# camera_capture_ctrl_flat

<file path="config.mk">
export PLATFORM = sky130hd
export DESIGN_NAME = camera_capture_ctrl_flat
export DESIGN_NICKNAME = d
export VERILOG_FILES = /design/src/rtl/camera_capture_ctrl_if.sv /design/src/rtl/camera_capture_ctrl.sv /design/src/flat_wrapper.sv
export SDC_FILE = /design/constraint.sdc
export NUM_CORES = 1
export LEC_CHECK = 0
export CAP_MARGIN = 20
export CORE_UTILIZATION = 35
export CTS_BUF_LIST = sky130_fd_sc_hd__clkbuf_2
export DETAILED_ROUTE_END_ITERATION = 8
export PLACE_DENSITY = 0.62
export SLEW_MARGIN = 20
export SYNTH_ARGS = -nofsm -noshare
export SYNTH_HDL_FRONTEND = slang
export SYNTH_SLANG_ARGS = --single-unit
</file>
<file path="constraint.sdc">
create_clock -name clk -period 3.1 [get_ports clk]
set_input_delay 0.775 -clock clk [delete_from_list [all_inputs] [get_ports clk]]
set_output_delay 0.775 -clock clk [all_outputs]
set_load 0.005 [all_outputs]
</file>
<file path="src/rtl/camera_capture_ctrl_if.sv">
// Pixel-input / frame-buffer-write bundle for camera_capture_ctrl.
// master = capture controller, slave = camera pins plus frame-buffer RAM side.
interface camera_capture_ctrl_if #(
  parameter int ADDR_W = 19
);
  logic              cfg_done;
  logic              capture_req;
  logic              continuous;
  logic              vsync;
  logic              href;
  logic [7:0]        p_data;
  logic              wr_en;
  logic [ADDR_W-1:0] wr_addr;
  logic [15:0]       wr_data;
  logic              busy;
  logic              frame_done;
  logic              frame_err;

  modport master (
    input  cfg_done, capture_req, continuous, vsync, href, p_data,
    output wr_en, wr_addr, wr_data, busy, frame_done, frame_err
  );

  modport slave (
    output cfg_done, capture_req, continuous, vsync, href, p_data,
    input  wr_en, wr_addr, wr_data, busy, frame_done, frame_err
  );
endinterface

</file>
<file path="src/rtl/camera_capture_ctrl.sv">
// OV7670 frame capture sequencer: packs href byte pairs into RGB565 frame-buffer writes.
// Optional 2x2 decimation when CAPTURE_DECIMATE_EN is defined.
module camera_capture_ctrl #(
  parameter int H_PIXELS = 640,
  parameter int V_LINES  = 480,
  parameter int ADDR_W   = 19
) (
  input  logic                  clk,
  input  logic                  rst,
  camera_capture_ctrl_if.master bus
);

`ifdef CAPTURE_DECIMATE_EN
  localparam bit DECIMATE = 1'b1;
`else
  localparam bit DECIMATE = 1'b0;
`endif
  localparam int unsigned   BOUND   = DECIMATE ? (H_PIXELS / 2) * (V_LINES / 2)
                                               : H_PIXELS * V_LINES;
  localparam logic [ADDR_W:0] BOUND_C = (ADDR_W + 1)'(BOUND);
  localparam logic [15:0]     H_C     = 16'(H_PIXELS);
  localparam logic [15:0]     V_C     = 16'(V_LINES);

  typedef enum logic [1:0] {S_IDLE, S_ARM, S_CAPTURE, S_DONE} state_t;

  state_t            state_q, state_d;
  logic              vsync_q, href_q, phase_q;
  logic [7:0]        hi_q;
  logic              wr_en_q;
  logic [ADDR_W-1:0] wr_addr_q;
  logic [ADDR_W:0]   addr_cnt_q;   // one bit wider so the bound itself is representable
  logic [15:0]       wr_data_q;
  logic [15:0]       line_cnt_q, pix_cnt_q;
  logic              frame_err_q;

  logic start_cap, in_cap, pix_done, line_end, keep_pix, at_bound;
  logic do_write, overflow, line_err, frame_len_err, vsync_rise;
  logic [15:0] line_cnt_inc;

  always_comb begin
    state_d   = state_q;
    start_cap = 1'b0;
    unique case (state_q)
      S_IDLE:    if (bus.capture_req && bus.cfg_done) state_d = S_ARM;
      S_ARM: begin
        if (!bus.cfg_done) begin
          state_d = S_IDLE;
        end else if (vsync_q && !bus.vsync) begin
          state_d   = S_CAPTURE;
          start_cap = 1'b1;
        end
      end
      S_CAPTURE: if (vsync_rise) state_d = S_DONE;
      S_DONE:    state_d = bus.continuous ? S_ARM : S_IDLE;
      default:   state_d = S_IDLE;
    endcase
  end

  always_comb begin
    vsync_rise    = !vsync_q && bus.vsync;
    in_cap        = (state_q == S_CAPTURE);
    pix_done      = in_cap && bus.href && phase_q;
    line_end      = in_cap && href_q && !bus.href;
    // Decimation keeps even pixels of even lines, indexed before this pixel/line is counted.
    keep_pix      = !DECIMATE || (!pix_cnt_q[0] && !line_cnt_q[0]);
    at_bound      = (addr_cnt_q == BOUND_C);
    do_write      = pix_done && keep_pix && !at_bound;
    overflow      = pix_done && keep_pix && at_bound;
    line_err      = line_end && (phase_q || (pix_cnt_q != H_C));
    line_cnt_inc  = line_cnt_q + {15'd0, line_end};
    frame_len_err = in_cap && vsync_rise && (line_cnt_inc != V_C);
  end

  always_ff @(posedge clk) begin
    if (rst) begin
      state_q     <= S_IDLE;
      vsync_q     <= 1'b1;
      href_q      <= 1'b0;
      phase_q     <= 1'b0;
      hi_q        <= 8'd0;
      wr_en_q     <= 1'b0;
      wr_addr_q   <= '0;
      addr_cnt_q  <= '0;
      wr_data_q   <= 16'd0;
      line_cnt_q  <= 16'd0;
      pix_cnt_q   <= 16'd0;
      frame_err_q <= 1'b0;
    end else begin
      state_q <= state_d;
      vsync_q <= bus.vsync;
      href_q  <= bus.href;
      wr_en_q <= do_write;
      if (do_write) begin
        wr_data_q  <= {hi_q, bus.p_data};
        wr_addr_q  <= addr_cnt_q[ADDR_W-1:0];
        addr_cnt_q <= addr_cnt_q + 1'b1;
      end
      if (start_cap) begin
        wr_addr_q   <= '0;
        addr_cnt_q  <= '0;
        line_cnt_q  <= 16'd0;
        pix_cnt_q   <= 16'd0;
        phase_q     <= 1'b0;
        frame_err_q <= 1'b0;
      end else if (in_cap) begin
        if (bus.href && !phase_q) hi_q <= bus.p_data;
        phase_q <= bus.href ? ~phase_q : 1'b0;
        if (pix_done) pix_cnt_q <= pix_cnt_q + 16'd1;
        if (line_end) begin
          line_cnt_q <= line_cnt_inc;
          pix_cnt_q  <= 16'd0;
        end
        if (line_err || overflow || frame_len_err) frame_err_q <= 1'b1;
      end else begin
        phase_q <= 1'b0;
      end
    end
  end

  assign bus.wr_en      = wr_en_q;
  assign bus.wr_addr    = wr_addr_q;
  assign bus.wr_data    = wr_data_q;
  assign bus.busy       = (state_q != S_IDLE);
  assign bus.frame_done = (state_q == S_DONE);
  assign bus.frame_err  = frame_err_q;

endmodule

</file>
<file path="src/flat_wrapper.sv">
// flat-port wrapper written by rule: the top's interface ports become plain ports
module camera_capture_ctrl_flat 
#(
  parameter int H_PIXELS = 640,
  parameter int V_LINES  = 480,
  parameter int ADDR_W   = 19
)
  (clk, rst, bus_cfg_done, bus_capture_req, bus_continuous, bus_vsync, bus_href, bus_p_data, bus_wr_en, bus_wr_addr, bus_wr_data, bus_busy, bus_frame_done, bus_frame_err);
  camera_capture_ctrl_if #(.ADDR_W(ADDR_W)) bus_i ();
  input  logic clk;
  input  logic rst;
  input wire logic [$bits(bus_i.cfg_done)-1:0] bus_cfg_done;
  input wire logic [$bits(bus_i.capture_req)-1:0] bus_capture_req;
  input wire logic [$bits(bus_i.continuous)-1:0] bus_continuous;
  input wire logic [$bits(bus_i.vsync)-1:0] bus_vsync;
  input wire logic [$bits(bus_i.href)-1:0] bus_href;
  input wire logic [$bits(bus_i.p_data)-1:0] bus_p_data;
  output wire logic [$bits(bus_i.wr_en)-1:0] bus_wr_en;
  output wire logic [$bits(bus_i.wr_addr)-1:0] bus_wr_addr;
  output wire logic [$bits(bus_i.wr_data)-1:0] bus_wr_data;
  output wire logic [$bits(bus_i.busy)-1:0] bus_busy;
  output wire logic [$bits(bus_i.frame_done)-1:0] bus_frame_done;
  output wire logic [$bits(bus_i.frame_err)-1:0] bus_frame_err;
  assign bus_i.cfg_done = bus_cfg_done;
  assign bus_i.capture_req = bus_capture_req;
  assign bus_i.continuous = bus_continuous;
  assign bus_i.vsync = bus_vsync;
  assign bus_i.href = bus_href;
  assign bus_i.p_data = bus_p_data;
  assign bus_wr_en = bus_i.wr_en;
  assign bus_wr_addr = bus_i.wr_addr;
  assign bus_wr_data = bus_i.wr_data;
  assign bus_busy = bus_i.busy;
  assign bus_frame_done = bus_i.frame_done;
  assign bus_frame_err = bus_i.frame_err;
  camera_capture_ctrl #(.H_PIXELS(H_PIXELS), .V_LINES(V_LINES), .ADDR_W(ADDR_W)) u_core (.clk(clk), .rst(rst), .bus(bus_i));
endmodule
</file>
# seq_detect_param

--- config.mk ---
export PLATFORM = sky130hd
export DESIGN_NAME = seq_detect_param
export DESIGN_NICKNAME = d
export VERILOG_FILES = /design/src/rtl/seq_detect_pkg.sv /design/src/rtl/seq_detect_param_sat_counter.sv /design/src/rtl/seq_detect_param.sv
export SDC_FILE = /design/constraint.sdc
export NUM_CORES = 1
export LEC_CHECK = 0
export CAP_MARGIN = 10
export CORE_MARGIN = 2
export CORE_UTILIZATION = 54
export CTS_CLUSTER_DIAMETER = 60
export DETAILED_ROUTE_END_ITERATION = 7
export PLACE_DENSITY = 0.84
export SKIP_LAST_GASP = 1
export SLEW_MARGIN = 10
export SYNTH_ARGS = -nofsm -noshare
export SYNTH_HDL_FRONTEND = slang
export SYNTH_HIERARCHICAL = 1
export SYNTH_SLANG_ARGS = --single-unit
--- constraint.sdc ---
create_clock -name clk -period 3.95 [get_ports clk]
set_input_delay 1.185 -clock clk [delete_from_list [all_inputs] [get_ports clk]]
set_output_delay 1.185 -clock clk [all_outputs]
set_load 0.1 [all_outputs]
--- src/rtl/seq_detect_pkg.sv ---
`default_nettype none
// ============================================================================
//  Module      : seq_detect_pkg
//  Description : Shared types and defaults for the programmable serial
//                pattern detector.
//  Revision    : 1.0 - initial release
// ============================================================================
package seq_detect_pkg;

    // Default maximum pattern length in bits.
    localparam int C_DEFAULT_MAX_W = 8;

    // Detector FSM states.
    typedef enum logic [1:0] {
        IDLE = 2'd0,
        FILL = 2'd1,
        HUNT = 2'd2
    } state_t;

endpackage
`default_nettype wire

--- src/rtl/seq_detect_param_sat_counter.sv ---
`default_nettype none
// ============================================================================
//  Module      : sat_counter
//  Description : WIDTH-bit saturating up-counter with synchronous clear
//                (clear wins over increment) and a saturation flag.
//  Revision    : 1.0 - initial release
// ============================================================================
module sat_counter #(
    parameter int WIDTH = 16
) (
    input  logic             clk,
    input  logic             rst,
    input  logic             i_inc,
    input  logic             i_clr,
    output logic [WIDTH-1:0] o_count,
    output logic             o_sat
);

    logic [WIDTH-1:0] r_count;

    // Count increments, holding at all-ones; clear overrides an increment.
    always_ff @(posedge clk or posedge rst) begin
        if (rst) begin
            r_count <= '0;
        end else if (i_clr) begin
            r_count <= '0;
        end else if (i_inc && !o_sat) begin
            r_count <= r_count + WIDTH'(1);
        end
    end

    assign o_count = r_count;
    assign o_sat   = (r_count == '1);

endmodule
`default_nettype wire

--- src/rtl/seq_detect_param.sv ---
`default_nettype none
// ============================================================================
//  Module      : seq_detect_param
//  Description : Runtime-programmable serial bit-pattern detector. Pattern
//                length 1..MAX_W, overlap / non-overlap matching, qualified
//                input strobe, registered match pulse and saturating count.
//  Revision    : 1.0 - initial release
// ============================================================================
module seq_detect_param
    import seq_detect_pkg::*;
#(
    parameter  int MAX_W = C_DEFAULT_MAX_W,
    parameter  int CNT_W = 16,
    localparam int LEN_W = $clog2(MAX_W + 1)
) (
    input  logic             clk,
    input  logic             reset,
    input  logic             enable,
    input  logic             din,
    input  logic             din_valid,
    input  logic             cfg_load,
    input  logic [MAX_W-1:0] cfg_pattern,
    input  logic [LEN_W-1:0] cfg_len,
    input  logic             cfg_overlap,
    input  logic             cnt_clr,
    output logic             dout,
    output logic [CNT_W-1:0] match_count,
    output logic             cnt_sat,
    output logic             cfg_err
);

    logic [MAX_W-1:0] r_pattern;
    logic [LEN_W-1:0] r_len;
    logic             r_overlap;
    logic [MAX_W-1:0] r_window;
    logic [LEN_W-1:0] r_fill;
    state_t           r_state;

    logic             w_cfg_ok;
    logic             w_sample;
    logic [MAX_W-1:0] w_window_nxt;
    logic [LEN_W-1:0] w_fill_inc;
    logic [MAX_W-1:0] w_mask;
    logic             w_hit;
    logic             w_match;

    // Window shift, length mask, compare and match qualification.
    always_comb begin
        w_cfg_ok     = (cfg_len != '0) && (cfg_len <= LEN_W'(MAX_W));
        // A cfg_load in the same cycle discards the incoming bit.
        w_sample     = din_valid && !cfg_load && enable;
        w_window_nxt = {r_window[MAX_W-2:0], din};
        w_fill_inc   = r_fill + LEN_W'(1);
        for (int i = 0; i < MAX_W; i++) begin
            w_mask[i] = (LEN_W'(i) < r_len);
        end
        w_hit   = (((w_window_nxt ^ r_pattern) & w_mask) == '0);
        w_match = 1'b0;
        if (w_sample) begin
            case (r_state)
                FILL:    w_match = w_hit && (w_fill_inc == r_len);
                HUNT:    w_match = w_hit;
                default: w_match = 1'b0;
            endcase
        end
    end

    // Configuration, history window and detector FSM with registered outputs.
    always_ff @(posedge clk or posedge reset) begin
        if (reset) begin
            r_pattern <= '0;
            r_len     <= '0;
            r_overlap <= 1'b0;
            r_window  <= '0;
            r_fill    <= '0;
            r_state   <= IDLE;
            dout      <= 1'b0;
            cfg_err   <= 1'b0;
        end else begin
            dout    <= w_match;
            cfg_err <= cfg_load && !w_cfg_ok;
            if (cfg_load && w_cfg_ok) begin
                r_pattern <= cfg_pattern;
                r_len     <= cfg_len;
                r_overlap <= cfg_overlap;
                r_window  <= '0;
                r_fill    <= '0;
                r_state   <= enable ? FILL : IDLE;
            end else if (!enable) begin
                r_window <= '0;
                r_fill   <= '0;
                r_state  <= IDLE;
            end else begin
                case (r_state)
                    IDLE: begin
                        if (r_len != '0) begin
                            r_state <= FILL;
                        end
                    end
                    FILL: begin
                        if (w_sample) begin
                            r_window <= w_window_nxt;
                            if (w_fill_inc == r_len) begin
                                // A non-overlapping match on the last fill bit restarts the fill.
                                if (w_match && !r_overlap) begin
                                    r_fill <= '0;
                                end else begin
                                    r_fill  <= w_fill_inc;
                                    r_state <= HUNT;
                                end
                            end else begin
                                r_fill <= w_fill_inc;
                            end
                        end
                    end
                    HUNT: begin
                        if (w_sample) begin
                            r_window <= w_window_nxt;
                            if (w_match && !r_overlap) begin
                                r_fill  <= '0;
                                r_state <= FILL;
                            end
                        end
                    end
                    default: r_state <= IDLE;
                endcase
            end
        end
    end

    sat_counter #(
        .WIDTH (CNT_W)
    ) u_cnt (
        .clk     (clk),
        .rst     (reset),
        .i_inc   (w_match),
        .i_clr   (cnt_clr),
        .o_count (match_count),
        .o_sat   (cnt_sat)
    );

endmodule
`default_nettype wire

# value_index_packer

File: src/rtl/value_index_packer.sv
// Tags each signed sample of a frame with its position index and streams the
// packed {value, index} words through a small first-word fall-through FIFO.
module value_index_packer #(
  parameter int VAL_W      = 8,
  parameter int IDX_W      = 5,
  parameter int FRAME_LEN  = 32,
  parameter int FIFO_DEPTH = 4
) (
  input  logic                   clk,
  input  logic                   rst_n,
  input  logic                   start,
  input  logic                   in_valid,
  output logic                   in_ready,
  input  logic [VAL_W-1:0]       in_value,
  output logic                   out_valid,
  input  logic                   out_ready,
  output logic [VAL_W+IDX_W-1:0] out_data,
  output logic                   out_last,
  output logic                   busy,
  output logic                   frame_done
);

  localparam int PTR_W  = $clog2(FIFO_DEPTH);
  localparam int WORD_W = VAL_W + IDX_W;
  localparam logic [IDX_W-1:0] LAST_IDX  = IDX_W'(FRAME_LEN - 1);
  localparam logic [PTR_W:0]   DEPTH_CNT = (PTR_W + 1)'(FIFO_DEPTH);

  typedef enum logic [1:0] {
    IDLE  = 2'd0,
    FILL  = 2'd1,
    DRAIN = 2'd2
  } state_e;

  state_e             state_q, state_d;
  logic [IDX_W-1:0]   idx_q, idx_d;
  logic [PTR_W-1:0]   wr_ptr_q, wr_ptr_d;
  logic [PTR_W-1:0]   rd_ptr_q, rd_ptr_d;
  logic [PTR_W:0]     count_q, count_d;
  logic               frame_done_q, frame_done_d;

  // Each entry holds {last, value, index}.
  logic [WORD_W:0]    mem_q [FIFO_DEPTH];

  logic full, empty, push, pop, push_last, head_last;

  assign full      = (count_q == DEPTH_CNT);
  assign empty     = (count_q == '0);
  assign push_last = (idx_q == LAST_IDX);
  assign head_last = mem_q[rd_ptr_q][WORD_W];

  assign in_ready   = (state_q == FILL) && !full;
  assign push       = in_valid && in_ready;
  assign out_valid  = !empty;
  assign pop        = out_valid && out_ready;
  // Gating with empty keeps out_data at zero after reset without clearing storage.
  assign out_data   = empty ? '0 : mem_q[rd_ptr_q][WORD_W-1:0];
  assign out_last   = !empty && head_last;
  assign busy       = (state_q != IDLE);
  assign frame_done = frame_done_q;

  // NOTE: every always_comb output gets a default first so no path infers a latch.
  always_comb begin
    state_d      = state_q;
    idx_d        = idx_q;
    frame_done_d = 1'b0;
    unique case (state_q)
      IDLE: begin
        if (start) begin
          idx_d   = '0;
          state_d = FILL;
        end
      end
      FILL: begin
        if (push) begin
          idx_d = idx_q + IDX_W'(1);
          if (push_last) state_d = DRAIN;
        end
      end
      DRAIN: begin
        if (pop && head_last) begin
          state_d      = IDLE;
          frame_done_d = 1'b1;
        end
      end
      default: state_d = IDLE;
    endcase
  end

  always_comb begin
    wr_ptr_d = push ? wr_ptr_q + PTR_W'(1) : wr_ptr_q;
    rd_ptr_d = pop  ? rd_ptr_q + PTR_W'(1) : rd_ptr_q;
    count_d  = count_q;
    unique case ({push, pop})
      2'b10:   count_d = count_q + (PTR_W + 1)'(1);
      2'b01:   count_d = count_q - (PTR_W + 1)'(1);
      default: count_d = count_q;
    endcase
  end

  // NOTE: sequential state uses non-blocking assignments so every flop samples pre-edge values.
  always_ff @(posedge clk or negedge rst_n) begin
    if (!rst_n) begin
      state_q      <= IDLE;
      idx_q        <= '0;
      wr_ptr_q     <= '0;
      rd_ptr_q     <= '0;
      count_q      <= '0;
      frame_done_q <= 1'b0;
    end else begin
      state_q      <= state_d;
      idx_q        <= idx_d;
      wr_ptr_q     <= wr_ptr_d;
      rd_ptr_q     <= rd_ptr_d;
      count_q      <= count_d;
      frame_done_q <= frame_done_d;
    end
  end

  // NOTE: storage is not reset; pointers and count define validity, so stale entries are never visible.
  always_ff @(posedge clk) begin
    if (push) mem_q[wr_ptr_q] <= {push_last, in_value, idx_q};
  end

endmodule

File: config.mk
export PLATFORM = sky130hd
export DESIGN_NAME = value_index_packer
export DESIGN_NICKNAME = d
export VERILOG_FILES = /design/src/rtl/value_index_packer.sv
export SDC_FILE = /design/constraint.sdc
export NUM_CORES = 1
export LEC_CHECK = 0
export CORE_MARGIN = 5
export CORE_UTILIZATION = 55
export DETAILED_ROUTE_END_ITERATION = 6
export PLACE_DENSITY = 0.88
export SLEW_MARGIN = 20
export SYNTH_ARGS = -nofsm -noshare
export SYNTH_HDL_FRONTEND = slang
export SYNTH_SLANG_ARGS = --single-unit
File: constraint.sdc
create_clock -name clk -period 2.5 [get_ports clk]
set_input_delay 0.25 -clock clk [delete_from_list [all_inputs] [get_ports clk]]
set_output_delay 0.25 -clock clk [all_outputs]
set_load 0.02 [all_outputs]
Fig. 1: value_index_packer, metal 2
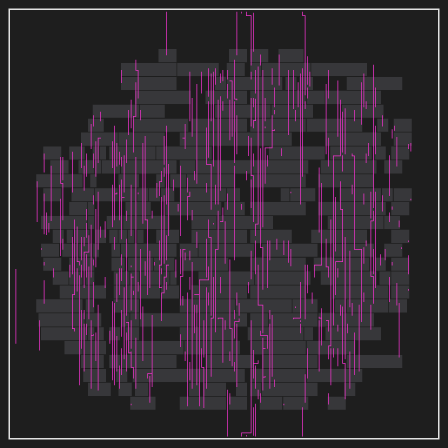
share of all routed wire = 49%
main direction = vertical
longest straight run = 33.1 um
wire length on this layer = 2490 um

==> metrics.csv, value_index_packer <==
metric,value,unit
timing.critical_path.from_type,flop,
synth-async-reset-ratio,0.211,
peak_vdd_ir,0.703,mV
floorplan.tapcells,70,
fillCellCount,343,
met1_length,2070,um
cp.required,2.25,ns
outcome,"finished, final reports clean",
cts_sinks,71,
post-dp-hpwl,3230,um
row_count,26,
met3_length,365,um
stdcell_area,3650,sq um
fp.dieArea,7010,sq um
synth-area-yosys,2990,sq um
worst_path_dominant_cell_family,buffers and inverters,
netSwitchingPower,1470,uW
power.static_leakage,0.00140,uW
drtIter0Drc,92,
reg.largest.list,"mem_q x56, idx_q x5, count_q x3",
chipWidth,83.7,um
cpPeakStageDelay,0.57,ns
logic_area,850,sq um
port_buffers,30,
grt-busiest-layer,met2,
synth_compound_gate_area_share,0.0138,
critical_path_class,reg2out,
clock_period_minus_worst_slack,2.39,ns
sh_comb_area,0.233,
grt_max_degree,18,
final-max-slew-violation-count,0,
timing.critical_path.to,out_data[1],
clk_share,0.0709,
report.final.hold_viol_count,0,
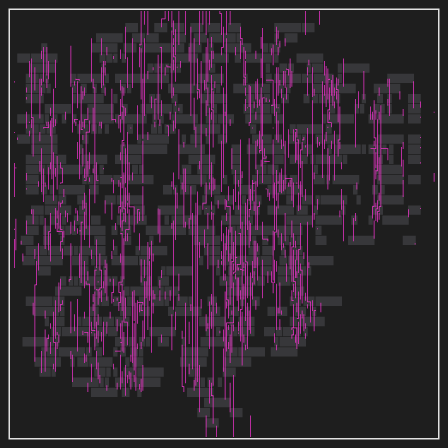
Fig. 2. Metal 2 (camera_capture_ctrl_flat).
nets with wire on the layer = 475
wire length on this layer = 4290 um
share of all routed wire = 46%
main direction = vertical

==> metrics.csv, camera_capture_ctrl_flat <==
metric,value,unit
grt_pass1_wl,15700,um
crit_path_max_fo,11,
internal-power,1540,uW
postPlaceCellArea,5170,sq um
post_layout_nonfiller_instances,753,
flow.area_growth_from_synthesis,18.3,%
layout.nonclk_buf_frac,0.120,
first_global_vias,3372,
enable_flop_cells,0,
dr_total_vias,3651,
met3_length,447,um
worst_hold_path.num_cells,2,
part_of_the_total_power_dissipated_in_combinational_logic,0.032,
setup_ws,0.547,ns
synth.top_cells.by_count,"sky130_fd_sc_hd__nand2_1 (113), sky130_fd_sc_hd__dfxtp_1 (102), sky130_fd_sc_hd__nor2_1 (59), sky130_fd_sc_hd__a21oi_1 (51), sky130_fd_sc_hd__xor2_1 (25)",
timing.fmax,0.392,GHz
route.detailed.wl_per_inst,12.3,um
worst_r2r_endpoint,u_core.bus.wr_data[15],
outcome,"finished, final reports clean",
setup_violations,0,
n_all_buffers,65,
grt_antenna_before_repair,0,
worst_pin_slew,0.806,ns
drtPass1Iterations,4,
worstHoldEndpoint,u_core.bus.wr_data[14],
largest_reg_flops,20,
gr-usage-met1,0.194,
detail_route.wirelength,9260,um
Fig. 3: seq_detect_param, cell density map
The die is cut into 7 by 7 equal tiles; white is low, dark blue is high, 0 to 100% covered.
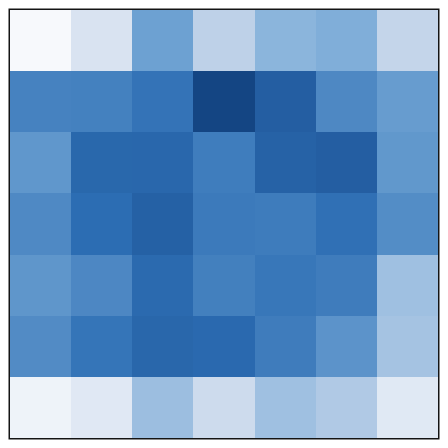
mean over tiles = 57%
fullest tile = 92%
tiles over 75% full = 22%

Fig. 4: seq_detect_param, the metal 1 layer
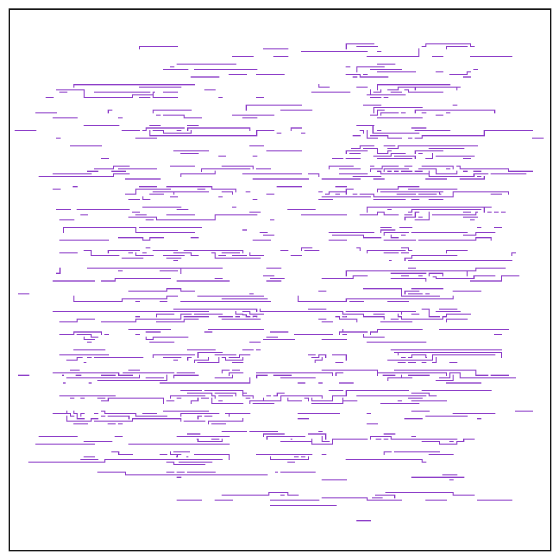
share of all routed wire = 45%
main direction = horizontal
longest straight run = 20.7 um
Routed WL: 5070 um
Global Route met1 Usage: 0.283
routed via count: 2001

==> metrics.csv, seq_detect_param <==
metric,value,unit
final-max-slew-violation-count,0,
logic_depth_of_the_worst_register_to_register_path,9,
fp.dieH,72.0,um
worst_r2r_endpoint,u_cnt/o_count[13],
setup-tns-final,0,ns
timing.critical_path.to,u_cnt/o_count[13],
n_all_buffers,41,
nClkBuffers,6,
xor_xnor_area_share,0.0516,
critical_path_buf_inv_count,1,
worst_hold_path.num_cells,2,
post_synth_mux_area_share,0.0852,
logic_area,1320,sq um
warnings,28,
enable_flop_cells,0,
dominantRegCellSynth,sky130_fd_sc_hd__dfrtp_1,
buffers_inserted_during_post_cts_setup_optimization,0,
worst_path_dominant_cell_family,simple AND/OR/NAND/NOR gates,
rsz0062_at_grt,no,
max_used_layer,met4,
tritoncts,built,
critical_path_class,in2reg,
reg2reg_from,r_fill[0],
grt_use_met3,0.0417,
place.detailed.instances,325,
outcome,"finished, final reports clean",
routabilityCongestion,0.815,
timing.critical_path.from_type,input pin,
ctsHoldBuffers,0,
report.final.hold_viol_count,0,
synth.avg_cell_area,10.5,sq um
placeableCoreArea,4410,sq um

# wb_arbiter

==> config.mk <==
export PLATFORM = sky130hd
export DESIGN_NAME = wb_arbiter
export DESIGN_NICKNAME = d
export VERILOG_FILES = /design/src/rtl/wb_arbiter.sv
export SDC_FILE = /design/constraint.sdc
export NUM_CORES = 1
export LEC_CHECK = 0
export ABC_CLOCK_PERIOD_IN_PS = 3900
export CORE_UTILIZATION = 53
export CTS_CLUSTER_SIZE = 8
export DETAILED_ROUTE_END_ITERATION = 12
export PLACE_DENSITY_LB_ADDON = 0.08
export SLEW_MARGIN = 30
export SYNTH_ARGS = -nofsm -noshare
export SYNTH_HDL_FRONTEND = slang
export SYNTH_SLANG_ARGS = --single-unit
==> constraint.sdc <==
create_clock -name clk -period 3.9 [get_ports clk]
set_clock_uncertainty 0.05 [all_clocks]
set_input_delay 0.39 -clock clk [delete_from_list [all_inputs] [get_ports clk]]
set_output_delay 0.39 -clock clk [all_outputs]
set_load 0.02 [all_outputs]
==> src/rtl/wb_arbiter.sv <==
`default_nettype none
// +--------------------------------------------------------------------------+
// | Module      : wb_arbiter                                                 |
// | Description : Writeback arbiter driving the single register-file write   |
// |               port. Merges the fixed-timing pipeline WB result with      |
// |               long-latency results that arrive on a valid/ready          |
// |               handshake and are buffered in a small FIFO. A younger      |
// |               pipeline write to the same destination kills older         |
// |               buffered entries. A pending-destination mask is exported   |
// |               for hazard detection.                                      |
// | Options     : `define WB_BYPASS_EN forwards an accepted ext result       |
// |               straight to the output stage when the FIFO is empty and    |
// |               no pipe write wins.                                        |
// | Ports       : clk, rst            clock, synchronous active-high reset   |
// |               pipe_we/rd/data     pipeline writeback (no backpressure)   |
// |               ext_valid/ready     long-latency handshake                 |
// |               ext_rd/ext_data     long-latency destination and result    |
// |               rf_we/addr/data     registered register-file write port    |
// |               pend_mask           destinations of live FIFO entries      |
// |               stall_req           ask upstream to withhold pipe_we       |
// |               fifo_count          occupied FIFO slots (live or killed)   |
// | Revision    : 1.0  initial release                                       |
// +--------------------------------------------------------------------------+
module wb_arbiter #(
    parameter int FIFO_DEPTH = 4,
    parameter int STARVE_MAX = 8
) (
    input  logic                          clk,
    input  logic                          rst,
    input  logic                          pipe_we,
    input  logic [4:0]                    pipe_rd,
    input  logic [63:0]                   pipe_data,
    input  logic                          ext_valid,
    output logic                          ext_ready,
    input  logic [4:0]                    ext_rd,
    input  logic [63:0]                   ext_data,
    output logic                          rf_we,
    output logic [4:0]                    rf_addr,
    output logic [63:0]                   rf_data,
    output logic [31:0]                   pend_mask,
    output logic                          stall_req,
    output logic [$clog2(FIFO_DEPTH):0]   fifo_count
);

    localparam int PW = $clog2(FIFO_DEPTH);
    localparam int CW = PW + 1;
    localparam int SW = $clog2(STARVE_MAX + 1);
    localparam logic [CW-1:0] C_DEPTH      = CW'(FIFO_DEPTH);
    localparam logic [SW-1:0] C_STARVE_MAX = SW'(STARVE_MAX);

    // FIFO storage and state
    logic [4:0]             r_rd   [FIFO_DEPTH];
    logic [63:0]            r_data [FIFO_DEPTH];
    logic [FIFO_DEPTH-1:0]  r_live;
    logic [PW-1:0]          r_head;
    logic [PW-1:0]          r_tail;
    logic [CW-1:0]          r_count;
    logic [SW-1:0]          r_starve;
    logic                   r_stall;
    logic                   r_rf_we;
    logic [4:0]             r_rf_addr;
    logic [63:0]            r_rf_data;

    logic                   w_pipe_win;
    logic                   w_xfer;
    logic                   w_empty;
    logic                   w_pop;
    logic                   w_head_live;
    logic                   w_bypass;
    logic                   w_push;
    logic                   w_push_live;
    logic [FIFO_DEPTH-1:0]  w_live_next;
    logic [SW-1:0]          w_starve_next;
    logic [31:0]            w_pend;

    // A pipe write to x0 is treated exactly like no pipe write at all.
    assign w_pipe_win  = pipe_we && (pipe_rd != 5'd0);
    assign ext_ready   = (r_count < C_DEPTH);
    assign w_xfer      = ext_valid && ext_ready;
    assign w_empty     = (r_count == '0);
    assign w_pop       = !w_pipe_win && !w_empty;
    assign w_head_live = r_live[r_head];

`ifdef WB_BYPASS_EN
    assign w_bypass = w_xfer && w_empty && !w_pipe_win && (ext_rd != 5'd0);
`else
    assign w_bypass = 1'b0;
`endif

    // x0 results are accepted and discarded; bypassed results skip the FIFO.
    assign w_push      = w_xfer && (ext_rd != 5'd0) && !w_bypass;
    // The concurrent pipe write to the same register is the younger one.
    assign w_push_live = !(w_pipe_win && (pipe_rd == ext_rd));

    // Live-bit update order: kill, then pop, then push. Push and pop never
    // target the same slot because a full FIFO refuses new data.
    always_comb begin
        w_live_next = r_live;
        for (int i = 0; i < FIFO_DEPTH; i++) begin
            if (w_pipe_win && (r_rd[i] == pipe_rd)) begin
                w_live_next[i] = 1'b0;
            end
        end
        if (w_pop) begin
            w_live_next[r_head] = 1'b0;
        end
        if (w_push) begin
            w_live_next[r_tail] = w_push_live;
        end
    end

    // Starvation only accrues while a live head is held off by the pipe.
    always_comb begin
        w_starve_next = '0;
        if (!w_empty && w_head_live && w_pipe_win) begin
            w_starve_next = (r_starve == C_STARVE_MAX) ? r_starve : r_starve + 1'b1;
        end
    end

    // Free and killed slots always carry live=0, so every slot can be scanned.
    always_comb begin
        w_pend = '0;
        for (int i = 0; i < FIFO_DEPTH; i++) begin
            if (r_live[i]) begin
                w_pend[r_rd[i]] = 1'b1;
            end
        end
        w_pend[0] = 1'b0;
    end

    always_ff @(posedge clk) begin
        if (rst) begin
            r_head    <= '0;
            r_tail    <= '0;
            r_count   <= '0;
            r_live    <= '0;
            r_starve  <= '0;
            r_stall   <= 1'b0;
            r_rf_we   <= 1'b0;
            r_rf_addr <= '0;
            r_rf_data <= '0;
        end else begin
            r_live   <= w_live_next;
            r_starve <= w_starve_next;
            r_stall  <= (w_starve_next >= C_STARVE_MAX);

            if (w_push) begin
                r_tail <= r_tail + 1'b1;
            end
            if (w_pop) begin
                r_head <= r_head + 1'b1;
            end
            case ({w_push, w_pop})
                2'b10:   r_count <= r_count + 1'b1;
                2'b01:   r_count <= r_count - 1'b1;
                default: r_count <= r_count;
            endcase

            // Output stage: a killed head pops silently with rf_we low.
            r_rf_we <= 1'b0;
            if (w_pipe_win) begin
                r_rf_we   <= 1'b1;
                r_rf_addr <= pipe_rd;
                r_rf_data <= pipe_data;
            end else if (w_bypass) begin
                r_rf_we   <= 1'b1;
                r_rf_addr <= ext_rd;
                r_rf_data <= ext_data;
            end else if (w_pop && w_head_live) begin
                r_rf_we   <= 1'b1;
                r_rf_addr <= r_rd[r_head];
                r_rf_data <= r_data[r_head];
            end
        end
    end

    // Payload storage needs no reset: it is qualified by the live bits.
    always_ff @(posedge clk) begin
        if (w_push) begin
            r_rd[r_tail]   <= ext_rd;
            r_data[r_tail] <= ext_data;
        end
    end

    assign rf_we      = r_rf_we;
    assign rf_addr    = r_rf_addr;
    assign rf_data    = r_rf_data;
    assign pend_mask  = w_pend;
    assign stall_req  = r_stall;
    assign fifo_count = r_count;

endmodule
`default_nettype wire

# spice_node_integrator

`src/rtl/spice_node_integrator_pkg.sv`:
```
// Node-wide constants shared by every integrator instance: voltage width, rails,
// quiescence tolerance and the digital-level thresholds.
package spice_node_integrator_pkg;

  localparam int SPICE_W         = 11;
  localparam int SPICE_HI        = (1 << SPICE_W) - 1;
  localparam int SPICE_LO        = -(1 << SPICE_W);
  localparam int SPICE_EPS_DEF   = 1;
  localparam int SPICE_TH_HI_DEF = SPICE_HI / 4;
  localparam int SPICE_TH_LO_DEF = -(SPICE_HI / 4);

  // Width of a sum over n_in voltage-width currents that cannot overflow.
  function automatic int sum_width(input int n_in);
    return SPICE_W + 1 + $clog2(n_in);
  endfunction

endpackage

```
`src/rtl/spice_current_sum.sv`:
```
// Combinational reduction of N_IN packed signed device currents into one widened sum.
module spice_current_sum
  import spice_node_integrator_pkg::*;
#(
  parameter int N_IN = 8
) (
  input  logic [N_IN*(SPICE_W+1)-1:0] i_in,
  output logic [sum_width(N_IN)-1:0]  sum
);

  localparam int VW = SPICE_W + 1;
  localparam int SW = sum_width(N_IN);

  logic [N_IN-1:0][SW-1:0] lane;
  logic [SW-1:0]           acc;

  genvar k;
  generate
    for (k = 0; k < N_IN; k++) begin : g_lane
      logic signed [VW-1:0] slot;
      assign slot    = signed'(i_in[k*VW +: VW]);
      assign lane[k] = SW'(slot);
    end
  endgenerate

  // Two's-complement wraparound is harmless: SW bits always hold the true sum.
  always_comb begin
    acc = '0;
    for (int j = 0; j < N_IN; j++) acc = acc + lane[j];
  end

  assign sum = acc;

endmodule

```
`src/rtl/spice_node_integrator.sv`:
```
// Per-node integrator: accumulates summed device current into a clamped node voltage
// each step, with hysteretic digital level, saturation and settle tracking.
module spice_node_integrator
  import spice_node_integrator_pkg::*;
#(
  parameter int N_IN      = 8,
  parameter int CAP_SHIFT = 2,
  parameter int EPS       = SPICE_EPS_DEF,
  parameter int SETTLE_N  = 4,
  parameter int TH_HI     = SPICE_TH_HI_DEF,
  parameter int TH_LO     = SPICE_TH_LO_DEF
) (
  input  logic                       clk,
  input  logic                       reset,
  input  logic                       step,
  input  logic                       force_en,
  input  logic [SPICE_W:0]           force_v,
  input  logic [N_IN*(SPICE_W+1)-1:0] i_in,
  output logic [SPICE_W:0]           v,
  output logic                       p,
  output logic                       settled,
  output logic                       sat
);

  localparam int VW = SPICE_W + 1;
  localparam int SW = sum_width(N_IN);
  localparam int EW = SW + 1;

  localparam logic signed [EW-1:0] HI_E  = EW'(SPICE_HI);
  localparam logic signed [EW-1:0] LO_E  = EW'(SPICE_LO);
  localparam logic signed [SW-1:0] EPS_P = SW'(EPS);
  localparam logic signed [SW-1:0] EPS_N = SW'(-EPS);
  localparam logic signed [VW-1:0] TH_HI_V = VW'(TH_HI);
  localparam logic signed [VW-1:0] TH_LO_V = VW'(TH_LO);
  localparam logic [3:0]           SN    = 4'(SETTLE_N);

  logic [SW-1:0]        sum_raw;
  logic signed [SW-1:0] sum_s, dv;
  logic signed [VW-1:0] v_s, v_clamp, v_upd;
  logic signed [EW-1:0] vn;
  logic                 hi_clip, lo_clip, quiet, p_new;
  logic [3:0]           cnt, cnt_new;

  spice_current_sum #(.N_IN(N_IN)) u_sum (
    .i_in (i_in),
    .sum  (sum_raw)
  );

  assign sum_s   = signed'(sum_raw);
  assign dv      = sum_s >>> CAP_SHIFT;
  assign v_s     = signed'(v);
  assign vn      = EW'(v_s) + EW'(dv);
  assign hi_clip = vn > HI_E;
  assign lo_clip = vn < LO_E;

  // v starts inside the rails, so any clip means dv is pushing into that rail.
  always_comb begin
    v_clamp = vn[VW-1:0];
    if (hi_clip)      v_clamp = VW'(SPICE_HI);
    else if (lo_clip) v_clamp = VW'(SPICE_LO);
    quiet   = ((dv <= EPS_P) && (dv >= EPS_N)) || hi_clip || lo_clip;
    cnt_new = '0;
    if (quiet) cnt_new = (cnt == SN) ? cnt : cnt + 4'd1;
    v_upd = force_en ? signed'(force_v) : v_clamp;
    // Hysteresis tracks whatever voltage the node takes, forced or integrated.
    p_new = p;
    if (v_upd >= TH_HI_V)      p_new = 1'b1;
    else if (v_upd <= TH_LO_V) p_new = 1'b0;
  end

  always_ff @(posedge clk) begin
    if (reset) begin
      v       <= VW'(SPICE_LO);
      p       <= 1'b0;
      settled <= 1'b0;
      sat     <= 1'b0;
      cnt     <= '0;
    end else if (step) begin
      v <= v_upd;
      p <= p_new;
      if (force_en) begin
        sat     <= 1'b0;
        cnt     <= '0;
        settled <= 1'b0;
      end else begin
        sat     <= hi_clip | lo_clip;
        cnt     <= cnt_new;
        settled <= (cnt_new == SN);
      end
    end
  end

endmodule

```
`config.mk`:
```
export PLATFORM = sky130hd
export DESIGN_NAME = spice_node_integrator
export DESIGN_NICKNAME = d
export VERILOG_FILES = /design/src/rtl/spice_node_integrator_pkg.sv /design/src/rtl/spice_current_sum.sv /design/src/rtl/spice_node_integrator.sv
export SDC_FILE = /design/constraint.sdc
export NUM_CORES = 1
export LEC_CHECK = 0
export ABC_AREA = 1
export CORE_MARGIN = 1
export CORE_UTILIZATION = 40
export DETAILED_ROUTE_END_ITERATION = 8
export DONT_BUFFER_PORTS = 1
export SYNTH_ARGS = -nofsm -noshare
export SYNTH_HDL_FRONTEND = slang
export SYNTH_SLANG_ARGS = --single-unit
```
`constraint.sdc`:
```
create_clock -name clk -period 12.3 [get_ports clk]
set_input_delay 2.46 -clock clk [delete_from_list [all_inputs] [get_ports clk]]
set_output_delay 2.46 -clock clk [all_outputs]
set_load 0.05 [all_outputs]
```
# inst_fetch_ctrl

[config.mk]
export PLATFORM = sky130hd
export DESIGN_NAME = inst_fetch_ctrl
export DESIGN_NICKNAME = d
export VERILOG_FILES = /design/src/rtl/inst_fetch_ctrl.sv
export SDC_FILE = /design/constraint.sdc
export NUM_CORES = 1
export LEC_CHECK = 0
export CORE_ASPECT_RATIO = 1.5
export CORE_UTILIZATION = 57
export DETAILED_ROUTE_END_ITERATION = 10
export PLACE_DENSITY = 0.86
export SLEW_MARGIN = 20
export SYNTH_ARGS = -nofsm -noshare
export SYNTH_HDL_FRONTEND = slang
export SYNTH_SLANG_ARGS = --single-unit
[constraint.sdc]
create_clock -name clk -period 8 [get_ports clk]
set_input_delay 1.2 -clock clk [delete_from_list [all_inputs] [get_ports clk]]
set_output_delay 1.2 -clock clk [all_outputs]
set_load 0.02 [all_outputs]
[src/rtl/inst_fetch_ctrl.sv]
`default_nettype none
// ---------------------------------------------------------------------------
// inst_fetch_ctrl : PC sequencer + fetch queue with redirect flush and zero-word halt
// Revision: 1.0
// ---------------------------------------------------------------------------
module inst_fetch_ctrl #(
   parameter int           N        = 32,
   parameter logic [N-1:0] RESET_PC = '0,
   parameter int           DEPTH    = 2
) (
   input  logic         clk,
   input  logic         rst_n,
   input  logic         fetch_en,
   output logic [N-1:0] imem_addr,
   input  logic [N-1:0] imem_inst,
   input  logic         redirect_valid,
   input  logic [N-1:0] redirect_pc,
   output logic         out_valid,
   output logic [N-1:0] out_inst,
   output logic [N-1:0] out_pc,
   input  logic         out_ready,
   output logic         halted,
   output logic [2:0]   q_count
);

   typedef enum logic [0:0] {
      RUN  = 1'b0,
      HALT = 1'b1
   } state_t;

   state_t       state;
   logic [N-1:0] pc;
   logic [N-1:0] q_inst   [DEPTH];
   logic [N-1:0] q_pc     [DEPTH];
   logic [N-1:0] nxt_inst [DEPTH];
   logic [N-1:0] nxt_pc   [DEPTH];

   logic         pop;
   logic         room;
   logic         attempt;
   logic         push;
   logic         go_halt;
   logic [2:0]   wr_idx;

   assign imem_addr = pc;
   assign out_valid = (q_count != 3'd0);
   assign out_inst  = q_inst[0];
   assign out_pc    = q_pc[0];

   // Shift-down queue: entry 0 is always the head, vacated slots refill with zero
   always_comb begin
      pop     = out_valid & out_ready;
      room    = (q_count < 3'(DEPTH)) | pop;
      attempt = (state == RUN) & fetch_en & ~redirect_valid & room;
      push    = attempt & (imem_inst != '0);
      go_halt = attempt & (imem_inst == '0);
      wr_idx  = q_count - {2'b00, pop};
      for (int i = 0; i < DEPTH; i++) begin
         nxt_inst[i] = q_inst[i];
         nxt_pc[i]   = q_pc[i];
         if (pop) begin
            if (i == DEPTH - 1) begin
               nxt_inst[i] = '0;
               nxt_pc[i]   = '0;
            end else begin
               nxt_inst[i] = q_inst[(i + 1) % DEPTH];
               nxt_pc[i]   = q_pc[(i + 1) % DEPTH];
            end
         end
         if (push && (wr_idx == 3'(i))) begin
            nxt_inst[i] = imem_inst;
            nxt_pc[i]   = pc;
         end
      end
   end

   always_ff @(posedge clk or negedge rst_n) begin
      if (!rst_n) begin
         state   <= RUN;
         halted  <= 1'b0;
         pc      <= {RESET_PC[N-1:2], 2'b00};
         q_count <= 3'd0;
         for (int i = 0; i < DEPTH; i++) begin
            q_inst[i] <= '0;
            q_pc[i]   <= '0;
         end
      end else if (redirect_valid) begin
         // Flush wins over any concurrent pop; nothing is fetched this cycle
         state   <= RUN;
         halted  <= 1'b0;
         pc      <= {redirect_pc[N-1:2], 2'b00};
         q_count <= 3'd0;
         for (int i = 0; i < DEPTH; i++) begin
            q_inst[i] <= '0;
            q_pc[i]   <= '0;
         end
      end else begin
         for (int i = 0; i < DEPTH; i++) begin
            q_inst[i] <= nxt_inst[i];
            q_pc[i]   <= nxt_pc[i];
         end
         q_count <= q_count + {2'b00, push} - {2'b00, pop};
         if (push) begin
            pc <= pc + N'(4);
         end
         if (go_halt) begin
            state  <= HALT;
            halted <= 1'b1;
         end
      end
   end

endmodule
`default_nettype wire

# alu_seq_flat

<file path="config.mk">
export PLATFORM = sky130hd
export DESIGN_NAME = alu_seq_flat
export DESIGN_NICKNAME = d
export VERILOG_FILES = /design/src/rtl/alu_pkg.sv /design/src/rtl/alu_seq_if.sv /design/src/rtl/alu_comb.sv /design/src/rtl/alu_seq.sv /design/src/flat_wrapper.sv
export SDC_FILE = /design/constraint.sdc
export NUM_CORES = 1
export LEC_CHECK = 0
export CAP_MARGIN = 20
export CORE_ASPECT_RATIO = 0.6
export CORE_MARGIN = 2
export CORE_UTILIZATION = 50
export DETAILED_ROUTE_END_ITERATION = 10
export PLACE_DENSITY_LB_ADDON = 0.08
export SLEW_MARGIN = 10
export SYNTH_ARGS = -nofsm -noshare
export SYNTH_HDL_FRONTEND = slang
export SYNTH_SLANG_ARGS = --single-unit
</file>
<file path="constraint.sdc">
create_clock -name clk -period 8.1 [get_ports clk]
set_clock_uncertainty 0.2 [all_clocks]
set_input_delay 1.215 -clock clk [delete_from_list [all_inputs] [get_ports clk]]
set_output_delay 1.215 -clock clk [all_outputs]
set_load 0.005 [all_outputs]
</file>
<file path="src/rtl/alu_pkg.sv">
// alu_seq shared types: opcode enum and width.
// Imported by the interface, datapath and top.
package alu_pkg;

  localparam int OP_W = 3;

  typedef enum logic [OP_W-1:0] {
    OP_AND = 3'b000,
    OP_OR  = 3'b001,
    OP_ADD = 3'b010,
    OP_SUB = 3'b011,
    OP_SLT = 3'b100,
    OP_NOR = 3'b101,
    OP_XOR = 3'b110,
    OP_MUL = 3'b111
  } op_t;

endpackage

</file>
<file path="src/rtl/alu_seq_if.sv">
// Operand/result handshake bundle for alu_seq.
// master drives operands and out_ready; slave is the ALU.
interface alu_seq_if #(
  parameter int WIDTH = 8
);
  import alu_pkg::*;

  logic             in_valid;
  logic             in_ready;
  logic [WIDTH-1:0] a;
  logic [WIDTH-1:0] b;
  op_t              op;
  logic             out_valid;
  logic             out_ready;
  logic [WIDTH-1:0] result;
  logic             carry_out;
  logic             overflow;
  logic             zero;
  logic             busy;

  modport master (
    output in_valid, a, b, op, out_ready,
    input  in_ready, out_valid, result,
    input  carry_out, overflow, zero, busy
  );

  modport slave (
    input  in_valid, a, b, op, out_ready,
    output in_ready, out_valid, result,
    output carry_out, overflow, zero, busy
  );

endinterface

</file>
<file path="src/rtl/alu_comb.sv">
// Single-cycle ALU datapath: logic, add/sub, signed SLT.
// MUL yields zero here; the sequencer owns the multiplier.
module alu_comb
  import alu_pkg::*;
#(
  parameter int WIDTH = 8
) (
  input  logic [WIDTH-1:0] a_i,
  input  logic [WIDTH-1:0] b_i,
  input  op_t              op_i,
  output logic [WIDTH-1:0] y_o,
  output logic             cf_o,
  output logic             ovf_o
);

  logic             sub;
  logic [WIDTH-1:0] bx;
  logic [WIDTH:0]   sum;
  logic             ovf_add;

  always_comb begin
    sub = (op_i == OP_SUB) || (op_i == OP_SLT);
    bx  = sub ? ~b_i : b_i;
    sum = {1'b0, a_i} + {1'b0, bx}
        + {{WIDTH{1'b0}}, sub};
    ovf_add = (a_i[WIDTH-1] == bx[WIDTH-1])
           && (sum[WIDTH-1] != a_i[WIDTH-1]);
    y_o   = '0;
    cf_o  = 1'b0;
    ovf_o = 1'b0;
    unique case (op_i)
      OP_AND: y_o = a_i & b_i;
      OP_OR:  y_o = a_i | b_i;
      OP_NOR: y_o = ~(a_i | b_i);
      OP_XOR: y_o = a_i ^ b_i;
      OP_ADD, OP_SUB: begin
        y_o   = sum[WIDTH-1:0];
        cf_o  = sum[WIDTH];
        ovf_o = ovf_add;
      end
      // true signed less-than: sign of a-b corrected by overflow
      OP_SLT: begin
        y_o  = {{(WIDTH-1){1'b0}},
                sum[WIDTH-1] ^ ovf_add};
        cf_o = sum[WIDTH];
      end
      OP_MUL: y_o = '0;
      default: y_o = '0;
    endcase
  end

endmodule

</file>
<file path="src/rtl/alu_seq.sv">
// Registered ALU with valid/ready handshakes and a
// fixed-latency shift-add multiplier.
module alu_seq
  import alu_pkg::*;
#(
  parameter int WIDTH  = 8,
  parameter bit MUL_EN = 1'b1
) (
  input logic       clk,
  input logic       rst_n,
  alu_seq_if.slave  bus
);

  localparam int CW = $clog2(WIDTH + 1);

  typedef enum logic [1:0] {
    S_IDLE,
    S_MUL,
    S_DONE
  } state_t;

  state_t             state_q, state_d;
  logic [WIDTH-1:0]   res_q, res_d;
  logic               cf_q, cf_d;
  logic               ovf_q, ovf_d;
  logic               zf_q, zf_d;
  logic [2*WIDTH-1:0] mcand_q, mcand_d;
  logic [2*WIDTH-1:0] acc_q, acc_d;
  logic [2*WIDTH-1:0] acc_step;
  logic [WIDTH-1:0]   mplier_q, mplier_d;
  logic [CW-1:0]      cnt_q, cnt_d;

  logic [WIDTH-1:0]   comb_y;
  logic               comb_cf;
  logic               comb_ovf;
  logic               accept;
  logic               is_mul;

  alu_comb #(.WIDTH(WIDTH)) u_comb (
    .a_i   (bus.a),
    .b_i   (bus.b),
    .op_i  (bus.op),
    .y_o   (comb_y),
    .cf_o  (comb_cf),
    .ovf_o (comb_ovf)
  );

  assign bus.in_ready  = (state_q == S_IDLE)
                      || ((state_q == S_DONE)
                          && bus.out_ready);
  assign bus.out_valid = (state_q == S_DONE);
  assign bus.busy      = (state_q == S_MUL);
  assign bus.result    = res_q;
  assign bus.carry_out = cf_q;
  assign bus.overflow  = ovf_q;
  assign bus.zero      = zf_q;

  assign accept   = bus.in_valid && bus.in_ready;
  assign is_mul   = MUL_EN && (bus.op == OP_MUL);
  assign acc_step = acc_q
                  + (mplier_q[0] ? mcand_q : '0);

  always_comb begin
    state_d  = state_q;
    res_d    = res_q;
    cf_d     = cf_q;
    ovf_d    = ovf_q;
    zf_d     = zf_q;
    mcand_d  = mcand_q;
    acc_d    = acc_q;
    mplier_d = mplier_q;
    cnt_d    = cnt_q;
    unique case (state_q)
      S_IDLE, S_DONE: begin
        if ((state_q == S_DONE) && bus.out_ready)
          state_d = S_IDLE;
        if (accept) begin
          if (is_mul) begin
            mcand_d  = {{WIDTH{1'b0}}, bus.a};
            mplier_d = bus.b;
            acc_d    = '0;
            cnt_d    = '0;
            state_d  = S_MUL;
          end else begin
            res_d   = comb_y;
            cf_d    = comb_cf;
            ovf_d   = comb_ovf;
            zf_d    = (comb_y == '0);
            state_d = S_DONE;
          end
        end
      end
      S_MUL: begin
        acc_d    = acc_step;
        mcand_d  = mcand_q << 1;
        mplier_d = mplier_q >> 1;
        cnt_d    = cnt_q + 1'b1;
        // last step folds straight into the output regs
        if (cnt_q == CW'(WIDTH - 1)) begin
          res_d   = acc_step[WIDTH-1:0];
          cf_d    = 1'b0;
          ovf_d   = |acc_step[2*WIDTH-1:WIDTH];
          zf_d    = (acc_step[WIDTH-1:0] == '0);
          state_d = S_DONE;
        end
      end
      default: state_d = S_IDLE;
    endcase
  end

  always_ff @(posedge clk or negedge rst_n) begin
    if (!rst_n) begin
      state_q  <= S_IDLE;
      res_q    <= '0;
      cf_q     <= 1'b0;
      ovf_q    <= 1'b0;
      zf_q     <= 1'b0;
      mcand_q  <= '0;
      acc_q    <= '0;
      mplier_q <= '0;
      cnt_q    <= '0;
    end else begin
      state_q  <= state_d;
      res_q    <= res_d;
      cf_q     <= cf_d;
      ovf_q    <= ovf_d;
      zf_q     <= zf_d;
      mcand_q  <= mcand_d;
      acc_q    <= acc_d;
      mplier_q <= mplier_d;
      cnt_q    <= cnt_d;
    end
  end

endmodule

</file>
<file path="src/flat_wrapper.sv">
// flat-port wrapper written by rule: the top's interface ports become plain ports
module alu_seq_flat import alu_pkg::*;
#(
  parameter int WIDTH  = 8,
  parameter bit MUL_EN = 1'b1
)
  (clk, rst_n, bus_in_valid, bus_a, bus_b, bus_op, bus_out_ready, bus_in_ready, bus_out_valid, bus_result, bus_carry_out, bus_overflow, bus_zero, bus_busy);
  alu_seq_if #(.WIDTH(WIDTH)) bus_i ();
  input logic clk;
  input logic rst_n;
  input wire logic [$bits(bus_i.in_valid)-1:0] bus_in_valid;
  input wire logic [$bits(bus_i.a)-1:0] bus_a;
  input wire logic [$bits(bus_i.b)-1:0] bus_b;
  input wire logic [$bits(bus_i.op)-1:0] bus_op;
  input wire logic [$bits(bus_i.out_ready)-1:0] bus_out_ready;
  output wire logic [$bits(bus_i.in_ready)-1:0] bus_in_ready;
  output wire logic [$bits(bus_i.out_valid)-1:0] bus_out_valid;
  output wire logic [$bits(bus_i.result)-1:0] bus_result;
  output wire logic [$bits(bus_i.carry_out)-1:0] bus_carry_out;
  output wire logic [$bits(bus_i.overflow)-1:0] bus_overflow;
  output wire logic [$bits(bus_i.zero)-1:0] bus_zero;
  output wire logic [$bits(bus_i.busy)-1:0] bus_busy;
  assign bus_i.in_valid = bus_in_valid;
  assign bus_i.a = bus_a;
  assign bus_i.b = bus_b;
  assign bus_i.op = bus_op;
  assign bus_i.out_ready = bus_out_ready;
  assign bus_in_ready = bus_i.in_ready;
  assign bus_out_valid = bus_i.out_valid;
  assign bus_result = bus_i.result;
  assign bus_carry_out = bus_i.carry_out;
  assign bus_overflow = bus_i.overflow;
  assign bus_zero = bus_i.zero;
  assign bus_busy = bus_i.busy;
  alu_seq #(.WIDTH(WIDTH), .MUL_EN(MUL_EN)) u_core (.clk(clk), .rst_n(rst_n), .bus(bus_i));
endmodule
</file>

==> gallery <==
Cell density map.
Plate I
The die is cut into 13 by 8 equal tiles; white is low, dark blue is high, 0 to 100% covered.
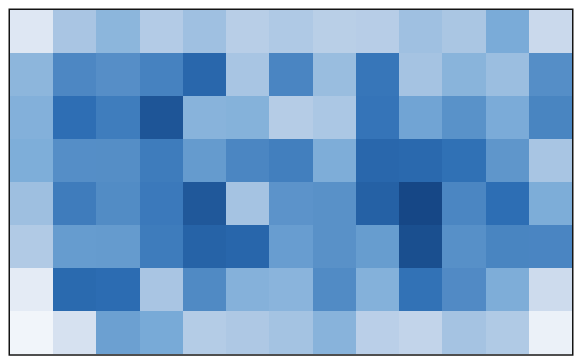
Plate II
The die is cut into 17 by 17 equal tiles; white is low, dark blue is high, 0 to 100% covered.
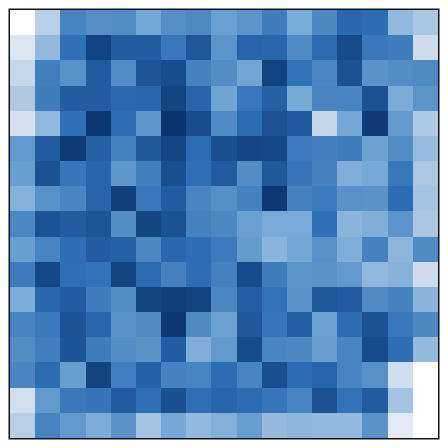
Plate III
The die is cut into 11 by 11 equal tiles; white is low, dark blue is high, 0 to 100% covered.
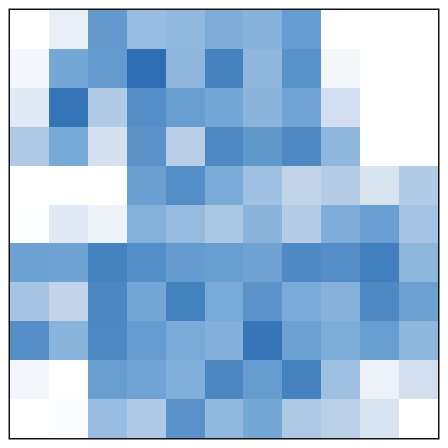
Plate IV
The die is cut into 11 by 16 equal tiles; white is low, dark blue is high, 0 to 100% covered.
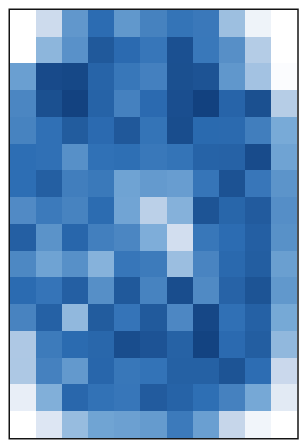
Plate I -> alu_seq_flat
Plate IV -> inst_fetch_ctrl
Plate III -> spice_node_integrator
Plate II -> wb_arbiter
- lowest utilization: Plate III

Key to Plate III:
mean over tiles = 39%
emptiest ninth of the die = top right
nearly empty tiles = 15%
fullest tile = 75%

Fig. 5: spice_node_integrator, the metal 1 layer
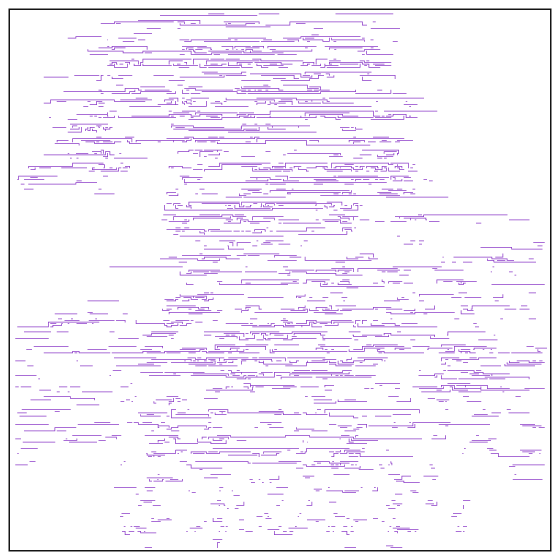
nets with wire on the layer = 905
share of all routed wire = 47%
longest straight run = 42.3 um
main direction = horizontal
wire length on this layer = 5120 um
Routed WL: 11000 um
routed via count: 4308

==> metrics.csv, spice_node_integrator <==
metric,value,unit
detail-route-antenna-nets,0,
worst_setup_hold_path_clk_slew,0.06,ns
post_layout_nonfiller_instances,886,
logic_area,3770,sq um
yosys-dominant-comb-family,adder cells,
met1_length,5120,um
ctsHoldBuffers,0,
floorplan.tapcells,147,
worst_hold_path.num_cells,2,
seq_area_share,0.0734,
largest-register,v,
enable_flop_cells,0,
cts_sinks,19,
endpoint_kind,flop,
routabilityCongestion,0.882,
fp.dieH,113,um
num-nonclk-inverters,203,
sh_comb_area,0.729,
preCtsSetupSlack,4.08,ns
ff2ff_setup_slack,8.98,ns
max_slew_margin,0.553,
buffers_inserted_during_post_cts_setup_optimization,0,
critical_path_buf_inv_count,6,
reg2reg_from,v[0],
first_global_vias,4266,
drtPass1Iterations,4,
cp.arrival,8.14,ns
numSequentialCells,19,
clock_period_minus_worst_slack,7.99,ns
timing.critical_path.mode_cell,sky130_fd_sc_hd__nand2_1,
worstHoldEndpoint,cnt[3],
cts-htree-levels,1,
outcome,"finished, final reports clean",
synth-area-yosys,4940,sq um
syn_area,4940,sq um
placeableCoreArea,12000,sq um
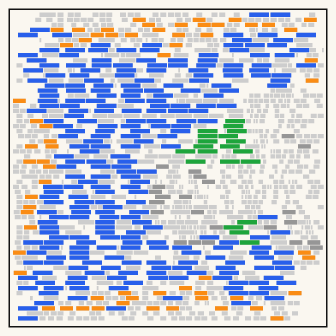
Fig. 6. Sequential cells colored by netlist name (wb_arbiter).
Other sequential cells in the stronger gray, the rest of the logic in the fainter gray.
orange -> rf_data  # sequential cells 64, where widely spread
blue -> r_data  # sequential cells 256, where widely spread
green -> r_rd  # sequential cells 20

==> metrics.csv, wb_arbiter <==
metric,value,unit
outcome,"finished, final reports clean",
max_used_layer,met5,
post-synth-top-count-cell,sky130_fd_sc_hd__edfxtp_1,
cp-startpoint,r_rd[0][1],
syn-instance-count,881,
grt_util_all_layers,0.246,
worst_setup_hold_path_clk_slew,0.05,ns
synth.distinct_cells,45,
topCellsByArea,"sky130_fd_sc_hd__edfxtp_1 (56%), sky130_fd_sc_hd__dfxtp_1 (12%), sky130_fd_sc_hd__mux4_2 (11%)",
report.final.hold_viol_count,0,
fin_worst_hold_slack,0.337,ns
timing.critical_path.from_type,flop,
net_count_after_synthesis,1035,
critical_path_buf_inv_count,1,
port_buffers,247,
synth_compound_gate_area_share,0.0835,
ctsHoldBuffers,0,
preCtsSetupSlack,0.583,ns
fa_ha_area_frac,0.0106,
floorplan.tapcells,378,
syn_area,14900,sq um
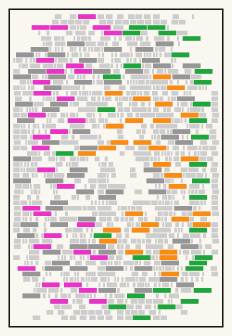
Fig. 7. Sequential cells colored by netlist name (inst_fetch_ctrl).
Other sequential cells in the stronger gray, the rest of the logic in the fainter gray.
orange -> imem_addr  # sequential cells 30
green -> out_pc  # sequential cells 31
magenta -> out_inst  # sequential cells 32
not colored = 67
Storage cell area: 4000 sq um
final core utilization: 0.692
Seq area share: 0.370

==> metrics.csv, inst_fetch_ctrl <==
metric,value,unit
worst_hold_path.num_cells,2,
logic_depth_of_the_worst_register_to_register_path,11,
hp-class,reg2reg,
max_cap_violation_count,0,
fp.dieH,157,um
finish.net_count,1070,
num-nonclk-inverters,71,
cts.path.max_buffers,2,
io_pins,170,
fillCellCount,1197,
clock_period_minus_worst_slack,4.91,ns
outcome,"finished, final reports clean",
ys_cells,938,
buffers_inserted_during_post_cts_setup_optimization,0,
share_of_cells_above_drive_strength_1,0.117,
drc,0,
critical_path_class,in2reg,
grt_remaining_overflow,0,
nClkBuffers,21,
detail_route.wirelength,24000,um
reg2reg_from,q_count[1],
worst_path_dominant_cell_family,simple AND/OR/NAND/NOR gates,
ys_seq_frac,0.439,
cpPeakStageDelay,0.88,ns
placeableCoreArea,15600,sq um
tritoncts.num_buffers,17,
tritoncts,built,
Fig. 8: alu_seq_flat, sequential cells colored by netlist name
Other sequential cells in the stronger gray, the rest of the logic in the fainter gray.
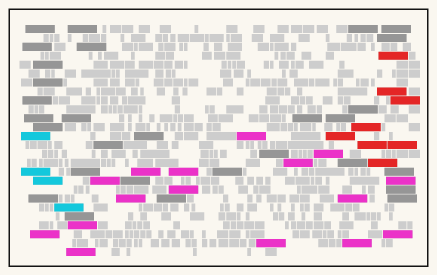
cyan -> u_core.cnt_q  # sequential cells 4
magenta -> u_core.acc_q  # sequential cells 16
red -> u_core.bus.result  # sequential cells 8, where right middle

==> metrics.csv, alu_seq_flat <==
metric,value,unit
outcome,"finished, final reports clean",
reg2reg_from,u_core.mplier_q[0],
setup_ws,2.38,ns
share_of_cells_above_drive_strength_1,0.0523,
port_buffers,36,
yosysTopAreaCellShare,0.314,
ys_warn_count,0,
post-route-period-util,0.706,
final-max-slew-violation-count,0,
fillCellCount,760,
clock_period_minus_worst_slack,5.72,ns
fp.dieH,77.9,um
fa_ha_area_frac,0.116,
worst_pin_slew,0.855,ns
syn-instance-count,544,
fp.dieArea,9900,sq um


## Gallery

The metal 1 layer.
picture 1
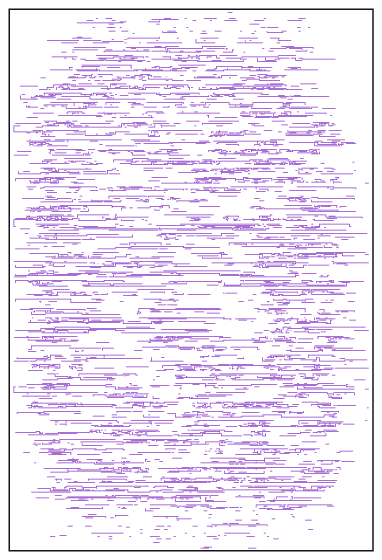
picture 2
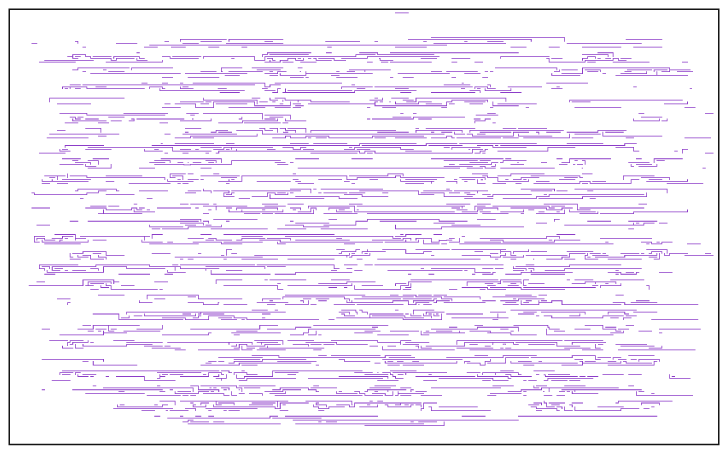
picture 3
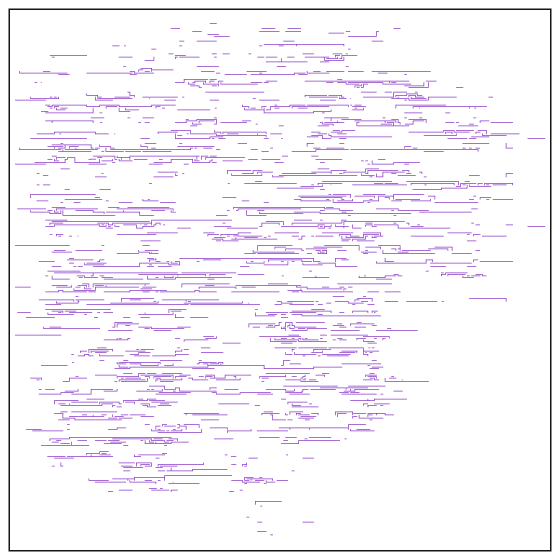
picture 4
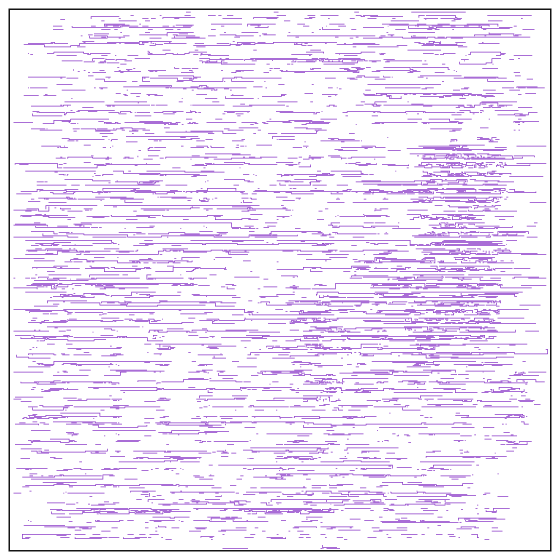
picture 5
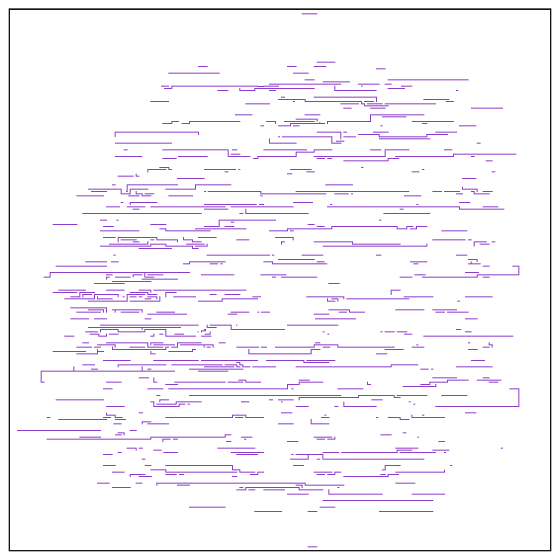
| picture | from |
|---|---|
| picture 2 | alu_seq_flat |
| picture 4 | wb_arbiter |
| picture 3 | camera_capture_ctrl_flat |
| picture 5 | value_index_packer |
| picture 1 | inst_fetch_ctrl |

Key to picture 5:
wire length on this layer = 2070 um
nets with wire on the layer = 199


==> layout pictures side by side <==
Sequential cells colored by netlist name.
Other sequential cells in the stronger gray, the rest of the logic in the fainter gray.
(a)
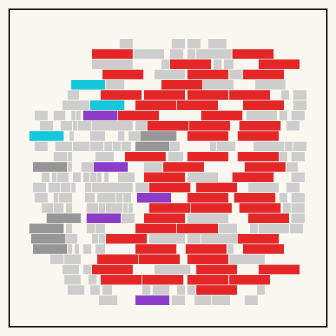
(b)
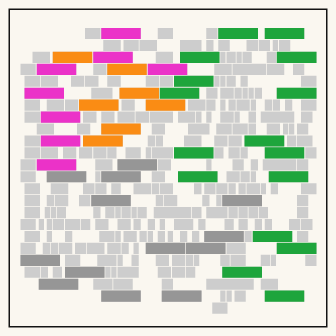
(c)
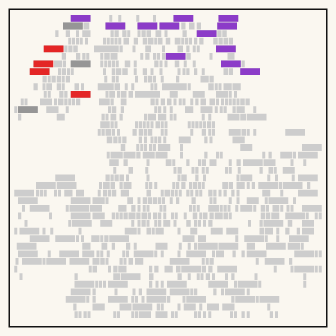
(d)
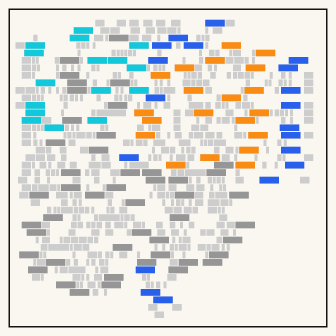
(d) comes from camera_capture_ctrl_flat.
(b) comes from seq_detect_param.
(a) comes from value_index_packer.
(c) comes from spice_node_integrator.
The one with the most sequential cells is (d).

Key to (a):
purple -> idx_q  # sequential cells 5
red -> mem_q  # sequential cells 56
cyan -> count_q  # sequential cells 3

No activity file was given, so power comes from the tool's default toggle rates.
